######## design 1 ########
===== config.mk =====
export PLATFORM = sky130hd
export DESIGN_NAME = axis_rgb2gray_flat
export DESIGN_NICKNAME = d
export VERILOG_FILES = /design/src/rtl/image_proc_pkg.sv /design/src/rtl/axis_rgb2gray_if.sv /design/src/rtl/axis_pipe_reg.sv /design/src/rtl/axis_rgb2gray.sv /design/src/flat_wrapper.sv
export SDC_FILE = /design/constraint.sdc
export NUM_CORES = 1
export LEC_CHECK = 0
export ABC_AREA = 1
export CAP_MARGIN = 20
export CORE_MARGIN = 8
export CORE_UTILIZATION = 53
export DETAILED_ROUTE_END_ITERATION = 10
export GPL_TIMING_DRIVEN = 0
export PLACE_DENSITY = 0.86
export SLEW_MARGIN = 20
export SYNTH_ARGS = -nofsm -noshare
export SYNTH_HDL_FRONTEND = slang
export SYNTH_HIERARCHICAL = 1
export SYNTH_SLANG_ARGS = --single-unit

===== constraint.sdc =====
create_clock -name clk -period 2.35 [get_ports clk]
set_input_delay 0.3525 -clock clk [delete_from_list [all_inputs] [get_ports clk]]
set_output_delay 0.3525 -clock clk [all_outputs]
set_load 0.02 [all_outputs]

===== src/rtl/image_proc_pkg.sv =====
// Shared pixel types, BT.601 luma weights and the luma multiply helper.
package image_proc_pkg;

  typedef struct packed {
    logic [7:0] r;
    logic [7:0] g;
    logic [7:0] b;
  } rgb888_t;

  localparam int unsigned LUMA_COEF_R = 77;
  localparam int unsigned LUMA_COEF_G = 150;
  localparam int unsigned LUMA_COEF_B = 29;
  localparam int unsigned LUMA_ROUND  = 128;

  localparam int unsigned PROD_W = 16;
  localparam int unsigned LUMA_W = 8;

  // 8-bit channel times a Q0.8 weight; the largest product (255*150) fits in 16 bits
  function automatic logic [PROD_W-1:0] luma_mul(input logic [7:0] chan, input int unsigned coef);
    return PROD_W'(chan) * PROD_W'(coef);
  endfunction

endpackage


===== src/rtl/axis_rgb2gray_if.sv =====
// AXI-Stream bundle shared by the RGB input and grayscale output of axis_rgb2gray.
interface axis_rgb2gray_if #(
  parameter int unsigned TDATA_WIDTH_P = 32,
  parameter int unsigned TID_WIDTH_P   = 1,
  parameter int unsigned TDEST_WIDTH_P = 1,
  parameter int unsigned TUSER_WIDTH_P = 1
);
  localparam int unsigned KEEP_W = TDATA_WIDTH_P / 8;

  logic                     tvalid;
  logic                     tready;
  logic [TDATA_WIDTH_P-1:0] tdata;
  logic [KEEP_W-1:0]        tkeep;
  logic [KEEP_W-1:0]        tstrb;
  logic                     tlast;
  logic [TID_WIDTH_P-1:0]   tid;
  logic [TDEST_WIDTH_P-1:0] tdest;
  logic [TUSER_WIDTH_P-1:0] tuser;

  modport master (output tvalid, tdata, tkeep, tstrb, tlast, tid, tdest, tuser, input tready);
  modport slave  (input tvalid, tdata, tkeep, tstrb, tlast, tid, tdest, tuser, output tready);
endinterface


===== src/rtl/axis_pipe_reg.sv =====
// Single valid/ready register slice; an empty slot (bubble) always accepts new data.
module axis_pipe_reg #(
  parameter int unsigned PAYLOAD_W = 8
) (
  input  logic                 clk,
  input  logic                 rst_n,
  input  logic                 in_valid_i,
  output logic                 in_ready_o,
  input  logic [PAYLOAD_W-1:0] in_data_i,
  output logic                 out_valid_o,
  input  logic                 out_ready_i,
  output logic [PAYLOAD_W-1:0] out_data_o
);

  logic                 valid_q, valid_d;
  logic [PAYLOAD_W-1:0] data_q, data_d;
  logic                 load_c;

  // Slot may load when empty or when its current beat leaves this cycle
  always_comb begin
    load_c  = !valid_q || out_ready_i;
    valid_d = valid_q;
    data_d  = data_q;
    if (load_c) begin
      valid_d = in_valid_i;
      if (in_valid_i) begin
        data_d = in_data_i;
      end
    end
  end

  // Slot state; reset flushes the beat and clears the payload
  always_ff @(posedge clk or negedge rst_n) begin
    if (!rst_n) begin
      valid_q <= 1'b0;
      data_q  <= '0;
    end else begin
      valid_q <= valid_d;
      data_q  <= data_d;
    end
  end

  assign in_ready_o  = load_c;
  assign out_valid_o = valid_q;
  assign out_data_o  = data_q;

endmodule


===== src/rtl/axis_rgb2gray.sv =====
// RGB888 to 8-bit luma AXI-Stream stage: products, rounded sum, luma, each in its own slice.
module axis_rgb2gray
  import image_proc_pkg::*;
#(
  parameter int unsigned TDATA_WIDTH_P = 32,
  parameter int unsigned TID_WIDTH_P   = 1,
  parameter int unsigned TDEST_WIDTH_P = 1,
  parameter int unsigned TUSER_WIDTH_P = 1,
  parameter int unsigned COEF_R_P      = LUMA_COEF_R,
  parameter int unsigned COEF_G_P      = LUMA_COEF_G,
  parameter int unsigned COEF_B_P      = LUMA_COEF_B,
  parameter bit          REPLICATE_P   = 1'b1
) (
  input logic             clk,
  input logic             rst_n,
  axis_rgb2gray_if.slave  s_axis,
  axis_rgb2gray_if.master m_axis
);

  localparam int unsigned KEEP_W = TDATA_WIDTH_P / 8;
  localparam int unsigned SB_W   = 2 * KEEP_W + 1 + TID_WIDTH_P + TDEST_WIDTH_P + TUSER_WIDTH_P;
  localparam int unsigned S1_W   = 3 * PROD_W + SB_W;
  localparam int unsigned S2_W   = PROD_W + SB_W;
  localparam int unsigned S3_W   = LUMA_W + SB_W;

  if (TDATA_WIDTH_P < 24 || (TDATA_WIDTH_P % 8) != 0) begin : g_bad_width
    $error("axis_rgb2gray: TDATA_WIDTH_P must be >= 24 and a multiple of 8");
  end
  if (COEF_R_P + COEF_G_P + COEF_B_P != 256) begin : g_bad_coef
    $error("axis_rgb2gray: luma weights must sum to 256");
  end

  rgb888_t           px;
  logic [SB_W-1:0]   sb_in, sb1, sb2, sb3;
  logic [S1_W-1:0]   s1_in, s1_out;
  logic [S2_W-1:0]   s2_in, s2_out;
  logic [S3_W-1:0]   s3_in, s3_out;
  logic              s1_valid, s2_valid, s3_valid;
  logic              s2_ready, s3_ready;
  logic [PROD_W-1:0] pr_q, pg_q, pb_q, sum_d, sum_q;
  logic [LUMA_W-1:0] luma_d, luma_q;
  logic              unused_bits;

  // Unpack the input pixel and sideband
  assign px    = s_axis.tdata[23:0];
  assign sb_in = {s_axis.tkeep, s_axis.tstrb, s_axis.tlast, s_axis.tid, s_axis.tdest, s_axis.tuser};
  assign s1_in = {luma_mul(px.r, COEF_R_P), luma_mul(px.g, COEF_G_P), luma_mul(px.b, COEF_B_P), sb_in};

  axis_pipe_reg #(.PAYLOAD_W(S1_W)) u_s1 (
    .clk(clk), .rst_n(rst_n),
    .in_valid_i(s_axis.tvalid), .in_ready_o(s_axis.tready), .in_data_i(s1_in),
    .out_valid_o(s1_valid), .out_ready_i(s2_ready), .out_data_o(s1_out)
  );

  // Rounded weighted sum; bounded by 65408 so 16 bits never overflow
  assign {pr_q, pg_q, pb_q, sb1} = s1_out;
  assign sum_d = pr_q + pg_q + pb_q + PROD_W'(LUMA_ROUND);
  assign s2_in = {sum_d, sb1};

  axis_pipe_reg #(.PAYLOAD_W(S2_W)) u_s2 (
    .clk(clk), .rst_n(rst_n),
    .in_valid_i(s1_valid), .in_ready_o(s2_ready), .in_data_i(s2_in),
    .out_valid_o(s2_valid), .out_ready_i(s3_ready), .out_data_o(s2_out)
  );

  // Drop the fraction; the +128 already made this round-half-up
  assign {sum_q, sb2} = s2_out;
  assign luma_d = sum_q[15:8];
  assign s3_in  = {luma_d, sb2};

  axis_pipe_reg #(.PAYLOAD_W(S3_W)) u_s3 (
    .clk(clk), .rst_n(rst_n),
    .in_valid_i(s2_valid), .in_ready_o(s3_ready), .in_data_i(s3_in),
    .out_valid_o(s3_valid), .out_ready_i(m_axis.tready), .out_data_o(s3_out)
  );

  // Output packing: luma replicated into all three colour bytes or only the low byte
  assign {luma_q, sb3}  = s3_out;
  assign m_axis.tvalid  = s3_valid;
  assign m_axis.tdata   = REPLICATE_P ? TDATA_WIDTH_P'({luma_q, luma_q, luma_q})
                                      : TDATA_WIDTH_P'(luma_q);
  assign {m_axis.tkeep, m_axis.tstrb, m_axis.tlast, m_axis.tid, m_axis.tdest, m_axis.tuser} = sb3;

  // Fraction bits and the pixel bits above [23:0] carry no information here
  assign unused_bits = ^{sum_q[7:0], s_axis.tdata};

endmodule


===== src/flat_wrapper.sv =====
// flat-port wrapper written by rule: the top's interface ports become plain ports
module axis_rgb2gray_flat import image_proc_pkg::*;
#(
  parameter int unsigned TDATA_WIDTH_P = 32,
  parameter int unsigned TID_WIDTH_P   = 1,
  parameter int unsigned TDEST_WIDTH_P = 1,
  parameter int unsigned TUSER_WIDTH_P = 1,
  parameter int unsigned COEF_R_P      = LUMA_COEF_R,
  parameter int unsigned COEF_G_P      = LUMA_COEF_G,
  parameter int unsigned COEF_B_P      = LUMA_COEF_B,
  parameter bit          REPLICATE_P   = 1'b1
)
  (clk, rst_n, s_axis_tvalid, s_axis_tdata, s_axis_tkeep, s_axis_tstrb, s_axis_tlast, s_axis_tid, s_axis_tdest, s_axis_tuser, s_axis_tready, m_axis_tvalid, m_axis_tdata, m_axis_tkeep, m_axis_tstrb, m_axis_tlast, m_axis_tid, m_axis_tdest, m_axis_tuser, m_axis_tready);
  axis_rgb2gray_if #(.TDATA_WIDTH_P(TDATA_WIDTH_P), .TID_WIDTH_P(TID_WIDTH_P), .TDEST_WIDTH_P(TDEST_WIDTH_P), .TUSER_WIDTH_P(TUSER_WIDTH_P)) s_axis_i ();
  axis_rgb2gray_if #(.TDATA_WIDTH_P(TDATA_WIDTH_P), .TID_WIDTH_P(TID_WIDTH_P), .TDEST_WIDTH_P(TDEST_WIDTH_P), .TUSER_WIDTH_P(TUSER_WIDTH_P)) m_axis_i ();
  input logic clk;
  input logic rst_n;
  input wire logic [$bits(s_axis_i.tvalid)-1:0] s_axis_tvalid;
  input wire logic [$bits(s_axis_i.tdata)-1:0] s_axis_tdata;
  input wire logic [$bits(s_axis_i.tkeep)-1:0] s_axis_tkeep;
  input wire logic [$bits(s_axis_i.tstrb)-1:0] s_axis_tstrb;
  input wire logic [$bits(s_axis_i.tlast)-1:0] s_axis_tlast;
  input wire logic [$bits(s_axis_i.tid)-1:0] s_axis_tid;
  input wire logic [$bits(s_axis_i.tdest)-1:0] s_axis_tdest;
  input wire logic [$bits(s_axis_i.tuser)-1:0] s_axis_tuser;
  output wire logic [$bits(s_axis_i.tready)-1:0] s_axis_tready;
  output wire logic [$bits(m_axis_i.tvalid)-1:0] m_axis_tvalid;
  output wire logic [$bits(m_axis_i.tdata)-1:0] m_axis_tdata;
  output wire logic [$bits(m_axis_i.tkeep)-1:0] m_axis_tkeep;
  output wire logic [$bits(m_axis_i.tstrb)-1:0] m_axis_tstrb;
  output wire logic [$bits(m_axis_i.tlast)-1:0] m_axis_tlast;
  output wire logic [$bits(m_axis_i.tid)-1:0] m_axis_tid;
  output wire logic [$bits(m_axis_i.tdest)-1:0] m_axis_tdest;
  output wire logic [$bits(m_axis_i.tuser)-1:0] m_axis_tuser;
  input wire logic [$bits(m_axis_i.tready)-1:0] m_axis_tready;
  assign s_axis_i.tvalid = s_axis_tvalid;
  assign s_axis_i.tdata = s_axis_tdata;
  assign s_axis_i.tkeep = s_axis_tkeep;
  assign s_axis_i.tstrb = s_axis_tstrb;
  assign s_axis_i.tlast = s_axis_tlast;
  assign s_axis_i.tid = s_axis_tid;
  assign s_axis_i.tdest = s_axis_tdest;
  assign s_axis_i.tuser = s_axis_tuser;
  assign s_axis_tready = s_axis_i.tready;
  assign m_axis_tvalid = m_axis_i.tvalid;
  assign m_axis_tdata = m_axis_i.tdata;
  assign m_axis_tkeep = m_axis_i.tkeep;
  assign m_axis_tstrb = m_axis_i.tstrb;
  assign m_axis_tlast = m_axis_i.tlast;
  assign m_axis_tid = m_axis_i.tid;
  assign m_axis_tdest = m_axis_i.tdest;
  assign m_axis_tuser = m_axis_i.tuser;
  assign m_axis_i.tready = m_axis_tready;
  axis_rgb2gray #(.TDATA_WIDTH_P(TDATA_WIDTH_P), .TID_WIDTH_P(TID_WIDTH_P), .TDEST_WIDTH_P(TDEST_WIDTH_P), .TUSER_WIDTH_P(TUSER_WIDTH_P), .COEF_R_P(COEF_R_P), .COEF_G_P(COEF_G_P), .COEF_B_P(COEF_B_P), .REPLICATE_P(REPLICATE_P)) u_core (.clk(clk), .rst_n(rst_n), .s_axis(s_axis_i), .m_axis(m_axis_i));
endmodule

######## design 2 ########
### src/rtl/frontier_pkg.sv
// Shared types and sizing helpers for the frontier collection stage.
// Default build-time sizes can be overridden by defining the macros before this file.
`ifndef V_ID_WIDTH
`define V_ID_WIDTH 32
`endif
`ifndef CORE_NUM
`define CORE_NUM 4
`endif
`ifndef ITERATION_WIDTH
`define ITERATION_WIDTH 8
`endif

package frontier_pkg;

  typedef enum logic [1:0] {
    ST_RUN   = 2'd0,
    ST_DRAIN = 2'd1,
    ST_NEXT  = 2'd2,
    ST_DONE  = 2'd3
  } lane_state_t;

  // Pointer width for a power-of-two FIFO; count needs one extra bit to hold "full".
  function automatic int ptr_width(input int depth);
    return (depth > 1) ? $clog2(depth) : 1;
  endfunction

endpackage

### src/rtl/frontier_collect_lane.sv
// One lane: frontier FIFO with a registered output stage plus the iteration FSM.
module frontier_collect_lane
  import frontier_pkg::*;
#(
  parameter int V_ID_WIDTH      = 32,
  parameter int ITERATION_WIDTH = 8,
  parameter int FIFO_DEPTH      = 16,
  parameter int MAX_ITERATION   = 255
) (
  input  logic                       clk,
  input  logic                       rst,
  input  logic [V_ID_WIDTH-1:0]      front_active_v_id,
  input  logic                       front_active_v_updated,
  input  logic                       front_active_v_valid,
  input  logic                       front_iteration_end,
  input  logic                       front_iteration_end_valid,
  input  logic                       next_v_ready,
  output logic [V_ID_WIDTH-1:0]      next_v_id,
  output logic                       next_v_valid,
  output logic                       iteration_start,
  output logic [ITERATION_WIDTH-1:0] iteration_id,
  output logic                       converged,
  output logic                       limit_reached,
  output logic                       overflow
);

  localparam int PTR_W = ptr_width(FIFO_DEPTH);
  localparam int CNT_W = PTR_W + 1;
  localparam logic [CNT_W-1:0] FULL_CNT = CNT_W'(FIFO_DEPTH);
  localparam logic [ITERATION_WIDTH-1:0] LAST_ITER = ITERATION_WIDTH'(MAX_ITERATION);

  logic [V_ID_WIDTH-1:0] mem [FIFO_DEPTH];
  logic [PTR_W-1:0]      wr_ptr;
  logic [PTR_W-1:0]      rd_ptr;
  logic [CNT_W-1:0]      count;
  logic [CNT_W-1:0]      mem_count;
  lane_state_t           state;
  logic                  any_updated;
  logic                  push_req;
  logic                  push_ok;
  logic                  pop;
  logic                  load;
  logic                  iter_end;
  logic                  drained;

  // count covers the output register too, so total capacity is exactly FIFO_DEPTH
  always_comb begin
    push_req  = front_active_v_valid && front_active_v_updated &&
                (state == ST_RUN || state == ST_DRAIN);
    pop       = next_v_valid && next_v_ready;
    push_ok   = push_req && ((count < FULL_CNT) || pop);
    mem_count = count - CNT_W'(next_v_valid);
    load      = (mem_count != '0) && (!next_v_valid || pop);
    iter_end  = front_iteration_end_valid && front_iteration_end;
    drained   = (count == '0) && !push_req;
  end

  always_ff @(posedge clk) begin
    if (push_ok) begin
      mem[wr_ptr] <= front_active_v_id;
    end
  end

  always_ff @(posedge clk or posedge rst) begin
    if (rst) begin
      wr_ptr          <= '0;
      rd_ptr          <= '0;
      count           <= '0;
      next_v_id       <= '0;
      next_v_valid    <= 1'b0;
      iteration_start <= 1'b0;
      iteration_id    <= '0;
      converged       <= 1'b0;
      limit_reached   <= 1'b0;
      overflow        <= 1'b0;
      any_updated     <= 1'b0;
      state           <= ST_RUN;
    end else begin
      iteration_start <= 1'b0;
      count <= count + CNT_W'(push_ok) - CNT_W'(pop);
      if (push_ok) begin
        wr_ptr <= wr_ptr + 1'b1;
      end
      if (load) begin
        next_v_id    <= mem[rd_ptr];
        next_v_valid <= 1'b1;
        rd_ptr       <= rd_ptr + 1'b1;
      end else if (pop) begin
        next_v_valid <= 1'b0;
      end
      if (push_req) begin
        any_updated <= 1'b1;
        if (!push_ok) begin
          overflow <= 1'b1;
        end
      end

      unique case (state)
        ST_RUN: begin
          if (iter_end) begin
            state <= ST_DRAIN;
          end
        end
        ST_DRAIN: begin
          if (drained) begin
            if (!any_updated) begin
              converged <= 1'b1;
              state     <= ST_DONE;
            end else if (iteration_id == LAST_ITER) begin
              limit_reached <= 1'b1;
              state         <= ST_DONE;
            end else begin
              iteration_start <= 1'b1;
              iteration_id    <= iteration_id + 1'b1;
              any_updated     <= 1'b0;
              state           <= ST_NEXT;
            end
          end
        end
        ST_NEXT: begin
          state <= ST_RUN;
        end
        ST_DONE: begin
          next_v_valid <= 1'b0;
        end
        default: state <= ST_RUN;
      endcase
    end
  end

endmodule

### src/rtl/frontier_collect.sv
// Frontier collection top: one independent lane per core, buses sliced per lane.
module frontier_collect
  import frontier_pkg::*;
#(
  parameter int V_ID_WIDTH      = `V_ID_WIDTH,
  parameter int CORE_NUM        = `CORE_NUM,
  parameter int ITERATION_WIDTH = `ITERATION_WIDTH,
  parameter int FIFO_DEPTH      = 16,
  parameter int MAX_ITERATION   = 2**ITERATION_WIDTH - 1
) (
  input  logic                                clk,
  input  logic [CORE_NUM-1:0]                 rst,
  input  logic [CORE_NUM*V_ID_WIDTH-1:0]      front_active_v_id,
  input  logic [CORE_NUM-1:0]                 front_active_v_updated,
  input  logic [CORE_NUM-1:0]                 front_active_v_valid,
  input  logic [CORE_NUM-1:0]                 front_iteration_end,
  input  logic [CORE_NUM-1:0]                 front_iteration_end_valid,
  input  logic [CORE_NUM-1:0]                 next_v_ready,
  output logic [CORE_NUM*V_ID_WIDTH-1:0]      next_v_id,
  output logic [CORE_NUM-1:0]                 next_v_valid,
  output logic [CORE_NUM-1:0]                 iteration_start,
  output logic [CORE_NUM*ITERATION_WIDTH-1:0] iteration_id,
  output logic [CORE_NUM-1:0]                 converged,
  output logic [CORE_NUM-1:0]                 limit_reached,
  output logic [CORE_NUM-1:0]                 overflow
);

  for (genvar i = 0; i < CORE_NUM; i++) begin : g_lane
    frontier_collect_lane #(
      .V_ID_WIDTH      (V_ID_WIDTH),
      .ITERATION_WIDTH (ITERATION_WIDTH),
      .FIFO_DEPTH      (FIFO_DEPTH),
      .MAX_ITERATION   (MAX_ITERATION)
    ) u_lane (
      .clk                       (clk),
      .rst                       (rst[i]),
      .front_active_v_id         (front_active_v_id[i*V_ID_WIDTH +: V_ID_WIDTH]),
      .front_active_v_updated    (front_active_v_updated[i]),
      .front_active_v_valid      (front_active_v_valid[i]),
      .front_iteration_end       (front_iteration_end[i]),
      .front_iteration_end_valid (front_iteration_end_valid[i]),
      .next_v_ready              (next_v_ready[i]),
      .next_v_id                 (next_v_id[i*V_ID_WIDTH +: V_ID_WIDTH]),
      .next_v_valid              (next_v_valid[i]),
      .iteration_start           (iteration_start[i]),
      .iteration_id              (iteration_id[i*ITERATION_WIDTH +: ITERATION_WIDTH]),
      .converged                 (converged[i]),
      .limit_reached             (limit_reached[i]),
      .overflow                  (overflow[i])
    );
  end

endmodule

### config.mk
export PLATFORM = sky130hd
export DESIGN_NAME = frontier_collect
export DESIGN_NICKNAME = d
export VERILOG_FILES = /design/src/rtl/frontier_pkg.sv /design/src/rtl/frontier_collect_lane.sv /design/src/rtl/frontier_collect.sv
export SDC_FILE = /design/constraint.sdc
export NUM_CORES = 2
export LEC_CHECK = 0
export ABC_CLOCK_PERIOD_IN_PS = 9200
export CORE_MARGIN = 5
export CORE_UTILIZATION = 50
export CTS_CLUSTER_DIAMETER = 60
export DETAILED_ROUTE_END_ITERATION = 8
export GPL_TIMING_DRIVEN = 1
export PLACE_DENSITY = 0.78
export SLEW_MARGIN = 20
export SYNTH_ARGS = -nofsm -noshare
export SYNTH_HDL_FRONTEND = slang
export SYNTH_SLANG_ARGS = --single-unit
### constraint.sdc
create_clock -name clk -period 9.2 [get_ports clk]
set_input_delay 0.92 -clock clk [delete_from_list [all_inputs] [get_ports clk]]
set_output_delay 0.92 -clock clk [all_outputs]
set_load 0.02 [all_outputs]

==> gallery <==
Zoomed window.
shot_01.png
Window x 99 to 119, y 99 to 119 µm. Cells in grey, sequential cells in the stronger grey; small squares are vias.
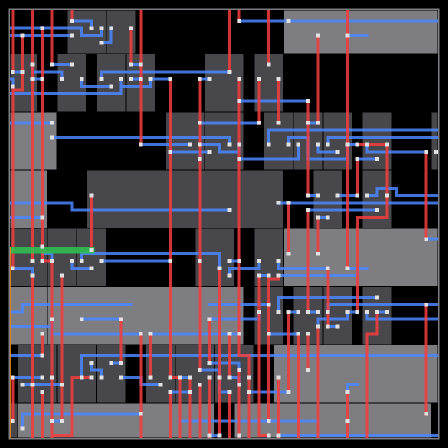
shot_02.png
Window x 312 to 332, y 312 to 332 µm. Cells in grey, sequential cells in the stronger grey; small squares are vias.
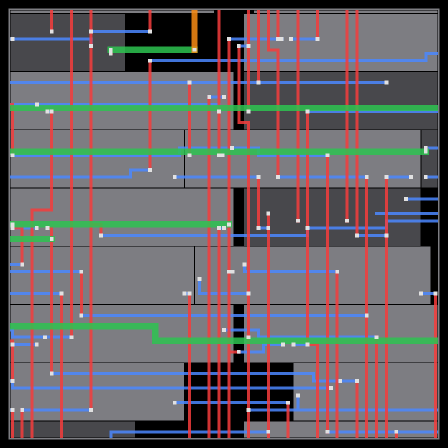
| from | picture |
|---|---|
| design 2 | shot_02.png |
| design 1 | shot_01.png |

Key to shot_02.png:
blue -> met1
red -> met2
green -> met3
orange -> met4
sequential cells in the window = 11
cells with their middle in the window = 14
most frequent = edfxtp_1 (11), mux4_2 (2), clkbuf_16 (1)
netlist names of flops here include = `g_lane.u_lane.mem` (11)

### Wiring by layer, design 1

Scale: 4 px per µm. Only two layers are drawn.
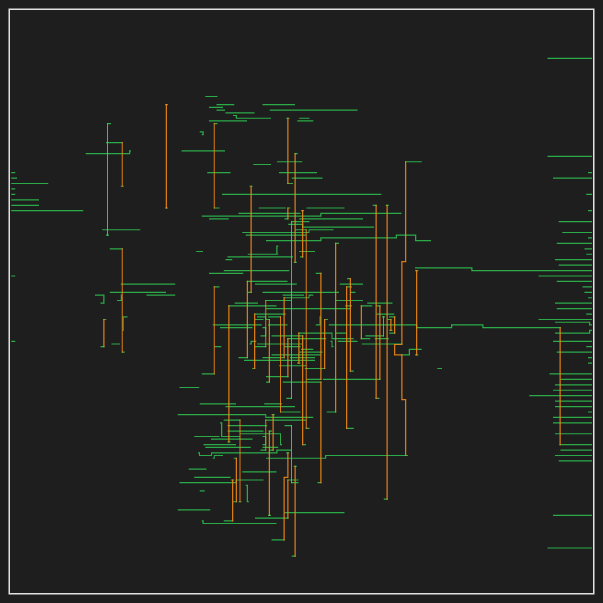
orange -> met4  # wire length 1100 µm
green -> met3  # wire length 1710 µm

==> out/qor.yml, design 1 <==
outcome: "finished with violations"
violations: "setup timing"
criticalPathCategory: "in -> reg"
dr_wl_met2_mm: 12.6
setup_ws_ns: -0.433
slew_viol_final: 0
mi_logic_area_mm2: 0.00651
cts_setup_buffers: 16
seq_share_pct: 21.8
largest_reg_flops: 60
nNonClkInverters: 178
num-fill-cells: 1091
sw_frac_of_total_pct: 48.8
cts_root_buf: "clkbuf_16"
syn_area_mm2: 0.00892
first_iter_violations: 859
top_area_cell_class: "combinational gates"
setup_viol: 32
nClkBuffers: 9
busiest_layer: "met2"
synth_area_per_cell_um2: 7.91
first_pass_iters: 5
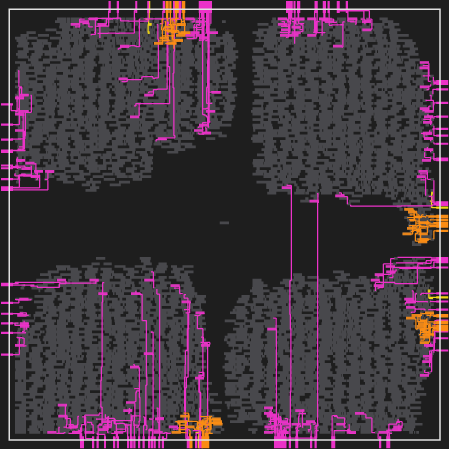
*Wires at chosen ports, followed through buffers, design 2*
Scale: 1 px per µm.
orange -> `iteration_id`  # direction output, end cells 32, buffers 32, wire 1370 µm
magenta -> `next_v_id`  # direction output, end cells 128, buffers 128, wire 7700 µm
yellow -> `front_active_v_valid`  # direction input, end cells 5, buffers 4, wire 87.5 µm

==> out/qor.yml, design 2 <==
cp-endpoint: "g_lane[1].u_lane.mem[1][21]$_DFFE_PP_"
num-fill-cells: 11895
ys.flops: 2292
dp_cells: 6582
ys_seq_share_pct: 76.9
wl_met1_mm: 72.1
chip_area_mm2: 0.184
outcome: "complete, no violations"
grt_util_met3_pct: 3.80
busiest_layer: "met2"
cp_max_fo: 24
critPathLaunch: "next_v_ready[1]"
synth.largest_area_cell: "edfxtp_1"
wl_met3_mm: 14.0
cts_buffers: 219
cts_root_buf: "clkbuf_16"
buffer_area_share_pct: 4.38
gp_congestion: 0.775
cellPowerDensity_mw_per_mm2: 299
worstSetupStartpointType: "input pin"
hold_start: "g_lane[0].u_lane.limit_reached$_DFFE_PP0P_"
seq_area_mm2: 0.0676
first_pass_iters: 6
die_w_um: 429
ys_sh_simple_pct: 2.06
dp_hpwl_mm: 106
postCtsHoldBufs: 0

######## design 3 ########
### Clock wiring as the flow saved it, design 3

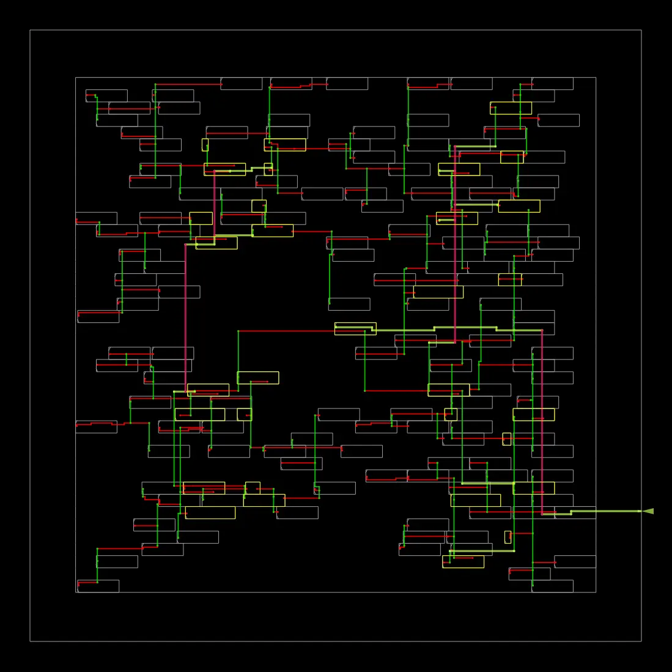

`src/rtl/idmem_bridge_pkg.sv`:
```
// Shared types for the IF/MEM-to-bus bridge: the hazard-unit busy bundle,
// the bridge FSM state encoding and the bus access-size codes.
package idmem_bridge_pkg;

    typedef struct packed {
        logic imem_busy;
        logic dmem_busy;
    } busy_ok;

    typedef enum logic [2:0] {
        IDLE,
        D_ADDR,
        D_DATA,
        I_ADDR,
        I_DATA
    } bridge_state_t;

    localparam logic [1:0] SIZE_B = 2'd0;
    localparam logic [1:0] SIZE_H = 2'd1;
    localparam logic [1:0] SIZE_W = 2'd2;

endpackage

```
`src/rtl/idmem_bridge_rsp_hold.sv`:
```
// Response hold register: captures a bus response and keeps it valid until the
// owning pipeline stage advances; the capture cycle bypasses the incoming data.
module rsp_hold #(
    parameter int DATA_W = 32
) (
    input  logic              clk,
    input  logic              resetn,
    input  logic              set,
    input  logic              load,
    input  logic              clr,
    input  logic [DATA_W-1:0] din,
    output logic [DATA_W-1:0] dout,
    output logic              valid
);

    logic              valid_q, valid_d;
    logic [DATA_W-1:0] data_q, data_d;

    always_comb begin
        valid_d = valid_q;
        data_d  = data_q;
        // A stage that advances in the capture cycle consumes the bypassed data.
        if (clr) begin
            valid_d = 1'b0;
        end else if (set) begin
            valid_d = 1'b1;
        end
        if (set && load) begin
            data_d = din;
        end
    end

    always_ff @(posedge clk or negedge resetn) begin
        if (!resetn) begin
            valid_q <= 1'b0;
            data_q  <= '0;
        end else begin
            valid_q <= valid_d;
            data_q  <= data_d;
        end
    end

    assign dout  = (set && load) ? din : data_q;
    assign valid = valid_q;

endmodule

```
`src/rtl/idmem_bridge.sv`:
```
// Arbitrates instruction fetches and loads/stores onto one SRAM-like bus,
// one transaction at a time, and reports per-stage busy to the hazard unit.
module idmem_bridge
    import idmem_bridge_pkg::*;
#(
    parameter int ADDR_W = 32,
    parameter int DATA_W = 32
) (
    input  logic              clk,
    input  logic              resetn,
    input  logic              stall_f,
    input  logic              stall_m,
    input  logic              flush_f,
    input  logic              inst_req,
    input  logic [ADDR_W-1:0] inst_addr,
    output logic [DATA_W-1:0] inst_rdata,
    input  logic              data_req,
    input  logic              data_wr,
    input  logic [1:0]        data_size,
    input  logic [ADDR_W-1:0] data_addr,
    input  logic [DATA_W-1:0] data_wdata,
    output logic [DATA_W-1:0] data_rdata,
    output busy_ok            idmem,
    output logic              bus_req,
    output logic              bus_wr,
    output logic [1:0]        bus_size,
    output logic [ADDR_W-1:0] bus_addr,
    output logic [DATA_W-1:0] bus_wdata,
    input  logic              bus_addr_ok,
    input  logic              bus_data_ok,
    input  logic [DATA_W-1:0] bus_rdata
);

    bridge_state_t     state_q, state_d;
    logic              bus_wr_q, bus_wr_d;
    logic [1:0]        bus_size_q, bus_size_d;
    logic [ADDR_W-1:0] bus_addr_q, bus_addr_d;
    logic [DATA_W-1:0] bus_wdata_q, bus_wdata_d;
    logic              i_cancel_q, i_cancel_d;

    logic i_hold, d_hold;
    logic i_set, d_set;
    logic d_pend, i_pend;

    assign d_pend = data_req && !d_hold;
    assign i_pend = inst_req && !i_hold && !flush_f;

    // A cancelled fetch still completes on the bus but never reaches IF.
    assign i_set = (state_q == I_DATA) && bus_data_ok && !i_cancel_q;
    assign d_set = (state_q == D_DATA) && bus_data_ok;

    always_comb begin
        state_d     = state_q;
        bus_wr_d    = bus_wr_q;
        bus_size_d  = bus_size_q;
        bus_addr_d  = bus_addr_q;
        bus_wdata_d = bus_wdata_q;
        i_cancel_d  = i_cancel_q;
        case (state_q)
            IDLE: begin
                if (d_pend) begin
                    state_d     = D_ADDR;
                    bus_wr_d    = data_wr;
                    bus_size_d  = data_size;
                    bus_addr_d  = data_addr;
                    bus_wdata_d = data_wdata;
                end else if (i_pend) begin
                    state_d     = I_ADDR;
                    bus_wr_d    = 1'b0;
                    bus_size_d  = SIZE_W;
                    bus_addr_d  = inst_addr;
                    bus_wdata_d = '0;
                end
            end
            D_ADDR: begin
                if (bus_addr_ok) state_d = D_DATA;
            end
            D_DATA: begin
                if (bus_data_ok) state_d = IDLE;
            end
            I_ADDR: begin
                if (flush_f) i_cancel_d = 1'b1;
                if (bus_addr_ok) state_d = I_DATA;
            end
            I_DATA: begin
                if (bus_data_ok) begin
                    state_d    = IDLE;
                    i_cancel_d = 1'b0;
                end else if (flush_f) begin
                    i_cancel_d = 1'b1;
                end
            end
            default: state_d = IDLE;
        endcase
    end

    always_ff @(posedge clk or negedge resetn) begin
        if (!resetn) begin
            state_q     <= IDLE;
            bus_wr_q    <= 1'b0;
            bus_size_q  <= 2'd0;
            bus_addr_q  <= '0;
            bus_wdata_q <= '0;
            i_cancel_q  <= 1'b0;
        end else begin
            state_q     <= state_d;
            bus_wr_q    <= bus_wr_d;
            bus_size_q  <= bus_size_d;
            bus_addr_q  <= bus_addr_d;
            bus_wdata_q <= bus_wdata_d;
            i_cancel_q  <= i_cancel_d;
        end
    end

    rsp_hold #(.DATA_W(DATA_W)) u_inst_hold (
        .clk    (clk),
        .resetn (resetn),
        .set    (i_set),
        .load   (1'b1),
        .clr    (!stall_f || flush_f),
        .din    (bus_rdata),
        .dout   (inst_rdata),
        .valid  (i_hold)
    );

    // Store acks mark the access done without touching the load data.
    rsp_hold #(.DATA_W(DATA_W)) u_data_hold (
        .clk    (clk),
        .resetn (resetn),
        .set    (d_set),
        .load   (!bus_wr_q),
        .clr    (!stall_m),
        .din    (bus_rdata),
        .dout   (data_rdata),
        .valid  (d_hold)
    );

    assign idmem.imem_busy = inst_req && !i_hold && !i_set;
    assign idmem.dmem_busy = data_req && !d_hold && !d_set;

    assign bus_req   = (state_q == D_ADDR) || (state_q == I_ADDR);
    assign bus_wr    = bus_wr_q;
    assign bus_size  = bus_size_q;
    assign bus_addr  = bus_addr_q;
    assign bus_wdata = bus_wdata_q;

endmodule

```
`config.mk`:
```
export PLATFORM = sky130hd
export DESIGN_NAME = idmem_bridge
export DESIGN_NICKNAME = d
export VERILOG_FILES = /design/src/rtl/idmem_bridge_pkg.sv /design/src/rtl/idmem_bridge_rsp_hold.sv /design/src/rtl/idmem_bridge.sv
export SDC_FILE = /design/constraint.sdc
export NUM_CORES = 1
export LEC_CHECK = 0
export ABC_CLOCK_PERIOD_IN_PS = 4000
export CAP_MARGIN = 20
export CORE_MARGIN = 10
export CORE_UTILIZATION = 45
export DETAILED_ROUTE_END_ITERATION = 16
export GPL_TIMING_DRIVEN = 0
export PLACE_DENSITY = 0.86
export SLEW_MARGIN = 25
export SYNTH_ARGS = -nofsm -noshare
export SYNTH_HDL_FRONTEND = slang
export SYNTH_HIERARCHICAL = 1
export SYNTH_SLANG_ARGS = --single-unit
```
`constraint.sdc`:
```
create_clock -name clk -period 4 [get_ports clk]
set_input_delay 0.8 -clock clk [delete_from_list [all_inputs] [get_ports clk]]
set_output_delay 0.8 -clock clk [all_outputs]
set_load 0.005 [all_outputs]
```
######## design 4 ########
$ cat src/rtl/fp_pkg.sv
// Shared field constants and the exponentiation controller state type
// for arithmetic modulo p = 2^255 - 19.
package fp_pkg;

  localparam int unsigned FP_W           = 255;
  localparam logic [FP_W-1:0] FP_P         = {FP_W{1'b1}} - FP_W'(18);
  localparam logic [FP_W-1:0] FP_P_MINUS_2 = FP_P - FP_W'(2);
  localparam int unsigned FP_MUL_LATENCY = 9;

  typedef enum logic [2:0] {
    ST_IDLE,
    ST_SQR_ISSUE,
    ST_SQR_WAIT,
    ST_MUL_ISSUE,
    ST_MUL_WAIT,
    ST_FINISH
  } fp_pow_state_t;

endpackage

$ cat src/rtl/fp_pow_exp_seq.sv
// Exponent bit walker: tracks the current exponent bit index, MSB-1 down to 0,
// and exposes that bit plus a flag for the final bit.
module fp_pow_exp_seq
  import fp_pkg::*;
#(
  parameter int unsigned          EXP_BITS = FP_W,
  parameter logic [EXP_BITS-1:0]  EXP      = EXP_BITS'(FP_P_MINUS_2)
) (
  input  logic clk,
  input  logic rst,
  input  logic load,
  input  logic dec,
  output logic exp_bit_c,
  output logic last_c
);

  localparam int unsigned IW = (EXP_BITS > 1) ? $clog2(EXP_BITS) : 1;
  localparam logic [IW-1:0] IDX_TOP = IW'((EXP_BITS > 1) ? EXP_BITS - 2 : 0);

  logic [IW-1:0] bit_idx;

  // Index never wraps: a decrement at zero is ignored.
  always_ff @(posedge clk or posedge rst) begin
    if (rst) begin
      bit_idx <= '0;
    end else if (load) begin
      bit_idx <= IDX_TOP;
    end else if (dec && (bit_idx != '0)) begin
      bit_idx <= bit_idx - IW'(1);
    end
  end

  assign exp_bit_c = EXP[bit_idx];
  assign last_c    = (bit_idx == '0);

endmodule

$ cat src/rtl/fp_pow_ctrl.sv
// MSB-first square-and-multiply controller driving an external fixed-latency
// field multiplier; with the default exponent p-2 it is the field inverter.
module fp_pow_ctrl
  import fp_pkg::*;
#(
  parameter int unsigned          W           = FP_W,
  parameter int unsigned          EXP_BITS    = FP_W,
  parameter logic [EXP_BITS-1:0]  EXP         = EXP_BITS'(FP_P_MINUS_2),
  parameter int unsigned          MUL_LATENCY = FP_MUL_LATENCY
) (
  input  logic         clk,
  input  logic         rst,
  input  logic         start,
  input  logic [W-1:0] base,
  output logic         busy,
  output logic         done,
  output logic [W-1:0] result,
  output logic [W-1:0] mul_a,
  output logic [W-1:0] mul_b,
  input  logic [W-1:0] mul_d
);

  localparam int unsigned CW = $clog2(MUL_LATENCY + 1);
  localparam logic [CW-1:0] CNT_DONE = CW'(MUL_LATENCY);

  fp_pow_state_t state, state_nxt;
  logic [W-1:0]  acc, acc_nxt;
  logic [W-1:0]  base_q, base_q_nxt;
  logic [CW-1:0] wait_cnt, wait_cnt_nxt;
  logic          busy_nxt, done_nxt;
  logic [W-1:0]  result_nxt, mul_a_nxt, mul_b_nxt;
  logic          seq_load, seq_dec;
  logic          exp_bit_c, last_c;

  fp_pow_exp_seq #(
    .EXP_BITS (EXP_BITS),
    .EXP      (EXP)
  ) u_exp_seq (
    .clk       (clk),
    .rst       (rst),
    .load      (seq_load),
    .dec       (seq_dec),
    .exp_bit_c (exp_bit_c),
    .last_c    (last_c)
  );

  always_ff @(posedge clk or posedge rst) begin
    if (rst) begin
      state    <= ST_IDLE;
      acc      <= '0;
      base_q   <= '0;
      wait_cnt <= '0;
      busy     <= 1'b0;
      done     <= 1'b0;
      result   <= '0;
      mul_a    <= '0;
      mul_b    <= '0;
    end else begin
      state    <= state_nxt;
      acc      <= acc_nxt;
      base_q   <= base_q_nxt;
      wait_cnt <= wait_cnt_nxt;
      busy     <= busy_nxt;
      done     <= done_nxt;
      result   <= result_nxt;
      mul_a    <= mul_a_nxt;
      mul_b    <= mul_b_nxt;
    end
  end

  always_comb begin
    state_nxt    = state;
    acc_nxt      = acc;
    base_q_nxt   = base_q;
    wait_cnt_nxt = wait_cnt;
    busy_nxt     = busy;
    done_nxt     = 1'b0;
    result_nxt   = result;
    mul_a_nxt    = mul_a;
    mul_b_nxt    = mul_b;
    seq_load     = 1'b0;
    seq_dec      = 1'b0;

    case (state)
      ST_IDLE: begin
        if (start) begin
          base_q_nxt = base;
          acc_nxt    = base;
          seq_load   = 1'b1;
          busy_nxt   = 1'b1;
          state_nxt  = (EXP_BITS == 1) ? ST_FINISH : ST_SQR_ISSUE;
        end
      end
      ST_SQR_ISSUE: begin
        mul_a_nxt    = acc;
        mul_b_nxt    = acc;
        wait_cnt_nxt = CW'(1);
        state_nxt    = ST_SQR_WAIT;
      end
      ST_SQR_WAIT: begin
        if (wait_cnt == CNT_DONE) begin
          acc_nxt = mul_d;
          if (exp_bit_c) begin
            state_nxt = ST_MUL_ISSUE;
          end else if (last_c) begin
            state_nxt = ST_FINISH;
          end else begin
            seq_dec   = 1'b1;
            state_nxt = ST_SQR_ISSUE;
          end
        end else begin
          wait_cnt_nxt = wait_cnt + CW'(1);
        end
      end
      ST_MUL_ISSUE: begin
        mul_a_nxt    = acc;
        mul_b_nxt    = base_q;
        wait_cnt_nxt = CW'(1);
        state_nxt    = ST_MUL_WAIT;
      end
      ST_MUL_WAIT: begin
        if (wait_cnt == CNT_DONE) begin
          acc_nxt = mul_d;
          if (last_c) begin
            state_nxt = ST_FINISH;
          end else begin
            seq_dec   = 1'b1;
            state_nxt = ST_SQR_ISSUE;
          end
        end else begin
          wait_cnt_nxt = wait_cnt + CW'(1);
        end
      end
      ST_FINISH: begin
        state_nxt = ST_IDLE;
      end
      default: begin
        state_nxt = ST_IDLE;
      end
    endcase

    // The done/result registers load on entry to FINISH, so done is high
    // exactly while FINISH is the current state.
    if (state_nxt == ST_FINISH) begin
      result_nxt = acc_nxt;
      done_nxt   = 1'b1;
      busy_nxt   = 1'b0;
    end
  end

endmodule

$ cat config.mk
export PLATFORM = sky130hd
export DESIGN_NAME = fp_pow_ctrl
export DESIGN_NICKNAME = d
export VERILOG_FILES = /design/src/rtl/fp_pkg.sv /design/src/rtl/fp_pow_exp_seq.sv /design/src/rtl/fp_pow_ctrl.sv
export SDC_FILE = /design/constraint.sdc
export NUM_CORES = 2
export LEC_CHECK = 0
export ABC_AREA = 1
export CAP_MARGIN = 20
export CORE_AREA = 5 5 492 494
export DETAILED_ROUTE_END_ITERATION = 12
export DIE_AREA = 0 0 497 499
export GPL_TIMING_DRIVEN = 0
export SLEW_MARGIN = 30
export SYNTH_ARGS = -nofsm -noshare
export SYNTH_HDL_FRONTEND = slang
export SYNTH_HIERARCHICAL = 1
export SYNTH_SLANG_ARGS = --single-unit
export TNS_END_PERCENT = 30
$ cat constraint.sdc
create_clock -name clk -period 117.6 [get_ports clk]
set_input_delay 23.52 -clock clk [delete_from_list [all_inputs] [get_ports clk]]
set_output_delay 23.52 -clock clk [all_outputs]
set_load 0.01 [all_outputs]
######## design 5 ########
[src/rtl/bsg_comm_link_pkg.sv]
// rtl/bsg_comm_link_pkg.sv - shared link widths and transmit FSM state encoding
package bsg_comm_link_pkg;

    localparam int BEAT_W = 8;
    localparam int WORD_W = 16;

    typedef enum logic [1:0] {
        ST_IDLE = 2'd0,
        ST_LO   = 2'd1,
        ST_HI   = 2'd2
    } tx_state_e;

endpackage

[src/rtl/bsg_tx_fifo.sv]
// rtl/bsg_tx_fifo.sv - word FIFO with wrap-bit pointers for full/empty detection
module bsg_tx_fifo #(
    parameter int DEPTH = 8,
    parameter int WIDTH = 16
) (
    input  logic                     clk,
    input  logic                     rst_n,
    input  logic                     push_i,
    input  logic [WIDTH-1:0]         data_i,
    input  logic                     pop_i,
    output logic [WIDTH-1:0]         head_o,
    output logic                     full_o,
    output logic                     empty_o,
    output logic [$clog2(DEPTH):0]   count_o
);

    localparam int AW = $clog2(DEPTH);
    localparam logic [AW:0] PTR_ONE = (AW+1)'(1);

    logic [WIDTH-1:0] mem_q [DEPTH];
    logic [AW:0]      wptr_q, wptr_d;
    logic [AW:0]      rptr_q, rptr_d;
    logic             do_push, do_pop;

    // Equal index with differing wrap bit means every slot is occupied.
    assign full_o  = (wptr_q[AW] != rptr_q[AW]) && (wptr_q[AW-1:0] == rptr_q[AW-1:0]);
    assign empty_o = (wptr_q == rptr_q);
    assign count_o = wptr_q - rptr_q;
    assign head_o  = mem_q[rptr_q[AW-1:0]];

    assign do_push = push_i & ~full_o;
    assign do_pop  = pop_i & ~empty_o;
    assign wptr_d  = do_push ? (wptr_q + PTR_ONE) : wptr_q;
    assign rptr_d  = do_pop  ? (rptr_q + PTR_ONE) : rptr_q;

    // Pointer registers; reset empties the FIFO by realigning both pointers.
    always_ff @(posedge clk or negedge rst_n) begin
        if (!rst_n) begin
            wptr_q <= '0;
            rptr_q <= '0;
        end else begin
            wptr_q <= wptr_d;
            rptr_q <= rptr_d;
        end
    end

    // Storage array; contents need no reset because the pointers gate visibility.
    always_ff @(posedge clk) begin
        if (do_push) begin
            mem_q[wptr_q[AW-1:0]] <= data_i;
        end
    end

endmodule

[src/rtl/bsg_upstream_ch_tx.sv]
// rtl/bsg_upstream_ch_tx.sv - credit-based upstream transmitter, 16-bit words as 8-bit beats
module bsg_upstream_ch_tx
    import bsg_comm_link_pkg::*;
#(
    parameter int DEPTH       = 8,
    parameter int CREDITS     = 16,
    parameter int TOKEN_RATIO = 4
) (
    input  logic                             clk,
    input  logic                             rst,
    input  logic                             core_valid_i,
    input  logic [WORD_W-1:0]                core_data_i,
    output logic                             core_ready_o,
    output logic                             io_valid_o,
    output logic [BEAT_W-1:0]                io_data_o,
    input  logic                             io_token_i,
    output logic [$clog2(CREDITS+1)-1:0]     credit_o,
    output logic                             credit_err_o
);

    localparam int CW = $clog2(CREDITS + 1);
    localparam int SW = CW + 1;
    localparam int PW = $clog2(DEPTH) + 1;
    localparam logic [PW-1:0] CNT_ONE = PW'(1);

    tx_state_e         state_q, state_d;
    logic [CW-1:0]     credit_q, credit_d;
    logic [SW-1:0]     credit_sum;
    logic              tok_q, tok_rise;
    logic              err_q, err_d;
    logic              fifo_push, fifo_pop, fifo_full, fifo_empty;
    logic [WORD_W-1:0] fifo_head;
    logic [PW-1:0]     fifo_count;
    logic              enter_lo, have_credit;

    // Ready is forced low while reset is held so nothing is accepted then.
    assign core_ready_o = rst & ~fifo_full;
    assign fifo_push    = core_valid_i & core_ready_o;
    assign have_credit  = (credit_q != '0);
    assign tok_rise     = io_token_i & ~tok_q;
    assign credit_o     = credit_q;
    assign credit_err_o = err_q;

    bsg_tx_fifo #(
        .DEPTH (DEPTH),
        .WIDTH (WORD_W)
    ) u_fifo (
        .clk     (clk),
        .rst_n   (rst),
        .push_i  (fifo_push),
        .data_i  (core_data_i),
        .pop_i   (fifo_pop),
        .head_o  (fifo_head),
        .full_o  (fifo_full),
        .empty_o (fifo_empty),
        .count_o (fifo_count)
    );

    // Beat sequencer: low byte then high byte, popping the word at the end of HI.
    always_comb begin
        state_d    = state_q;
        fifo_pop   = 1'b0;
        enter_lo   = 1'b0;
        io_valid_o = 1'b0;
        io_data_o  = '0;
        case (state_q)
            ST_IDLE: begin
                if (!fifo_empty && have_credit) begin
                    state_d  = ST_LO;
                    enter_lo = 1'b1;
                end
            end
            ST_LO: begin
                io_valid_o = 1'b1;
                io_data_o  = fifo_head[BEAT_W-1:0];
                state_d    = ST_HI;
            end
            ST_HI: begin
                io_valid_o = 1'b1;
                io_data_o  = fifo_head[WORD_W-1:BEAT_W];
                fifo_pop   = 1'b1;
                // A second stored word keeps the link busy without an idle gap.
                if ((fifo_count > CNT_ONE) && have_credit) begin
                    state_d  = ST_LO;
                    enter_lo = 1'b1;
                end else begin
                    state_d  = ST_IDLE;
                end
            end
            default: state_d = ST_IDLE;
        endcase
    end

    // Credit update: token adds a batch, each word start spends one; clamp and flag overflow.
    always_comb begin
        credit_sum = {1'b0, credit_q};
        if (tok_rise) begin
            credit_sum = credit_sum + SW'(TOKEN_RATIO);
        end
        if (enter_lo) begin
            credit_sum = credit_sum - SW'(1);
        end
        credit_d = credit_sum[CW-1:0];
        err_d    = err_q;
        if (credit_sum > SW'(CREDITS)) begin
            credit_d = CW'(CREDITS);
            err_d    = 1'b1;
        end
    end

    // State, credit, token history and sticky error registers.
    always_ff @(posedge clk or negedge rst) begin
        if (!rst) begin
            state_q  <= ST_IDLE;
            credit_q <= CW'(CREDITS);
            tok_q    <= 1'b0;
            err_q    <= 1'b0;
        end else begin
            state_q  <= state_d;
            credit_q <= credit_d;
            tok_q    <= io_token_i;
            err_q    <= err_d;
        end
    end

endmodule

[config.mk]
export PLATFORM = sky130hd
export DESIGN_NAME = bsg_upstream_ch_tx
export DESIGN_NICKNAME = d
export VERILOG_FILES = /design/src/rtl/bsg_comm_link_pkg.sv /design/src/rtl/bsg_tx_fifo.sv /design/src/rtl/bsg_upstream_ch_tx.sv
export SDC_FILE = /design/constraint.sdc
export NUM_CORES = 1
export LEC_CHECK = 0
export ABC_AREA = 1
export CAP_MARGIN = 20
export CORE_MARGIN = 5
export CORE_UTILIZATION = 35
export CTS_BUF_LIST = sky130_fd_sc_hd__clkbuf_8
export DETAILED_ROUTE_END_ITERATION = 7
export SLEW_MARGIN = 5
export SYNTH_ARGS = -nofsm -noshare
export SYNTH_HDL_FRONTEND = slang
export SYNTH_SLANG_ARGS = --single-unit
export TNS_END_PERCENT = 50
[constraint.sdc]
create_clock -name clk -period 8.1 [get_ports clk]
set_input_delay 1.62 -clock clk [delete_from_list [all_inputs] [get_ports clk]]
set_output_delay 1.62 -clock clk [all_outputs]
set_load 0.005 [all_outputs]
### Clock wiring as the flow saved it, design 4

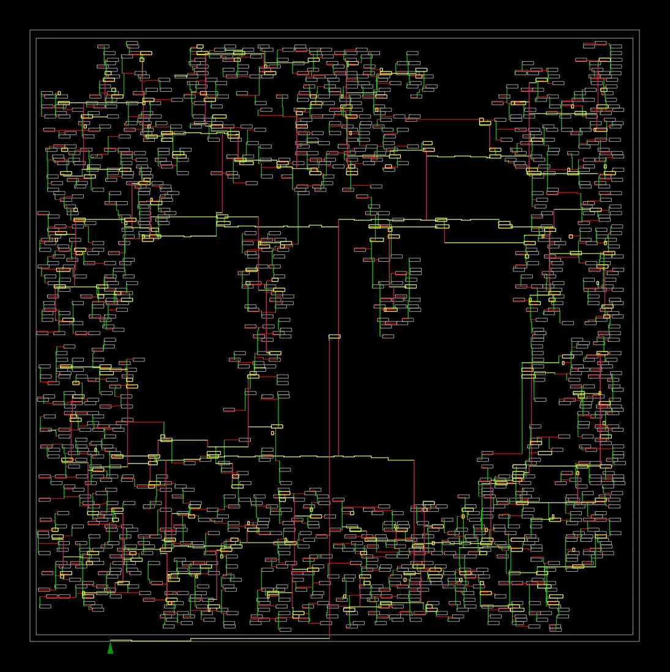
Skew-Pair Late Insertion Delay: 0.83 ns
# clk buffers: 215
CTS Buf Count: 156

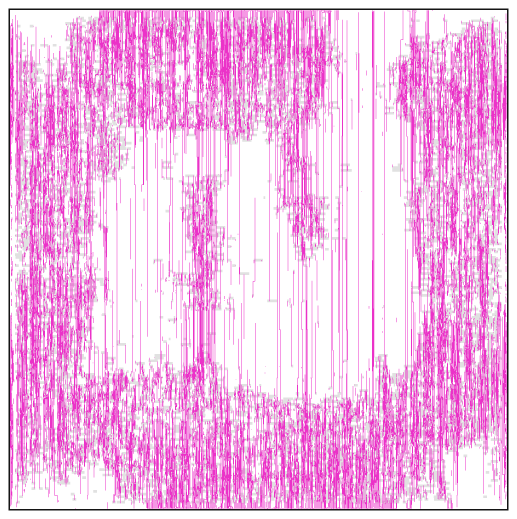
*Metal 2, design 4*
Scale: 1 px per µm.
nets with wire on the layer = 7487
longest straight run = 369 µm
main direction = vertical

==> out/qor.yml, design 4 <==
outcome: "complete, no violations"
syn-num-nets: 7884
yosysMostFrequentCell: "nand2_1"
warning_count: 31
use_met2_pct: 41.7
crit_family: "buffers and inverters"
grt_use_total_pct: 26.4
r2r_end: "result[150]$_DFFE_PP0P_"
fp.dieH_um: 499
sw_frac_of_total_pct: 26.0
criticalPathCategory: "in -> async"
leakagePower_nw: 39.4
cp_max_fo: 86
r2r_setup_slack_ns: 114.21
chip_area_mm2: 0.248
lay_top_cells: "nand2_1 (3714), dfrtp_1 (1292), clkdlybuf4s50_1 (1278)"
seq_cell_power_mw: 0.470
pin_count: 1280
critPathLaunch: "rst"
ys_chip_area_mm2: 0.0585
yosysWarnings: 6
ys_seq_share_pct: 55.2
min_period_over_period_pct: 22.0
reg2reg_from: "wait_cnt[1]$_DFFE_PP0P_"
crit_required_ns: 118.55
reg2reg_depth: 12
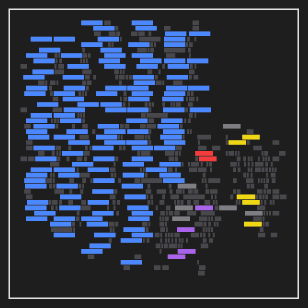
*Sequential cells grouped by signal name, design 5*
Scale: 2 px per µm. Other sequential cells in the stronger grey, the rest of the logic in the fainter grey.
purple -> `u_fifo.wptr_q`  # sequential cells 4, where south
blue -> `u_fifo.mem_q`  # sequential cells 128
red -> `state_q`  # sequential cells 2
yellow -> `credit_o`  # sequential cells 5

==> out/qor.yml, design 5 <==
synth_area_per_cell_um2: 12.1
ys_sh_adder_pct: 3.12
outcome: "complete, no violations"
cts.sinks: 145
syn_area_mm2: 0.00626
common_cells: "edfxtp_1 (128), nor2_1 (76), o21ai_0 (67)"
antenna_left: 0
ys_sh_xor_pct: 0.839
timing.setup.tns_ns: 0
maxPowerGroup: "combinational cells"
lay_top_cells: "edfxtp_1 (128), nor2_1 (76), o21ai_0 (67)"
routed_wl_mm: 14.2
worstSetupStartpointType: "flop"
cts_setup_buffers: 0
num_tap_cells: 229
power_frac_clock_pct: 24.9
ys.flops: 145
cts_buffer_depth: 2
r2r_setup_slack_ns: 4.47
reg2reg_from: "u_fifo.rptr_q[2]$_DFFE_PN0P_"
slew_viol_final: 0
pg_clk_mw: 0.648
first_iter_violations: 185
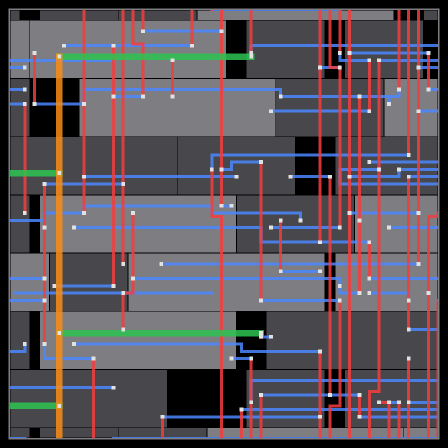
*Zoomed window, design 3*
Window x 92 to 112, y 92 to 112 µm. Cells in grey, sequential cells in the stronger grey; small squares are vias.
green -> met3
blue -> met1
orange -> met4
red -> met2
sequential cells in the window = 6
netlist names of flops here include = `u_data_hold/data_q` (4), `u_inst_hold/data_q` (2)
most frequent = dfrtp_1 (6), clkdlybuf4s50_1 (4), mux2_4 (4)
cells with their middle in the window = 18

Notes on 'Clock wiring as the flow saved it' of design 3 above:
# clk buffers: 22
Skew-Pair Late Insertion Delay: 0.42 ns
clk pwr: 1.70 mW
registers: 137

==> out/qor.yml, design 3 <==
first_pass_iters: 4
antenna_left: 0
grt_util_met3_pct: 7.16
outcome: "complete, no violations"
p_comb_share_pct: 41.9
switchingPower_mw: 1.82
leakagePower_nw: 4.48
worst_path_max_delay_cell: "clkdlybuf4s50_1"
core_mm2: 0.0132
comb_area_share_pct: 23.9
reg2reg_from: "state_q[1]$_DFFE_PN0P_"
ys_sh_xor_pct: 0
yosys.area.top_type_share_pct: 57.0
drive_gt1_share_pct: 27.7
dp_cells: 811
hold_class: "in -> async"
cellPowerDensity_mw_per_mm2: 687
setup_ws_ns: 0.232
period_minus_slack_ns: 3.77
dp_hpwl_mm: 13.9
rsz0062_at_grt: "false"
r2r_end: "u_data_hold/data_q[20]$_DFF_PN0_"
use_met2_pct: 33.1
setup_viol: 0

==> gallery <==
Wires at chosen ports, followed through buffers.
(a)
Scale: 3 px per µm.
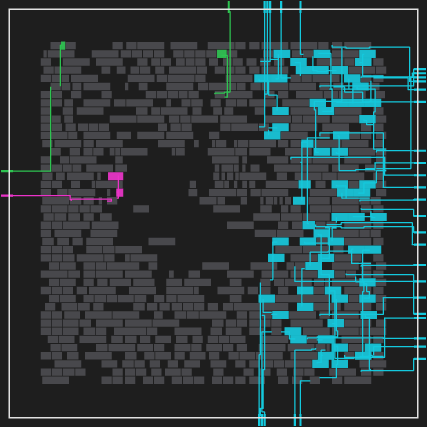
(b)
Scale: 2 px per µm.
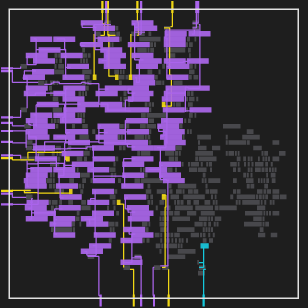
(c)
Scale: 1 px per µm.
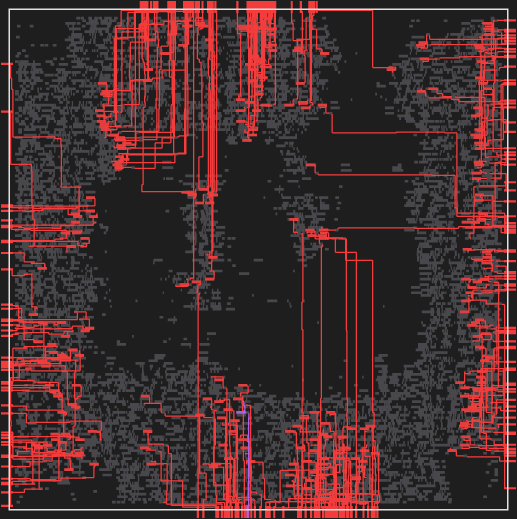
design 4 -> (c)
design 5 -> (b)
design 3 -> (a)
Of these, most cells: (c)
Of these, largest die: (c)


######## design 6 ########
### Zoomed window, design 6

Window x 41 to 61, y 41 to 61 µm. Cells in grey, sequential cells in the stronger grey; small squares are vias.
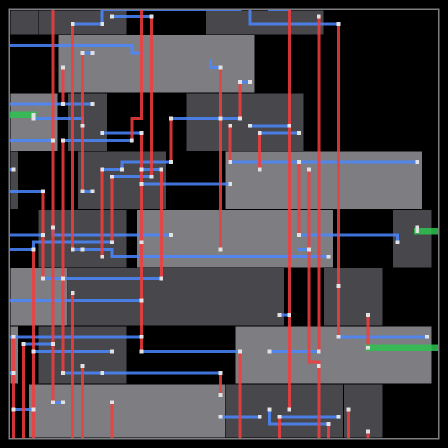

===== src/rtl/sipo_pkg.sv =====
// Shared types and constants for the serial-in parallel-out receiver.
// Holds the default word width, the holding-register state type and the counter-width helper.
package sipo_pkg;

    localparam int SIPO_WIDTH_DEF = 16;

    typedef enum logic {HOLD_EMPTY, HOLD_FULL} hold_state_e;

    function automatic int cnt_w(input int width);
        return $clog2(width);
    endfunction

endpackage


===== src/rtl/sipo_shift_core.sv =====
// Shift register, bit counter and word realignment for the SIPO receiver.
// word/word_done are combinational and describe the word completing at the coming edge.
module sipo_shift_core
    import sipo_pkg::*;
#(
    parameter int WIDTH = SIPO_WIDTH_DEF,
    parameter int CNT_W = cnt_w(WIDTH)
) (
    input  logic             clk,
    input  logic             rst_n,
    input  logic             serial_in,
    input  logic             bit_valid,
    input  logic             sync,
    output logic [WIDTH-1:0] word,
    output logic             word_done,
    output logic [CNT_W-1:0] bit_cnt
);

    localparam logic [CNT_W-1:0] LAST_BIT = CNT_W'(WIDTH - 1);

    // The LSB of a full shift register would be discarded on completion, so only
    // the upper WIDTH-1 bits are stored; the incoming bit supplies the MSB.
    logic [WIDTH-2:0] sr;

    assign word      = {serial_in, sr};
    assign word_done = bit_valid && !sync && (bit_cnt == LAST_BIT);

    // NOTE: sequential state uses non-blocking assignments so every flop samples
    // pre-edge values regardless of statement order.
    always_ff @(posedge clk or negedge rst_n) begin
        if (!rst_n) begin
            sr      <= '0;
            bit_cnt <= '0;
        end else if (sync) begin
            if (bit_valid) begin
                sr      <= word[WIDTH-1:1];
                bit_cnt <= CNT_W'(1);
            end else begin
                bit_cnt <= '0;
            end
        end else if (bit_valid) begin
            sr      <= word[WIDTH-1:1];
            bit_cnt <= word_done ? '0 : bit_cnt + CNT_W'(1);
        end
    end

endmodule


===== src/rtl/sipo_rx.sv =====
// Serial-in parallel-out receiver: rebuilds LSB-first words and presents them on a
// one-entry valid/ready holding register with a sticky overflow flag.
module sipo_rx
    import sipo_pkg::*;
#(
    parameter int WIDTH = SIPO_WIDTH_DEF,
    parameter int CNT_W = cnt_w(WIDTH)
) (
    input  logic             clk,
    input  logic             rst_n,
    input  logic             serial_in,
    input  logic             bit_valid,
    input  logic             sync,
    output logic [WIDTH-1:0] parallel_out,
    output logic             out_valid,
    input  logic             out_ready,
    output logic             overflow,
    output logic [CNT_W-1:0] bit_cnt
);

    logic [WIDTH-1:0] word;
    logic             word_done;
    hold_state_e      state;

    sipo_shift_core #(
        .WIDTH (WIDTH),
        .CNT_W (CNT_W)
    ) u_core (
        .clk       (clk),
        .rst_n     (rst_n),
        .serial_in (serial_in),
        .bit_valid (bit_valid),
        .sync      (sync),
        .word      (word),
        .word_done (word_done),
        .bit_cnt   (bit_cnt)
    );

    assign out_valid = (state == HOLD_FULL);

    always_ff @(posedge clk or negedge rst_n) begin
        if (!rst_n) begin
            state        <= HOLD_EMPTY;
            parallel_out <= '0;
            overflow     <= 1'b0;
        end else begin
            case (state)
                HOLD_EMPTY: begin
                    if (word_done) begin
                        parallel_out <= word;
                        state        <= HOLD_FULL;
                    end
                end
                HOLD_FULL: begin
                    if (out_ready) begin
                        // Accept and refill on the same edge keeps the register full.
                        if (word_done) parallel_out <= word;
                        else           state        <= HOLD_EMPTY;
                    end else if (word_done) begin
                        overflow <= 1'b1;
                    end
                end
                default: state <= HOLD_EMPTY;
            endcase
        end
    end

endmodule

===== config.mk =====
export PLATFORM = sky130hd
export DESIGN_NAME = sipo_rx
export DESIGN_NICKNAME = d
export VERILOG_FILES = /design/src/rtl/sipo_pkg.sv /design/src/rtl/sipo_shift_core.sv /design/src/rtl/sipo_rx.sv
export SDC_FILE = /design/constraint.sdc
export NUM_CORES = 1
export LEC_CHECK = 0
export CAP_MARGIN = 30
export CORE_MARGIN = 5
export CORE_UTILIZATION = 45
export CTS_BUF_LIST = sky130_fd_sc_hd__clkbuf_2
export CTS_CLUSTER_DIAMETER = 50
export DETAILED_ROUTE_END_ITERATION = 10
export GPL_TIMING_DRIVEN = 0
export PLACE_DENSITY = 0.7
export SETUP_SLACK_MARGIN = 0.5
export SLEW_MARGIN = 20
export SYNTH_ARGS = -nofsm -noshare
export SYNTH_HDL_FRONTEND = slang
export SYNTH_SLANG_ARGS = --single-unit

===== constraint.sdc =====
create_clock -name clk -period 2.3 [get_ports clk]
set_input_delay 0.69 -clock clk [delete_from_list [all_inputs] [get_ports clk]]
set_output_delay 0.69 -clock clk [all_outputs]
set_load 0.05 [all_outputs]

######## design 7 ########
==> src/rtl/code_sequencer_if.sv <==
// Load-stream valid/ready port of code_sequencer.
// master streams program words, slave accepts them.
interface code_sequencer_if #(
  parameter int W = 12
) ();
  logic         in_valid;
  logic [W-1:0] in_data;
  logic         in_ready;

  modport master (
    output in_valid,
    output in_data,
    input  in_ready
  );

  modport slave (
    input  in_valid,
    input  in_data,
    output in_ready
  );
endinterface

==> src/rtl/code_sequencer.sv <==
// Loads a program into code_storage, then fetches it one line per step.
// Optional halt-word termination: CODE_SEQUENCER_HALT_DETECT_EN.
module code_sequencer #(
  parameter int                    code_size     = 12,
  parameter int                    max_code_line = 100,
  parameter logic [code_size-1:0]  halt_code     = '0
) (
  input  logic                 clk,
  input  logic                 reset,
  input  logic                 load_start,
  input  logic [31:0]          load_len,
  code_sequencer_if.slave      in_if,
  input  logic                 step,
  output logic [code_size-1:0] core_code,
  output logic                 core_valid,
  output logic                 busy,
  output logic                 done,
  output logic                 error,
  output logic                 st_is_write,
  output logic [31:0]          st_write_line,
  output logic [code_size-1:0] st_write_data,
  output logic                 st_enable,
  output logic                 st_active,
  output logic                 st_reset,
  input  logic [code_size-1:0] st_code
);

  typedef enum logic [2:0] {
    IDLE,
    LOAD,
    START,
    RUN,
    DONE
  } state_t;

  state_t      state_q, state_d;
  logic [31:0] wr_q, wr_d;
  logic [31:0] pc_q, pc_d;
  logic [31:0] len_q, len_d;
  logic        adv_q, adv_d;
  logic        err_q, err_d;

  logic        bad_len;
  logic        halt_hit;

  assign bad_len = (load_len == 32'd0) ||
                   (load_len > 32'(max_code_line));

`ifdef CODE_SEQUENCER_HALT_DETECT_EN
  assign halt_hit = (st_code == halt_code);
`else
  logic unused_halt;
  assign unused_halt = ^halt_code;
  assign halt_hit    = 1'b0;
`endif

  // state and datapath registers
  always_ff @(posedge clk or posedge reset) begin
    if (reset) begin
      state_q <= IDLE;
      wr_q    <= '0;
      pc_q    <= '0;
      len_q   <= '0;
      adv_q   <= 1'b0;
      err_q   <= 1'b0;
    end else begin
      state_q <= state_d;
      wr_q    <= wr_d;
      pc_q    <= pc_d;
      len_q   <= len_d;
      adv_q   <= adv_d;
      err_q   <= err_d;
    end
  end

  // next-state logic and storage/core outputs
  always_comb begin
    state_d       = state_q;
    wr_d          = wr_q;
    pc_d          = pc_q;
    len_d         = len_q;
    adv_d         = 1'b0;
    err_d         = err_q;
    in_if.in_ready = 1'b0;
    st_is_write   = 1'b0;
    st_write_line = '0;
    st_write_data = '0;
    st_enable     = 1'b0;
    st_active     = 1'b0;
    st_reset      = 1'b0;
    core_valid    = 1'b0;
    core_code     = '0;
    unique case (state_q)
      IDLE, DONE: begin
        if (load_start) begin
          if (bad_len) begin
            err_d   = 1'b1;
            state_d = IDLE;
          end else begin
            len_d   = load_len;
            err_d   = 1'b0;
            wr_d    = '0;
            pc_d    = '0;
            state_d = LOAD;
          end
        end
      end
      LOAD: begin
        in_if.in_ready = 1'b1;
        if (in_if.in_valid) begin
          st_is_write   = 1'b1;
          st_write_line = wr_q;
          st_write_data = in_if.in_data;
          wr_d          = wr_q + 32'd1;
          if (wr_q == len_q - 32'd1)
            state_d = START;
        end
      end
      START: begin
        st_enable = 1'b1;
        st_reset  = 1'b1;
        state_d   = RUN;
      end
      RUN: begin
        st_enable  = 1'b1;
        st_active  = adv_q;
        core_valid = !adv_q;
        core_code  = st_code;
        if (step && !adv_q) begin
          if ((pc_q == len_q - 32'd1) || halt_hit) begin
            state_d = DONE;
          end else begin
            adv_d = 1'b1;
            pc_d  = pc_q + 32'd1;
          end
        end
      end
      default: state_d = IDLE;
    endcase
  end

  assign busy  = (state_q == LOAD) || (state_q == START) ||
                 (state_q == RUN);
  assign done  = (state_q == DONE);
  assign error = err_q;

endmodule

==> src/flat_wrapper.sv <==
// flat-port wrapper written by rule: the top's interface ports become plain ports
module code_sequencer_flat 
#(
  parameter int                    code_size     = 12,
  parameter int                    max_code_line = 100,
  parameter logic [code_size-1:0]  halt_code     = '0
)
  (clk, reset, load_start, load_len, step, core_code, core_valid, busy, done, error, st_is_write, st_write_line, st_write_data, st_enable, st_active, st_reset, st_code, in_if_in_valid, in_if_in_data, in_if_in_ready);
  code_sequencer_if #(.W(12)) in_if_i ();
  input  logic clk;
  input  logic reset;
  input  logic load_start;
  input  logic [31:0] load_len;
  input  logic step;
  output logic [code_size-1:0] core_code;
  output logic core_valid;
  output logic busy;
  output logic done;
  output logic error;
  output logic st_is_write;
  output logic [31:0] st_write_line;
  output logic [code_size-1:0] st_write_data;
  output logic st_enable;
  output logic st_active;
  output logic st_reset;
  input  logic [code_size-1:0] st_code;
  input wire logic [$bits(in_if_i.in_valid)-1:0] in_if_in_valid;
  input wire logic [$bits(in_if_i.in_data)-1:0] in_if_in_data;
  output wire logic [$bits(in_if_i.in_ready)-1:0] in_if_in_ready;
  assign in_if_i.in_valid = in_if_in_valid;
  assign in_if_i.in_data = in_if_in_data;
  assign in_if_in_ready = in_if_i.in_ready;
  code_sequencer #(.code_size(code_size), .max_code_line(max_code_line), .halt_code(halt_code)) u_core (.clk(clk), .reset(reset), .load_start(load_start), .load_len(load_len), .in_if(in_if_i), .step(step), .core_code(core_code), .core_valid(core_valid), .busy(busy), .done(done), .error(error), .st_is_write(st_is_write), .st_write_line(st_write_line), .st_write_data(st_write_data), .st_enable(st_enable), .st_active(st_active), .st_reset(st_reset), .st_code(st_code));
endmodule
==> config.mk <==
export PLATFORM = sky130hd
export DESIGN_NAME = code_sequencer_flat
export DESIGN_NICKNAME = d
export VERILOG_FILES = /design/src/rtl/code_sequencer_if.sv /design/src/rtl/code_sequencer.sv /design/src/flat_wrapper.sv
export SDC_FILE = /design/constraint.sdc
export NUM_CORES = 1
export LEC_CHECK = 0
export ABC_AREA = 1
export ABC_CLOCK_PERIOD_IN_PS = 5520
export CAP_MARGIN = 20
export CORE_MARGIN = 2
export CORE_UTILIZATION = 40
export CTS_BUF_LIST = sky130_fd_sc_hd__clkbuf_8
export CTS_CLUSTER_DIAMETER = 50
export DETAILED_ROUTE_END_ITERATION = 8
export DONT_BUFFER_PORTS = 1
export HOLD_SLACK_MARGIN = 0.03
export PLACE_DENSITY = 0.66
export SLEW_MARGIN = 20
export SYNTH_ARGS = -nofsm -noshare
export SYNTH_HDL_FRONTEND = slang
export SYNTH_SLANG_ARGS = --single-unit
==> constraint.sdc <==
create_clock -name clk -period 5.52 [get_ports clk]
set_input_delay 0.828 -clock clk [delete_from_list [all_inputs] [get_ports clk]]
set_output_delay 0.828 -clock clk [all_outputs]
set_load 0.01 [all_outputs]
######## design 8 ########
===== config.mk =====
export PLATFORM = sky130hd
export DESIGN_NAME = pipe_hazard_ctrl_flat
export DESIGN_NICKNAME = d
export VERILOG_FILES = /design/src/rtl/pipe_hazard_ctrl_pkg.sv /design/src/rtl/pipe_hazard_ctrl_if.sv /design/src/rtl/pipe_hazard_ctrl_hazard_detect.sv /design/src/rtl/pipe_hazard_ctrl.sv /design/src/flat_wrapper.sv
export SDC_FILE = /design/constraint.sdc
export NUM_CORES = 1
export LEC_CHECK = 0
export ABC_CLOCK_PERIOD_IN_PS = 3640
export CAP_MARGIN = 20
export CORE_MARGIN = 3
export CORE_UTILIZATION = 36
export DETAILED_ROUTE_END_ITERATION = 16
export PLACE_DENSITY_LB_ADDON = 0.2
export SLEW_MARGIN = 20
export SYNTH_ARGS = -nofsm -noshare
export SYNTH_HDL_FRONTEND = slang
export SYNTH_SLANG_ARGS = --single-unit

===== constraint.sdc =====
create_clock -name clk -period 3.64 [get_ports clk]
set_input_delay 0.364 -clock clk [delete_from_list [all_inputs] [get_ports clk]]
set_output_delay 0.364 -clock clk [all_outputs]
set_load 0.05 [all_outputs]

===== src/rtl/pipe_hazard_ctrl_pkg.sv =====
// Shared types and constants for the pipeline hazard controller:
// FSM state encoding, stage indices into the valid vector and parameter defaults.
package pipe_ctrl_pkg;

    typedef enum logic [1:0] {
        RUN      = 2'd0,
        LD_STALL = 2'd1,
        MEM_WAIT = 2'd2,
        SQUASH   = 2'd3
    } pctrl_state_t;

    // Bit positions in stage_valid, {wb,mem,ex,id}
    localparam int STG_ID     = 0;
    localparam int STG_EX     = 1;
    localparam int STG_MEM    = 2;
    localparam int STG_WB     = 3;
    localparam int NUM_STAGES = 4;

    localparam int REG_AW_DEF   = 5;
    localparam int ZERO_REG_DEF = 31;

endpackage


===== src/rtl/pipe_hazard_ctrl_if.sv =====
// Bundle between the core datapath and the hazard controller.
// master = datapath side (supplies hazard inputs, consumes controls),
// slave  = controller side.
interface pipe_hazard_ctrl_if #(
    parameter int REG_AW = 5
);
    logic [REG_AW-1:0] id_rs1;
    logic [REG_AW-1:0] id_rs2;
    logic              id_uses_rs2;
    logic [REG_AW-1:0] ex_rd;
    logic              ex_is_load;
    logic              br_taken;
    logic              mem_req;
    logic              mem_ack;

    logic              pc_en;
    logic              en_ifid;
    logic              en_idex;
    logic              en_exmem;
    logic              en_memwb;
    logic              flush_ifid;
    logic              flush_idex;
    logic [3:0]        stage_valid;
    logic [1:0]        state_o;

    modport master (
        output id_rs1, id_rs2, id_uses_rs2, ex_rd, ex_is_load, br_taken, mem_req, mem_ack,
        input  pc_en, en_ifid, en_idex, en_exmem, en_memwb, flush_ifid, flush_idex,
               stage_valid, state_o
    );

    modport slave (
        input  id_rs1, id_rs2, id_uses_rs2, ex_rd, ex_is_load, br_taken, mem_req, mem_ack,
        output pc_en, en_ifid, en_idex, en_exmem, en_memwb, flush_ifid, flush_idex,
               stage_valid, state_o
    );

endinterface


===== src/rtl/pipe_hazard_ctrl_hazard_detect.sv =====
// Combinational load-use compare: the load in EX writes a register the
// instruction in ID is about to read. The zero register never forms a hazard.
module hazard_detect #(
    parameter int REG_AW   = 5,
    parameter int ZERO_REG = 31
) (
    input  logic [REG_AW-1:0] id_rs1,
    input  logic [REG_AW-1:0] id_rs2,
    input  logic              id_uses_rs2,
    input  logic [REG_AW-1:0] ex_rd,
    input  logic              ex_is_load,
    input  logic              valid_ex,
    input  logic              valid_id,
    output logic              load_use
);

    localparam logic [REG_AW-1:0] ZERO_IDX = REG_AW'(ZERO_REG);

    logic rs1_match;
    logic rs2_match;

    assign rs1_match = (ex_rd == id_rs1);
    assign rs2_match = id_uses_rs2 & (ex_rd == id_rs2);

    assign load_use = ex_is_load & valid_ex & valid_id
                    & (ex_rd != ZERO_IDX)
                    & (rs1_match | rs2_match);

endmodule


===== src/rtl/pipe_hazard_ctrl.sv =====
// Pipeline hazard controller for the 5-stage core: per-buffer load enables,
// bubble injection for load-use and taken branches, full freeze while data
// memory is busy, and a valid bit per stage.
// Optional build macro PIPE_PERF_CNT_EN adds saturating stall/squash counters.
module pipe_hazard_ctrl
    import pipe_ctrl_pkg::*;
#(
    parameter int REG_AW   = REG_AW_DEF,
    parameter int ZERO_REG = ZERO_REG_DEF
`ifdef PIPE_PERF_CNT_EN
    ,
    parameter int CNT_W    = 32
`endif
) (
    input  logic                 clk,
    input  logic                 reset,
    pipe_hazard_ctrl_if.slave    bus
`ifdef PIPE_PERF_CNT_EN
    ,
    output logic [CNT_W-1:0]     stall_cnt,
    output logic [CNT_W-1:0]     squash_cnt
`endif
);

    pctrl_state_t state_reg, state_next;

    logic pc_en, en_ifid, en_idex, en_exmem, en_memwb;
    logic flush_ifid, flush_idex;
    logic load_use;
    logic mem_stall;

    logic [NUM_STAGES-1:0] valid_vec;
    logic [NUM_STAGES-1:0] stage_en;
    logic [NUM_STAGES-1:0] stage_d;

    hazard_detect #(
        .REG_AW   (REG_AW),
        .ZERO_REG (ZERO_REG)
    ) u_hazard_detect (
        .id_rs1      (bus.id_rs1),
        .id_rs2      (bus.id_rs2),
        .id_uses_rs2 (bus.id_uses_rs2),
        .ex_rd       (bus.ex_rd),
        .ex_is_load  (bus.ex_is_load),
        .valid_ex    (valid_vec[STG_EX]),
        .valid_id    (valid_vec[STG_ID]),
        .load_use    (load_use)
    );

    // Memory stays busy from the first un-acked request until the ack cycle
    assign mem_stall = ~bus.mem_ack & (bus.mem_req | (state_reg == MEM_WAIT));

    // State register
    always_ff @(posedge clk or negedge reset) begin
        if (!reset) state_reg <= RUN;
        else        state_reg <= state_next;
    end

    // Next state and Mealy controls; priority mem wait > branch > load-use
    always_comb begin
        state_next = RUN;
        pc_en      = 1'b1;
        en_ifid    = 1'b1;
        en_idex    = 1'b1;
        en_exmem   = 1'b1;
        en_memwb   = 1'b1;
        flush_ifid = 1'b0;
        flush_idex = 1'b0;
        if (reset) begin
            if (mem_stall) begin
                pc_en      = 1'b0;
                en_ifid    = 1'b0;
                en_idex    = 1'b0;
                en_exmem   = 1'b0;
                en_memwb   = 1'b0;
                state_next = MEM_WAIT;
            end else if (bus.br_taken && valid_vec[STG_EX]) begin
                flush_ifid = 1'b1;
                flush_idex = 1'b1;
                state_next = SQUASH;
            end else if (load_use && (state_reg != SQUASH) && (state_reg != LD_STALL)) begin
                // ID holds a bubble in SQUASH; in LD_STALL the stall already happened
                pc_en      = 1'b0;
                en_ifid    = 1'b0;
                flush_idex = 1'b1;
                state_next = LD_STALL;
            end
        end
    end

    assign stage_en = {en_memwb, en_exmem, en_idex, en_ifid};
    assign stage_d  = {valid_vec[STG_MEM],
                       valid_vec[STG_EX],
                       valid_vec[STG_ID] & ~flush_idex,
                       ~flush_ifid};

    genvar gi;
    generate
        for (gi = 0; gi < NUM_STAGES; gi++) begin : g_valid
            logic valid_reg;
            // Valid bit advances only when its buffer loads
            always_ff @(posedge clk or negedge reset) begin
                if (!reset)            valid_reg <= 1'b0;
                else if (stage_en[gi]) valid_reg <= stage_d[gi];
            end
            assign valid_vec[gi] = valid_reg;
        end
    endgenerate

`ifdef PIPE_PERF_CNT_EN
    logic [CNT_W-1:0] stall_cnt_reg;
    logic [CNT_W-1:0] squash_cnt_reg;

    // Saturating counts of PC-stalled cycles and taken-branch flushes
    always_ff @(posedge clk or negedge reset) begin
        if (!reset) begin
            stall_cnt_reg  <= '0;
            squash_cnt_reg <= '0;
        end else begin
            if (!pc_en && (stall_cnt_reg != '1))
                stall_cnt_reg <= stall_cnt_reg + 1'b1;
            if (flush_ifid && (squash_cnt_reg != '1))
                squash_cnt_reg <= squash_cnt_reg + 1'b1;
        end
    end

    assign stall_cnt  = stall_cnt_reg;
    assign squash_cnt = squash_cnt_reg;
`endif

    assign bus.pc_en       = pc_en;
    assign bus.en_ifid     = en_ifid;
    assign bus.en_idex     = en_idex;
    assign bus.en_exmem    = en_exmem;
    assign bus.en_memwb    = en_memwb;
    assign bus.flush_ifid  = flush_ifid;
    assign bus.flush_idex  = flush_idex;
    assign bus.stage_valid = valid_vec;
    assign bus.state_o     = state_reg;

endmodule

===== src/flat_wrapper.sv =====
// flat-port wrapper written by rule: the top's interface ports become plain ports
module pipe_hazard_ctrl_flat import pipe_ctrl_pkg::*;
#(
    parameter int REG_AW   = REG_AW_DEF,
    parameter int ZERO_REG = ZERO_REG_DEF

)
  (clk, reset, bus_id_rs1, bus_id_rs2, bus_id_uses_rs2, bus_ex_rd, bus_ex_is_load, bus_br_taken, bus_mem_req, bus_mem_ack, bus_pc_en, bus_en_ifid, bus_en_idex, bus_en_exmem, bus_en_memwb, bus_flush_ifid, bus_flush_idex, bus_stage_valid, bus_state_o);
  pipe_hazard_ctrl_if #(.REG_AW(REG_AW)) bus_i ();
  input  logic clk;
  input  logic reset;
  input wire logic [$bits(bus_i.id_rs1)-1:0] bus_id_rs1;
  input wire logic [$bits(bus_i.id_rs2)-1:0] bus_id_rs2;
  input wire logic [$bits(bus_i.id_uses_rs2)-1:0] bus_id_uses_rs2;
  input wire logic [$bits(bus_i.ex_rd)-1:0] bus_ex_rd;
  input wire logic [$bits(bus_i.ex_is_load)-1:0] bus_ex_is_load;
  input wire logic [$bits(bus_i.br_taken)-1:0] bus_br_taken;
  input wire logic [$bits(bus_i.mem_req)-1:0] bus_mem_req;
  input wire logic [$bits(bus_i.mem_ack)-1:0] bus_mem_ack;
  output wire logic [$bits(bus_i.pc_en)-1:0] bus_pc_en;
  output wire logic [$bits(bus_i.en_ifid)-1:0] bus_en_ifid;
  output wire logic [$bits(bus_i.en_idex)-1:0] bus_en_idex;
  output wire logic [$bits(bus_i.en_exmem)-1:0] bus_en_exmem;
  output wire logic [$bits(bus_i.en_memwb)-1:0] bus_en_memwb;
  output wire logic [$bits(bus_i.flush_ifid)-1:0] bus_flush_ifid;
  output wire logic [$bits(bus_i.flush_idex)-1:0] bus_flush_idex;
  output wire logic [$bits(bus_i.stage_valid)-1:0] bus_stage_valid;
  output wire logic [$bits(bus_i.state_o)-1:0] bus_state_o;
  assign bus_i.id_rs1 = bus_id_rs1;
  assign bus_i.id_rs2 = bus_id_rs2;
  assign bus_i.id_uses_rs2 = bus_id_uses_rs2;
  assign bus_i.ex_rd = bus_ex_rd;
  assign bus_i.ex_is_load = bus_ex_is_load;
  assign bus_i.br_taken = bus_br_taken;
  assign bus_i.mem_req = bus_mem_req;
  assign bus_i.mem_ack = bus_mem_ack;
  assign bus_pc_en = bus_i.pc_en;
  assign bus_en_ifid = bus_i.en_ifid;
  assign bus_en_idex = bus_i.en_idex;
  assign bus_en_exmem = bus_i.en_exmem;
  assign bus_en_memwb = bus_i.en_memwb;
  assign bus_flush_ifid = bus_i.flush_ifid;
  assign bus_flush_idex = bus_i.flush_idex;
  assign bus_stage_valid = bus_i.stage_valid;
  assign bus_state_o = bus_i.state_o;
  pipe_hazard_ctrl #(.REG_AW(REG_AW), .ZERO_REG(ZERO_REG)) u_core (.clk(clk), .reset(reset), .bus(bus_i));
endmodule

######## design 9 ########
==> config.mk <==
export PLATFORM = sky130hd
export DESIGN_NAME = memory_arbiter_flat
export DESIGN_NICKNAME = d
export VERILOG_FILES = /design/src/rtl/memory_arbiter_if.sv /design/src/rtl/memory_arbiter.sv /design/src/flat_wrapper.sv
export SDC_FILE = /design/constraint.sdc
export NUM_CORES = 1
export LEC_CHECK = 0
export ABC_AREA = 0
export CORE_MARGIN = 8
export CORE_UTILIZATION = 43
export CTS_CLUSTER_DIAMETER = 120
export DETAILED_ROUTE_END_ITERATION = 16
export PLACE_DENSITY_LB_ADDON = 0.15
export SLEW_MARGIN = 25
export SYNTH_ARGS = -nofsm -noshare
export SYNTH_HDL_FRONTEND = slang
export SYNTH_SLANG_ARGS = --single-unit
==> constraint.sdc <==
create_clock -name clock -period 2.9 [get_ports clock]
set_input_delay 0.29 -clock clock [delete_from_list [all_inputs] [get_ports clock]]
set_output_delay 0.29 -clock clock [all_outputs]
set_load 0.02 [all_outputs]
==> src/rtl/memory_arbiter_if.sv <==
// Bus bundle between the fetch/LSU requesters, the arbiter and the memory slave.
// The slave modport is the arbiter's view; the master modport is the surrounding system's view.
interface memory_arbiter_if;
  logic [2:0]  r0Command;
  logic [2:0]  r1Command;
  logic [31:0] r0Address;
  logic [31:0] r1Address;
  logic [31:0] r0Data;
  logic [31:0] r1Data;
  logic        r0Done;
  logic        r1Done;
  logic [31:0] r0Result;
  logic [31:0] r1Result;
  logic        r0Signal;
  logic        r1Signal;
  logic [2:0]  cCommand;
  logic [31:0] cAddress;
  logic [31:0] cData;
  logic        hReady;
  logic        hSignal;
  logic [31:0] hData;
  logic        grant;
  logic        busy;

  modport slave (
    input  r0Command, r1Command, r0Address, r1Address, r0Data, r1Data,
    input  hReady, hSignal, hData,
    output r0Done, r1Done, r0Result, r1Result, r0Signal, r1Signal,
    output cCommand, cAddress, cData, grant, busy
  );

  modport master (
    output r0Command, r1Command, r0Address, r1Address, r0Data, r1Data,
    output hReady, hSignal, hData,
    input  r0Done, r1Done, r0Result, r1Result, r0Signal, r1Signal,
    input  cCommand, cAddress, cData, grant, busy
  );
endinterface

==> src/rtl/memory_arbiter.sv <==
// Two-port arbiter sharing one memory slave: IDLE -> ISSUE -> WAIT -> RELEASE per transaction.
// Define MEMORY_ARBITER_FIXED_PRIORITY_EN to make port 0 always win contention (default: round-robin).
module memory_arbiter (
  input  logic             clock,
  input  logic             reset,
  memory_arbiter_if.slave  bus
);
  typedef enum logic [1:0] {IDLE, ISSUE, WAIT, RELEASE} state_t;

  localparam logic [2:0] CMD_NOP = 3'b000;

  state_t           r_state, w_state_next;
  logic             r_grant, w_grant_next;
  logic             r_busy;
  logic [2:0]       r_cmd, w_cmd_next;
  logic [31:0]      r_addr, w_addr_next;
  logic [31:0]      r_data, w_data_next;
  logic [1:0]       r_done, w_done_next;
  logic [1:0][31:0] r_result, w_result_next;
  logic [1:0]       r_signal, w_signal_next;

  logic w_req0, w_req1, w_any_req, w_winner;

  assign w_req0    = (bus.r0Command != CMD_NOP);
  assign w_req1    = (bus.r1Command != CMD_NOP);
  assign w_any_req = w_req0 | w_req1;

`ifdef MEMORY_ARBITER_FIXED_PRIORITY_EN
  assign w_winner = ~w_req0;
`else
  logic r_last_grant;

  // Under contention the port that did not win last time goes first.
  assign w_winner = (w_req0 && w_req1) ? ~r_last_grant : w_req1;

  always_ff @(posedge clock or negedge reset) begin
    if (!reset)
      r_last_grant <= 1'b1;
    else if (r_state == IDLE && w_any_req)
      r_last_grant <= w_winner;
  end
`endif

  always_comb begin
    w_state_next  = r_state;
    w_grant_next  = r_grant;
    w_cmd_next    = r_cmd;
    w_addr_next   = r_addr;
    w_data_next   = r_data;
    w_done_next   = 2'b00;
    w_result_next = r_result;
    w_signal_next = r_signal;
    case (r_state)
      IDLE: begin
        if (w_any_req) begin
          w_state_next = ISSUE;
          w_grant_next = w_winner;
          w_cmd_next   = w_winner ? bus.r1Command : bus.r0Command;
          w_addr_next  = w_winner ? bus.r1Address : bus.r0Address;
          w_data_next  = w_winner ? bus.r1Data    : bus.r0Data;
        end
      end
      // hReady still reflects the previous operation here, so it is not looked at.
      ISSUE: w_state_next = WAIT;
      WAIT: begin
        if (bus.hReady) begin
          w_result_next[r_grant] = bus.hData;
          w_signal_next[r_grant] = bus.hSignal;
          w_done_next[r_grant]   = 1'b1;
          w_cmd_next             = CMD_NOP;
          w_state_next           = RELEASE;
        end
      end
      RELEASE: w_state_next = IDLE;
      default: w_state_next = IDLE;
    endcase
  end

  always_ff @(posedge clock or negedge reset) begin
    if (!reset) begin
      r_state  <= IDLE;
      r_grant  <= 1'b0;
      r_busy   <= 1'b0;
      r_cmd    <= CMD_NOP;
      r_addr   <= '0;
      r_data   <= '0;
      r_done   <= '0;
      r_result <= '0;
      r_signal <= '0;
    end else begin
      r_state  <= w_state_next;
      r_grant  <= w_grant_next;
      r_busy   <= (w_state_next != IDLE);
      r_cmd    <= w_cmd_next;
      r_addr   <= w_addr_next;
      r_data   <= w_data_next;
      r_done   <= w_done_next;
      r_result <= w_result_next;
      r_signal <= w_signal_next;
    end
  end

  assign bus.cCommand = r_cmd;
  assign bus.cAddress = r_addr;
  assign bus.cData    = r_data;
  assign bus.grant    = r_grant;
  assign bus.busy     = r_busy;
  assign bus.r0Done   = r_done[0];
  assign bus.r1Done   = r_done[1];
  assign bus.r0Result = r_result[0];
  assign bus.r1Result = r_result[1];
  assign bus.r0Signal = r_signal[0];
  assign bus.r1Signal = r_signal[1];
endmodule
==> src/flat_wrapper.sv <==
// flat-port wrapper written by rule: the top's interface ports become plain ports
module memory_arbiter_flat 
  (clock, reset, bus_r0Command, bus_r1Command, bus_r0Address, bus_r1Address, bus_r0Data, bus_r1Data, bus_hReady, bus_hSignal, bus_hData, bus_r0Done, bus_r1Done, bus_r0Result, bus_r1Result, bus_r0Signal, bus_r1Signal, bus_cCommand, bus_cAddress, bus_cData, bus_grant, bus_busy);
  memory_arbiter_if bus_i ();
  input  logic clock;
  input  logic reset;
  input wire logic [$bits(bus_i.r0Command)-1:0] bus_r0Command;
  input wire logic [$bits(bus_i.r1Command)-1:0] bus_r1Command;
  input wire logic [$bits(bus_i.r0Address)-1:0] bus_r0Address;
  input wire logic [$bits(bus_i.r1Address)-1:0] bus_r1Address;
  input wire logic [$bits(bus_i.r0Data)-1:0] bus_r0Data;
  input wire logic [$bits(bus_i.r1Data)-1:0] bus_r1Data;
  input wire logic [$bits(bus_i.hReady)-1:0] bus_hReady;
  input wire logic [$bits(bus_i.hSignal)-1:0] bus_hSignal;
  input wire logic [$bits(bus_i.hData)-1:0] bus_hData;
  output wire logic [$bits(bus_i.r0Done)-1:0] bus_r0Done;
  output wire logic [$bits(bus_i.r1Done)-1:0] bus_r1Done;
  output wire logic [$bits(bus_i.r0Result)-1:0] bus_r0Result;
  output wire logic [$bits(bus_i.r1Result)-1:0] bus_r1Result;
  output wire logic [$bits(bus_i.r0Signal)-1:0] bus_r0Signal;
  output wire logic [$bits(bus_i.r1Signal)-1:0] bus_r1Signal;
  output wire logic [$bits(bus_i.cCommand)-1:0] bus_cCommand;
  output wire logic [$bits(bus_i.cAddress)-1:0] bus_cAddress;
  output wire logic [$bits(bus_i.cData)-1:0] bus_cData;
  output wire logic [$bits(bus_i.grant)-1:0] bus_grant;
  output wire logic [$bits(bus_i.busy)-1:0] bus_busy;
  assign bus_i.r0Command = bus_r0Command;
  assign bus_i.r1Command = bus_r1Command;
  assign bus_i.r0Address = bus_r0Address;
  assign bus_i.r1Address = bus_r1Address;
  assign bus_i.r0Data = bus_r0Data;
  assign bus_i.r1Data = bus_r1Data;
  assign bus_i.hReady = bus_hReady;
  assign bus_i.hSignal = bus_hSignal;
  assign bus_i.hData = bus_hData;
  assign bus_r0Done = bus_i.r0Done;
  assign bus_r1Done = bus_i.r1Done;
  assign bus_r0Result = bus_i.r0Result;
  assign bus_r1Result = bus_i.r1Result;
  assign bus_r0Signal = bus_i.r0Signal;
  assign bus_r1Signal = bus_i.r1Signal;
  assign bus_cCommand = bus_i.cCommand;
  assign bus_cAddress = bus_i.cAddress;
  assign bus_cData = bus_i.cData;
  assign bus_grant = bus_i.grant;
  assign bus_busy = bus_i.busy;
  memory_arbiter u_core (.clock(clock), .reset(reset), .bus(bus_i));
endmodule
### Metal 2, design 8

Scale: 8 px per µm.
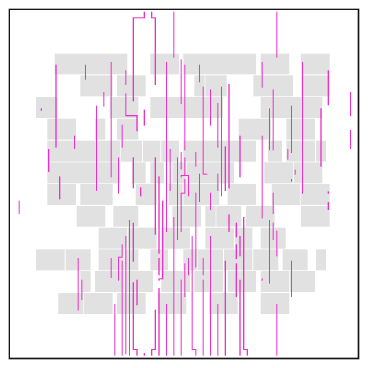
nets with wire on the layer = 81
share of all routed wire = 48%
longest straight run = 21.1 µm
main direction = vertical

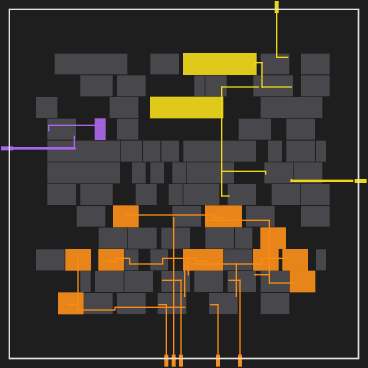
*Wires at chosen ports, followed through buffers, design 8*
Scale: 8 px per µm.
purple -> `bus_flush_ifid`  # direction output, end cells 1, buffers 1, wire 16.5 µm
yellow -> `bus_state_o`  # direction output, end cells 2, buffers 2, wire 47.7 µm
orange -> `bus_ex_rd`  # direction input, end cells 12, buffers 5, wire 147 µm

==> out/qor.yml, design 8 <==
outcome: "complete, no violations"
clock_area_share_pct: 2.70
finalHoldWorstSlack_ns: 0.453
vias_per_cell: 4.67
rsz0062_at_grt: "false"
aoi_share_pct: 21.3
cts_setup_buffers: 0
syn2layout_area_growth_pct: 64.9
portBuffers: 34
grt_pass1_vias: 455
antennaDiodeCount: 0
seq_cell_power_mw: 0.0852
pin_count: 35
flops: 6
warning_count: 26
synth.distinct_cells: 23
path_buffers: 2
reg2reg_from: "u_core.bus.state_o[1]$_DFF_PN0_"
yosysMostFrequentCell: "xnor2_1"
crit_chain: "clkdlybuf4s50_1 > and4b_1 > o211ai_2 > a21oi_1 > a21boi_0 > clkdlybuf4s50_1"
reg2reg_depth: 3
met1_usage_pct: 21.3
buffer_area_share_pct: 40.8
final_nets: 105
grt_remaining_overflow: 0
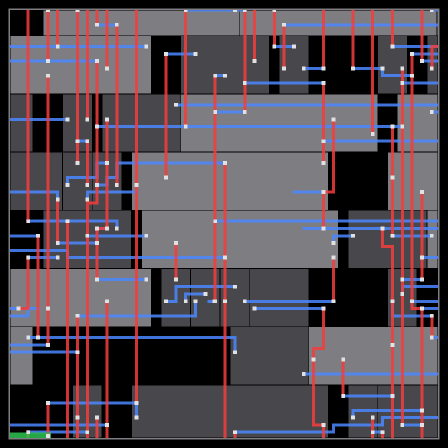
*Zoomed window, design 9*
Window x 90 to 110, y 90 to 110 µm. Cells in grey, sequential cells in the stronger grey; small squares are vias.
green -> met3
red -> met2
blue -> met1
netlist names of flops here include = `u_core.bus.r1Result` (4), `u_core.bus.r0Result` (2)
cells with their middle in the window = 26
sequential cells in the window = 6
most frequent = nand2_1 (11), dfrtp_1 (6), clkdlybuf4s50_1 (4)

==> out/qor.yml, design 9 <==
stdcell_count: 1096
drive_gt1_share_pct: 8.80
final_nets: 1080
num-fill-cells: 973
comb_area_share_pct: 22.4
rows: 42
timing.setup.tns_ns: 0
tightest_slew_ns: 0.955
criticalPathCategory: "reg -> reg"
sequentialPowerShare_pct: 30.4
switchingPower_mw: 4.53
met1_usage_pct: 23.1
dp_cells: 1063
grt_start_max_net_pins: 130
nNonClkInverters: 5
combinationalPower_mw: 5.74
yosysMostFrequentCell: "nand2_1"
synth.largest_area_cell: "dfrtp_1"
outcome: "complete, no violations"
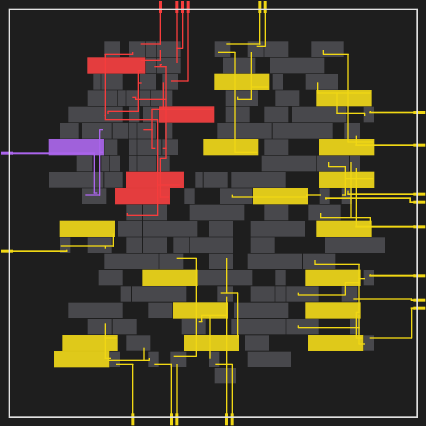
*Wires at chosen ports, followed through buffers, design 6*
Scale: 6 px per µm.
yellow -> `parallel_out`  # direction output, end cells 16, buffers 16, wire 442 µm
purple -> `out_valid`  # direction output, end cells 1, buffers 1, wire 34.8 µm
red -> `bit_cnt`  # direction output, end cells 4, buffers 4, wire 162 µm

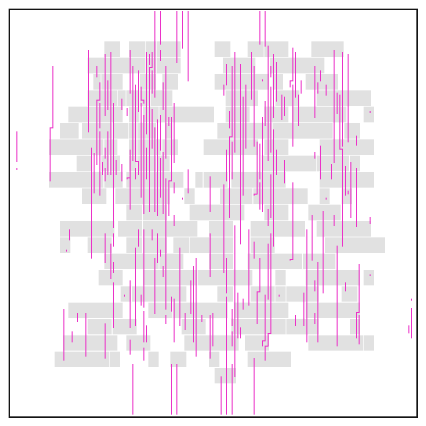
*Metal 2, design 6*
Scale: 6 px per µm.
share of all routed wire = 53%
nets with wire on the layer = 129
main direction = vertical

About 'Zoomed window' of design 6:
blue -> met1
red -> met2
green -> met3
most frequent = dfrtp_1 (5), mux2_2 (3)
netlist names of flops here include = `u_core.sr` (3), `parallel_out` (2)
cells with their middle in the window = 15
sequential cells in the window = 5

==> out/qor.yml, design 6 <==
outcome: "complete, no violations"
final_nets: 144
antennaDiodeCount: 0
ys_top_logic_family: "multiplexers"
arrival_ns: 2.12
grt_start_max_net_pins: 24
slew_headroom_pct: 61.3
finish.utilization_pct: 58.9
crit_path_end_kind: "flop"
maxPowerGroup: "registers"
ir_drop_v: 0.000455
finalHoldWorstSlack_ns: 0.208
wl_met3_um: 171
cts_resized: 120
vias_per_cell: 4.84
edf_count: 0
clock_latency_ns: 0.37
ys.flops: 37
yosysMostFrequentCell: "dfrtp_1"
seq_share_pct: 48.0
cts.sinks: 37
cts_root_buf: "clkbuf_2"
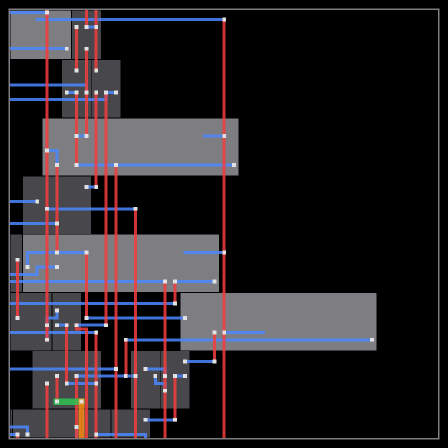
*Zoomed window, design 7*
Window x 102 to 122, y 102 to 122 µm. Cells in grey, sequential cells in the stronger grey; small squares are vias.
red -> met2
orange -> met4
green -> met3
blue -> met1
cells with their middle in the window = 15
netlist names of flops here include = `u_core.pc_q` (3)
most frequent = nand2_1 (4), nor2_1 (3), dfrtp_1 (3)
sequential cells in the window = 3

==> out/qor.yml, design 7 <==
worst_path_max_delay_cell: "nor3_4"
postPlaceCellArea_mm2: 0.00862
outcome: "complete, no violations"
final_nets: 1388
chip_area_mm2: 0.0222
warning_count: 26
rows: 53
use_met2_pct: 39.4
postSynthCellCount: 1343
async_flop_share_pct: 100
first_pass_iters: 5
buffer_area_share_pct: 0.341
ys_cells: 1343
nMultiInputCombCells: 1043
gp_congestion: 0.990
rsz0062_at_grt: "false"
busiest_layer: "met2"
nClkBuffers: 9
met1_usage_pct: 32.2
ys_sh_simple_pct: 49.1
grt_start_max_net_pins: 66
cellPowerDensity_mw_per_mm2: 228
lay_top_cells: "nand2_1 (406), nor2_1 (248), inv_1 (163)"
seq_share_pct: 28.7
num_tap_cells: 275
syn_area_mm2: 0.00843
ys_sh_adder_pct: 0.445
clock_latency_ns: 0.40

==> notes/layouts.md <==
Pictures saved along the way, in no particular order.

Wiring by layer.
image #1
Scale: 12 px per µm. Only two layers are drawn.
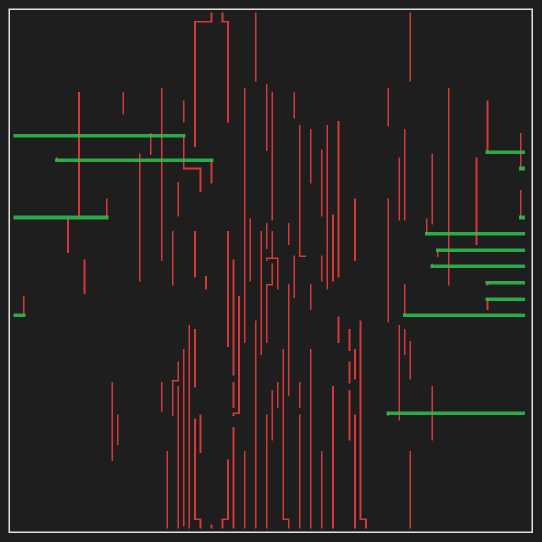
image #2
Scale: 4 px per µm. Only two layers are drawn.
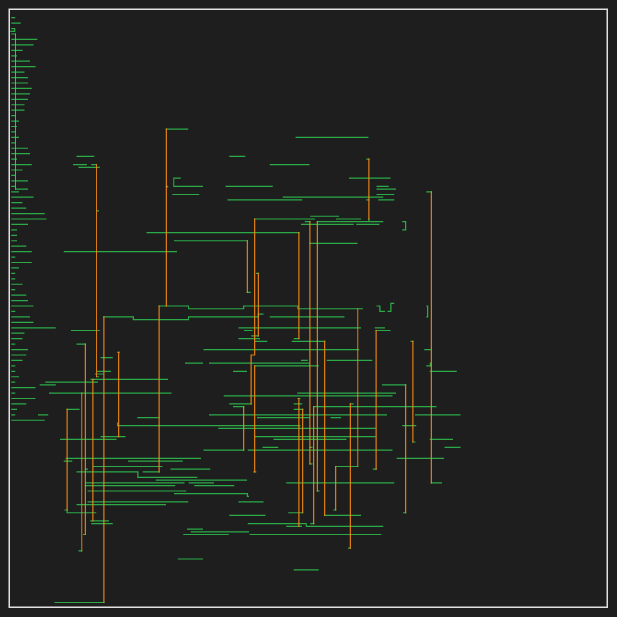
image #3
Scale: 8 px per µm. Only two layers are drawn.
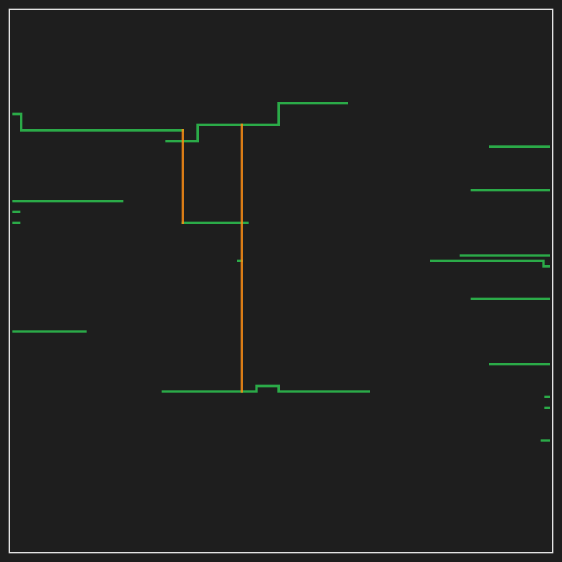
image #4
Scale: 4 px per µm. Only two layers are drawn.
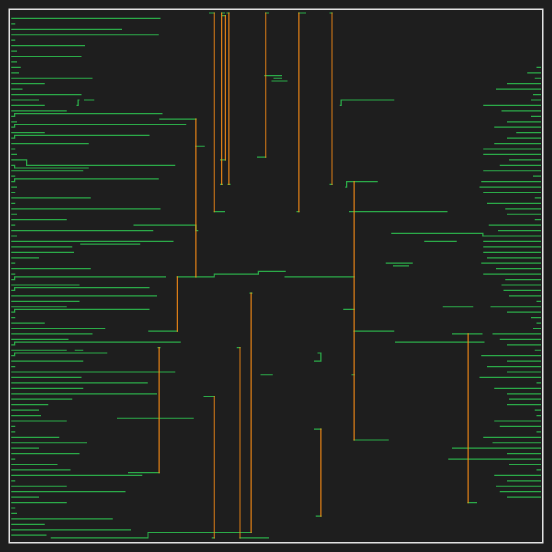
| from | picture |
|---|---|
| design 8 | image #1 |
| design 6 | image #3 |
| design 7 | image #2 |
| design 9 | image #4 |
- least wire: image #1
- smallest die: image #1


######## design 10 ########
### Wires at chosen ports, followed through buffers, design 10

Scale: 3 px per µm.
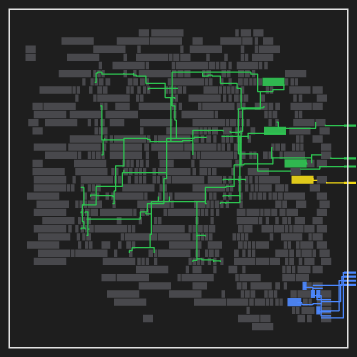

==> src/rtl/fifo_param_pkg.sv <==
// Shared definitions for the parametrised FIFO: error codes and default geometry.
// Latency: n/a (constants only).
// Backpressure: n/a.
package fifo_param_pkg;

   localparam logic [1:0] ERR_NONE = 2'b00;
   localparam logic [1:0] ERR_OVF  = 2'b01;
   localparam logic [1:0] ERR_UDF  = 2'b10;

   localparam int DEF_DATA_WIDTH = 10;
   localparam int DEF_ADDR_WIDTH = 3;

endpackage

==> src/rtl/memoria_fifo.sv <==
// FIFO storage: DATA_WIDTH x 2**ADDR_WIDTH array, one write port, one read port.
// Latency: write lands on the clock edge; read is combinational from the address.
// Backpressure: none, the caller only writes accepted words.
module memoria_fifo #(
   parameter int DATA_WIDTH = 10,
   parameter int ADDR_WIDTH = 3
) (
   input  logic                  clk,
   input  logic                  wr_en,
   input  logic [ADDR_WIDTH-1:0] wr_addr,
   input  logic [DATA_WIDTH-1:0] wr_data,
   input  logic [ADDR_WIDTH-1:0] rd_addr,
   output logic [DATA_WIDTH-1:0] rd_data
);

   logic [DATA_WIDTH-1:0] mem [2**ADDR_WIDTH];

   // No reset: stored contents survive a FIFO reset and are simply orphaned.
   always_ff @(posedge clk) begin
      if (wr_en) mem[wr_addr] <= wr_data;
   end

   assign rd_data = mem[rd_addr];

endmodule

==> src/rtl/fifo_param.sv <==
// Single-clock FIFO with occupancy count, threshold flags and sticky coded error.
// Latency: standard mode data one cycle after the read request; FWFT head word visible one cycle after write.
// Backpressure: writes when full are dropped (overflow) unless a read pops in the same cycle; reads on empty are dropped (underflow).
module fifo_param
   import fifo_param_pkg::*;
#(
   parameter int DATA_WIDTH = DEF_DATA_WIDTH,
   parameter int ADDR_WIDTH = DEF_ADDR_WIDTH,
   parameter int FWFT       = 0
) (
   input  logic                  clk,
   input  logic                  reset,
   input  logic                  write_enable,
   input  logic                  read_enable,
   input  logic [DATA_WIDTH-1:0] data_in,
   input  logic [ADDR_WIDTH:0]   umbral_alto,
   input  logic [ADDR_WIDTH:0]   umbral_bajo,
   input  logic                  clear_error,
   output logic [DATA_WIDTH-1:0] data_out,
   output logic                  valid_out,
   output logic                  full,
   output logic                  empty,
   output logic                  almost_full,
   output logic                  almost_empty,
   output logic                  error,
   output logic [1:0]            error_code,
   output logic [ADDR_WIDTH:0]   count,
   output logic [ADDR_WIDTH-1:0] wr_ptr,
   output logic [ADDR_WIDTH-1:0] rd_ptr
);

   localparam logic [ADDR_WIDTH:0] DEPTH_C = {1'b1, {ADDR_WIDTH{1'b0}}};

   logic                  rd_acc;
   logic                  wr_acc;
   logic                  new_err;
   logic [1:0]            new_code;
   logic [DATA_WIDTH-1:0] mem_rdata;

   assign full         = (count == DEPTH_C);
   assign empty        = (count == '0);
   assign almost_full  = (umbral_alto != '0) && (count >= umbral_alto);
   assign almost_empty = (count <= umbral_bajo);

   // A pop in the same cycle frees a slot, so a write into a full FIFO still goes through.
   assign rd_acc = read_enable && !empty;
   assign wr_acc = write_enable && (!full || rd_acc);

   always_comb begin
      new_code = ERR_NONE;
      if (write_enable && !wr_acc)    new_code = ERR_OVF;
      else if (read_enable && empty)  new_code = ERR_UDF;
   end
   assign new_err = (new_code != ERR_NONE);

   memoria_fifo #(
      .DATA_WIDTH (DATA_WIDTH),
      .ADDR_WIDTH (ADDR_WIDTH)
   ) u_mem (
      .clk     (clk),
      .wr_en   (wr_acc),
      .wr_addr (wr_ptr),
      .wr_data (data_in),
      .rd_addr (rd_ptr),
      .rd_data (mem_rdata)
   );

   always_ff @(posedge clk) begin
      if (reset) begin
         wr_ptr <= '0;
         rd_ptr <= '0;
         count  <= '0;
      end else begin
         if (wr_acc) wr_ptr <= wr_ptr + 1'b1;
         if (rd_acc) rd_ptr <= rd_ptr + 1'b1;
         if (wr_acc && !rd_acc)      count <= count + 1'b1;
         else if (rd_acc && !wr_acc) count <= count - 1'b1;
      end
   end

   // First cause sticks; a clear in the same cycle as a fresh error yields the fresh one.
   always_ff @(posedge clk) begin
      if (reset) begin
         error      <= 1'b0;
         error_code <= ERR_NONE;
      end else if (new_err && (!error || clear_error)) begin
         error      <= 1'b1;
         error_code <= new_code;
      end else if (clear_error) begin
         error      <= 1'b0;
         error_code <= ERR_NONE;
      end
   end

   generate
      if (FWFT != 0) begin : g_fwft
         assign data_out  = mem_rdata;
         assign valid_out = !empty;
      end else begin : g_std
         logic [DATA_WIDTH-1:0] dout_q;
         logic                  vld_q;

         always_ff @(posedge clk) begin
            if (reset) begin
               dout_q <= '0;
               vld_q  <= 1'b0;
            end else begin
               vld_q <= rd_acc;
               if (rd_acc) dout_q <= mem_rdata;
            end
         end

         assign data_out  = dout_q;
         assign valid_out = vld_q;
      end
   endgenerate

endmodule

==> config.mk <==
export PLATFORM = sky130hd
export DESIGN_NAME = fifo_param
export DESIGN_NICKNAME = d
export VERILOG_FILES = /design/src/rtl/fifo_param_pkg.sv /design/src/rtl/memoria_fifo.sv /design/src/rtl/fifo_param.sv
export SDC_FILE = /design/constraint.sdc
export NUM_CORES = 1
export LEC_CHECK = 0
export ABC_AREA = 1
export CORE_MARGIN = 5
export CORE_UTILIZATION = 47
export CTS_CLUSTER_DIAMETER = 30
export DETAILED_ROUTE_END_ITERATION = 12
export HOLD_SLACK_MARGIN = 0.08
export PLACE_DENSITY = 0.67
export SLEW_MARGIN = 20
export SYNTH_ARGS = -nofsm -noshare
export SYNTH_HDL_FRONTEND = slang
export SYNTH_HIERARCHICAL = 1
export SYNTH_SLANG_ARGS = --single-unit
==> constraint.sdc <==
create_clock -name clk -period 5.2 [get_ports clk]
set_input_delay 0.52 -clock clk [delete_from_list [all_inputs] [get_ports clk]]
set_output_delay 0.52 -clock clk [all_outputs]
set_load 0.005 [all_outputs]
######## design 11 ########
--- src/rtl/freq_pkg.sv ---
// Shared definitions for the frequency-counter binary-to-BCD converter:
// FSM encoding, default sizes and the saturation constants.
package freq_pkg;

    localparam int BIN_W_DEF  = 27;
    localparam int DIGITS_DEF = 8;

    // Every digit reads 9 when the count does not fit on the display
    localparam logic [3:0] SAT_DIGIT = 4'h9;

    typedef enum logic [1:0] {
        IDLE  = 2'b00,
        SHIFT = 2'b01,
        DONE  = 2'b10
    } conv_state_t;

    // Largest value representable in 'digits' decimal digits (10^digits - 1)
    function automatic logic [63:0] dec_limit(input int digits);
        logic [63:0] v;
        v = 64'd1;
        for (int i = 0; i < digits; i++) begin
            v = v * 64'd10;
        end
        return v - 64'd1;
    endfunction

endpackage

--- src/rtl/bcd_digit_adj.sv ---
// One double-dabble digit correction: a digit of 5 or more gets 3 added
// so that the following left shift carries correctly into the next digit.
module bcd_digit_adj (
    input  logic [3:0] din,
    output logic [3:0] dout
);

    // Add-3 correction
    always_comb begin
        dout = din;
        if (din >= 4'd5) begin
            dout = din + 4'd3;
        end else begin
            dout = din;
        end
    end

endmodule

--- src/rtl/freq_bcd_conv.sv ---
// Sequential binary-to-BCD converter (double dabble, one bit per clock) that
// feeds the display driver; the result only changes on the Done pulse.
module freq_bcd_conv
    import freq_pkg::*;
#(
    parameter int BIN_W  = BIN_W_DEF,
    parameter int DIGITS = DIGITS_DEF
) (
    input  logic                  Clk,
    input  logic                  Rst,
    input  logic                  Start,
    input  logic [BIN_W-1:0]      Bin,
    output logic                  Busy,
    output logic                  Done,
    output logic                  Ovf,
    output logic [4*DIGITS-1:0]   Bcd
);

    localparam int BCD_W = 4 * DIGITS;
    localparam int CNT_W = $clog2(BIN_W + 1);
    localparam int CMP_W = 64;
    localparam logic [CMP_W-1:0] LIMIT = dec_limit(DIGITS);
    localparam logic [CNT_W-1:0] LAST_SHIFT = CNT_W'(BIN_W - 1);
    localparam logic [CNT_W-1:0] CNT_ONE = {{(CNT_W-1){1'b0}}, 1'b1};

    conv_state_t        state_r;
    conv_state_t        state_s;
    logic [BIN_W-1:0]   bin_sh_r;
    logic [BCD_W-1:0]   work_r;
    logic [BCD_W-1:0]   adj_s;
    logic [CNT_W-1:0]   cnt_r;
    logic               ovf_pend_r;
    logic               busy_r;
    logic               done_r;
    logic               ovf_r;
    logic [BCD_W-1:0]   bcd_r;

    for (genvar g = 0; g < DIGITS; g++) begin : g_adj
        bcd_digit_adj u_adj (
            .din  (work_r[4*g +: 4]),
            .dout (adj_s[4*g +: 4])
        );
    end

    // State register
    always_ff @(posedge Clk or posedge Rst) begin
        if (Rst) begin
            state_r <= IDLE;
        end else begin
            state_r <= state_s;
        end
    end

    // Next-state logic; Start is only looked at in IDLE
    always_comb begin
        state_s = state_r;
        case (state_r)
            IDLE: begin
                if (Start) begin
                    state_s = SHIFT;
                end else begin
                    state_s = IDLE;
                end
            end
            SHIFT: begin
                if (cnt_r == LAST_SHIFT) begin
                    state_s = DONE;
                end else begin
                    state_s = SHIFT;
                end
            end
            DONE:    state_s = IDLE;
            default: state_s = IDLE;
        endcase
    end

    // Working registers: load on acceptance, then correct-and-shift each SHIFT cycle
    always_ff @(posedge Clk or posedge Rst) begin
        if (Rst) begin
            bin_sh_r   <= '0;
            work_r     <= '0;
            cnt_r      <= '0;
            ovf_pend_r <= 1'b0;
        end else begin
            case (state_r)
                IDLE: begin
                    if (Start) begin
                        bin_sh_r   <= Bin;
                        work_r     <= '0;
                        cnt_r      <= '0;
                        ovf_pend_r <= ({{(CMP_W-BIN_W){1'b0}}, Bin} > LIMIT);
                    end else begin
                        bin_sh_r   <= bin_sh_r;
                        work_r     <= work_r;
                        cnt_r      <= cnt_r;
                        ovf_pend_r <= ovf_pend_r;
                    end
                end
                SHIFT: begin
                    work_r   <= {adj_s[BCD_W-2:0], bin_sh_r[BIN_W-1]};
                    bin_sh_r <= {bin_sh_r[BIN_W-2:0], 1'b0};
                    cnt_r    <= cnt_r + CNT_ONE;
                end
                default: begin
                    bin_sh_r   <= bin_sh_r;
                    work_r     <= work_r;
                    cnt_r      <= cnt_r;
                    ovf_pend_r <= ovf_pend_r;
                end
            endcase
        end
    end

    // Registered outputs trail the FSM by one clock so Done and the new Bcd coincide
    always_ff @(posedge Clk or posedge Rst) begin
        if (Rst) begin
            busy_r <= 1'b0;
            done_r <= 1'b0;
            ovf_r  <= 1'b0;
            bcd_r  <= '0;
        end else begin
            busy_r <= (state_r != IDLE);
            done_r <= (state_r == DONE);
            if (state_r == DONE) begin
                ovf_r <= ovf_pend_r;
                bcd_r <= ovf_pend_r ? {DIGITS{SAT_DIGIT}} : work_r;
            end else begin
                ovf_r <= ovf_r;
                bcd_r <= bcd_r;
            end
        end
    end

    assign Busy = busy_r;
    assign Done = done_r;
    assign Ovf  = ovf_r;
    assign Bcd  = bcd_r;

endmodule
--- config.mk ---
export PLATFORM = sky130hd
export DESIGN_NAME = freq_bcd_conv
export DESIGN_NICKNAME = d
export VERILOG_FILES = /design/src/rtl/freq_pkg.sv /design/src/rtl/bcd_digit_adj.sv /design/src/rtl/freq_bcd_conv.sv
export SDC_FILE = /design/constraint.sdc
export NUM_CORES = 1
export LEC_CHECK = 0
export CAP_MARGIN = 15
export CORE_MARGIN = 4
export CORE_UTILIZATION = 40
export DETAILED_ROUTE_END_ITERATION = 8
export HOLD_SLACK_MARGIN = 0.15
export PLACE_DENSITY_LB_ADDON = 0.25
export SLEW_MARGIN = 15
export SYNTH_ARGS = -nofsm -noshare
export SYNTH_HDL_FRONTEND = slang
export SYNTH_HIERARCHICAL = 1
export SYNTH_SLANG_ARGS = --single-unit
--- constraint.sdc ---
create_clock -name Clk -period 4.4 [get_ports Clk]
set_input_delay 0.88 -clock Clk [delete_from_list [all_inputs] [get_ports Clk]]
set_output_delay 0.88 -clock Clk [all_outputs]
set_load 0.02 [all_outputs]

==> screenshots <==
Metal 2.
Scale: 3 px per µm.
Plate I
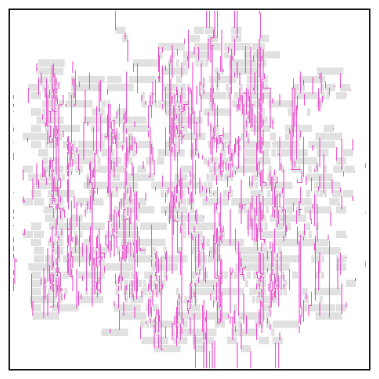
Plate II
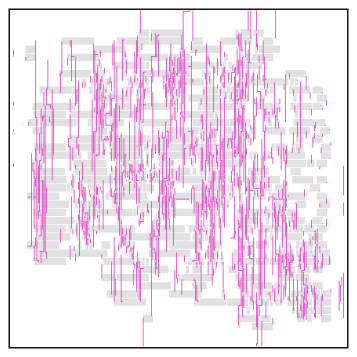
Plate I is design 11.
Plate II is design 10.

### Zoomed window, design 11

Window x 80 to 100, y 80 to 100 µm. Cells in grey, sequential cells in the stronger grey; small squares are vias.
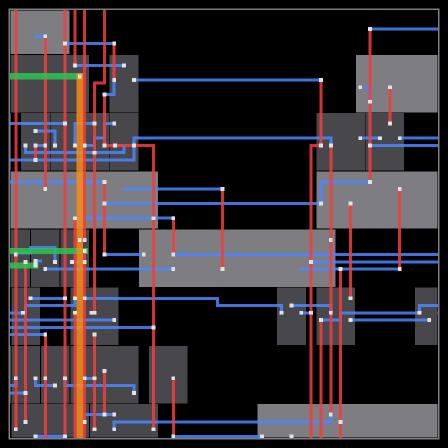
blue -> met1
green -> met3
red -> met2
orange -> met4
most frequent = nand2_1 (8), dfrtp_1 (4), nor2_1 (3)
sequential cells in the window = 4
netlist names of flops here include = `Bcd` (2), `work_r` (2)
cells with their middle in the window = 26

==> out/qor.yml, design 11 <==
dr.max_layer_used: "met4"
grt_start_max_net_pins: 72
cts_buffer_depth: 2
cts_buffers: 9
fp.dieH_um: 120
slew_viol_final: 0
detail_route.wl_per_cell_um: 12.9
whs_endpoint: "Bcd[22]$_DFFE_PP0P_"
postCtsHoldBufs: 0
gp_congestion: 0.819
met1_usage_pct: 20.3
syn_area_mm2: 0.00499
final_nets: 670
nNonClkInverters: 19
setup_ws_ns: 1.82
fmax_ghz: 0.388
cts.clk_slew.worst_paths_ns: 0.07
path_buffers: 2
outcome: "complete, no violations"
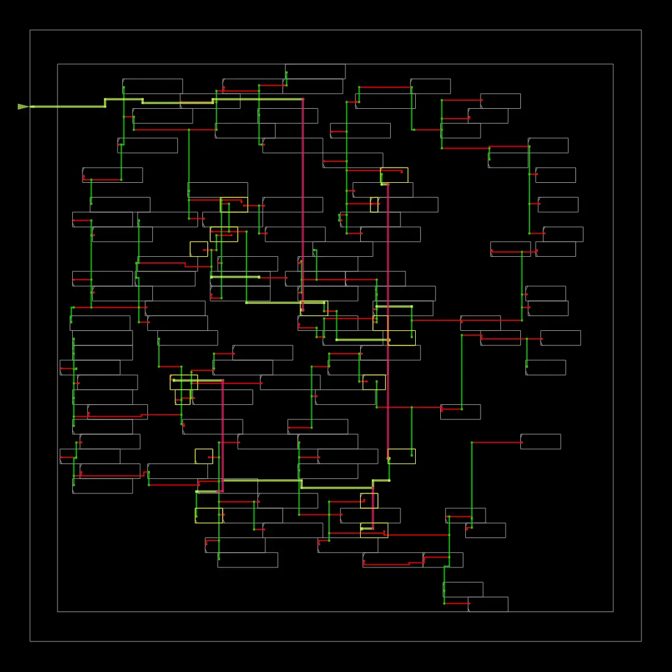
*Clock wiring as the flow saved it, design 10*
registers: 104
Skew-Pair Late Insertion Delay: 0.37 ns
clk pwr: 0.470 mW
# clk buffers: 9

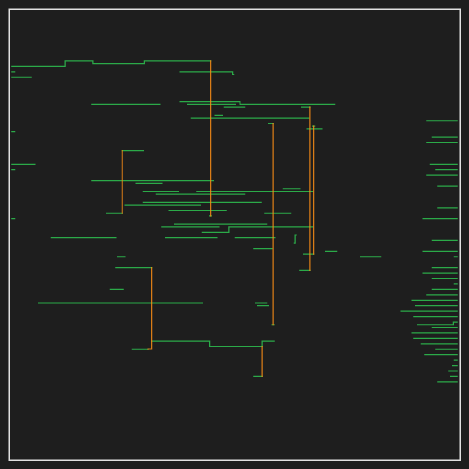
*Wiring by layer, design 10*
Scale: 4 px per µm. Only two layers are drawn.
green -> met3  # wire length 824 µm
orange -> met4  # wire length 206 µm

## Picture notes: 'Wires at chosen ports, followed through buffers' of design 10
yellow -> `valid_out`  # direction output, end cells 1, buffers 1, wire 8.40 µm
green -> `rd_ptr`  # direction output, end cells 3, buffers 4, wire 741 µm
blue -> `umbral_alto`  # direction input, end cells 5, buffers 4, wire 112 µm

==> out/qor.yml, design 10 <==
switchingPower_mw: 0.809
grt_use_total_pct: 17.3
syn-num-nets: 579
power_frac_clock_pct: 20.6
wl_met1_mm: 4.72
combinationalPower_mw: 0.758
seq_cell_power_mw: 1.05
async_flop_share_pct: 0
crit_required_ns: 4.68
min_period_over_period_pct: 52.2
worst_path_max_delay_cell: "clkdlybuf4s50_1"
outcome: "complete, no violations"
lay_top_cells: "nand2_1 (147), inv_1 (111), edfxtp_1 (80)"
ys_sh_simple_pct: 21.9
fin_area_mm2: 0.00563
finalPower_mw: 2.28
hold_depth: 2
largest_reg_flops: 80
busiest_layer: "met2"
ir_drop_v: 0.000225
crit_path_end_kind: "output pin"
aoi_share_pct: 3.23
seq_share_pct: 51.2
cts_resized: 0
grt_util_met3_pct: 3.18
ys_cells: 542
grt_pass1_vias: 3262
fin_skew_ns: 0.0106
grt_start_max_net_pins: 45
nNonClkInverters: 115


==> layout pictures side by side <==
Wiring by layer.
panel A
Scale: 4 px per µm. Only two layers are drawn.
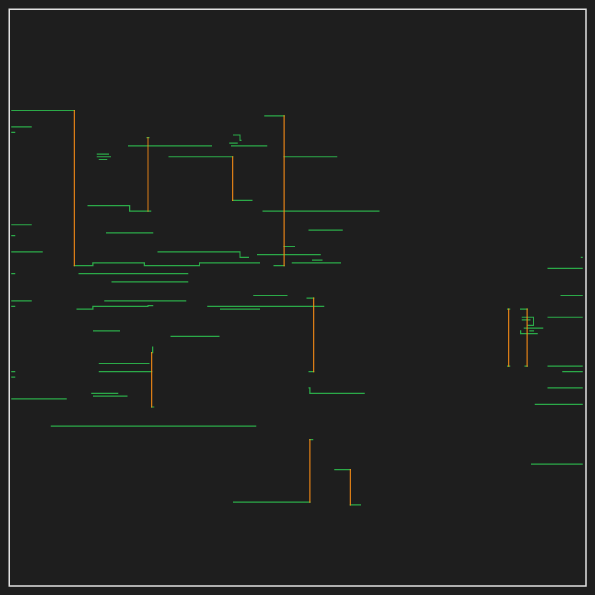
panel B
Scale: 1.5 px per µm. Only two layers are drawn.
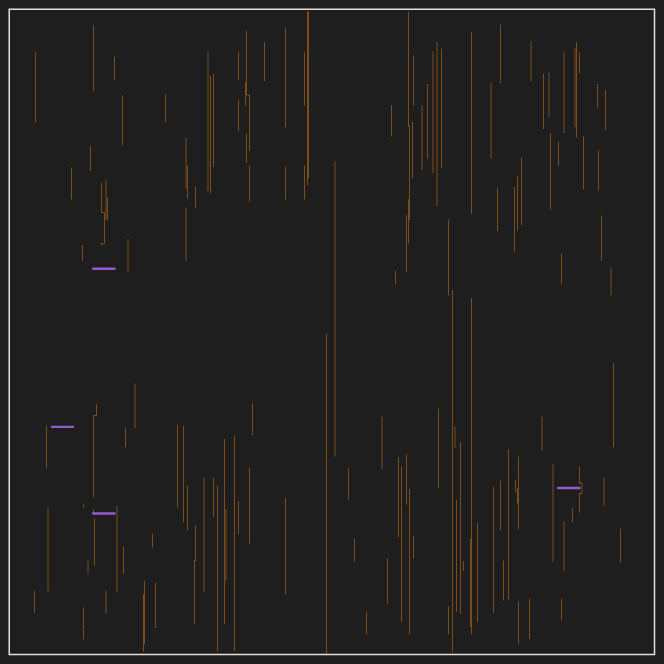
panel C
Scale: 4 px per µm. Only two layers are drawn.
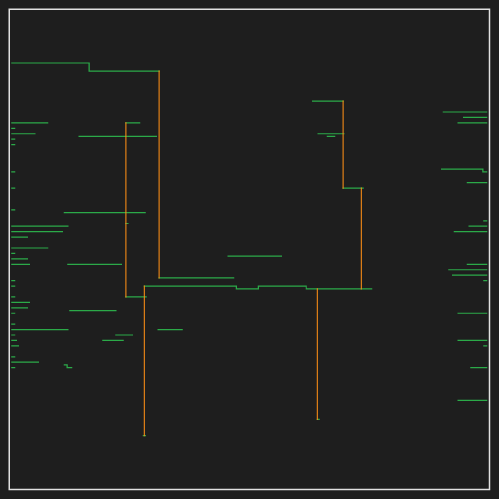
panel D
Scale: 4 px per µm. Only two layers are drawn.
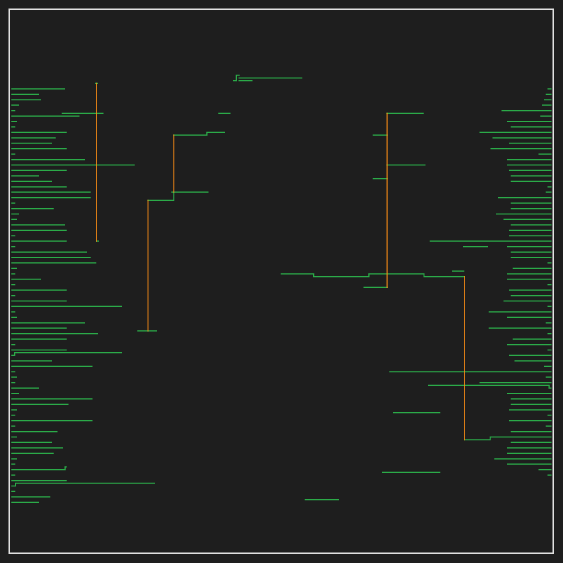
panel E
Scale: 1 px per µm. Only two layers are drawn.
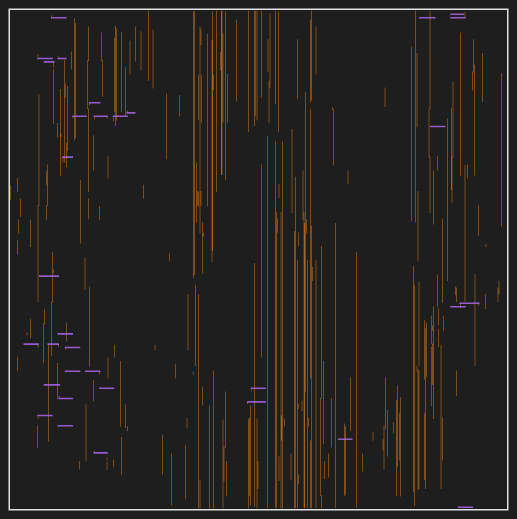
| from | picture |
|---|---|
| design 2 | panel B |
| design 4 | panel E |
| design 5 | panel A |
| design 11 | panel C |
| design 3 | panel D |
Of these, largest die: panel E
Of these, least wire: panel C

Key to panel D:
orange -> met4  # wire length 171 µm
green -> met3  # wire length 1630 µm


==> gallery <==
Metal 2.
picture 1
Scale: 2 px per µm.
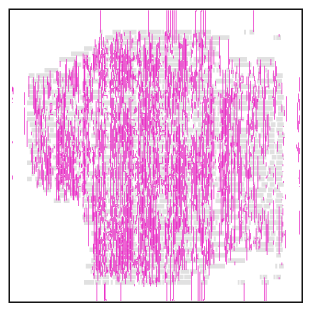
picture 2
Scale: 1 px per µm.
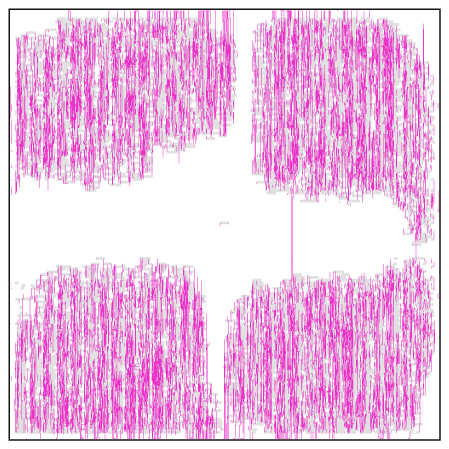
picture 3
Scale: 3 px per µm.
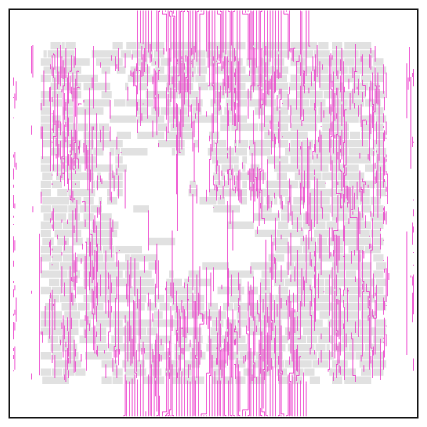
picture 4
Scale: 2 px per µm.
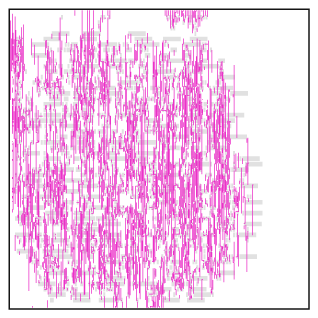
picture 5
Scale: 3 px per µm.
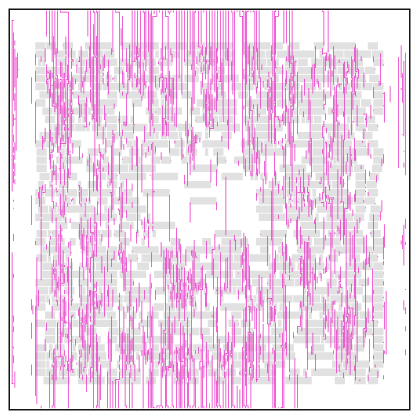
picture 6
Scale: 2 px per µm.
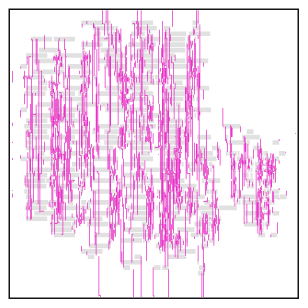
| from | picture |
|---|---|
| design 9 | picture 5 |
| design 1 | picture 1 |
| design 3 | picture 3 |
| design 5 | picture 6 |
| design 7 | picture 4 |
| design 2 | picture 2 |
- largest die: picture 2

Key to picture 6:
share of all routed wire = 52%
nets with wire on the layer = 496
wire length on this layer = 7400 µm
main direction = vertical
longest straight run = 64.2 µm

Power and IR drop assume default switching activity.
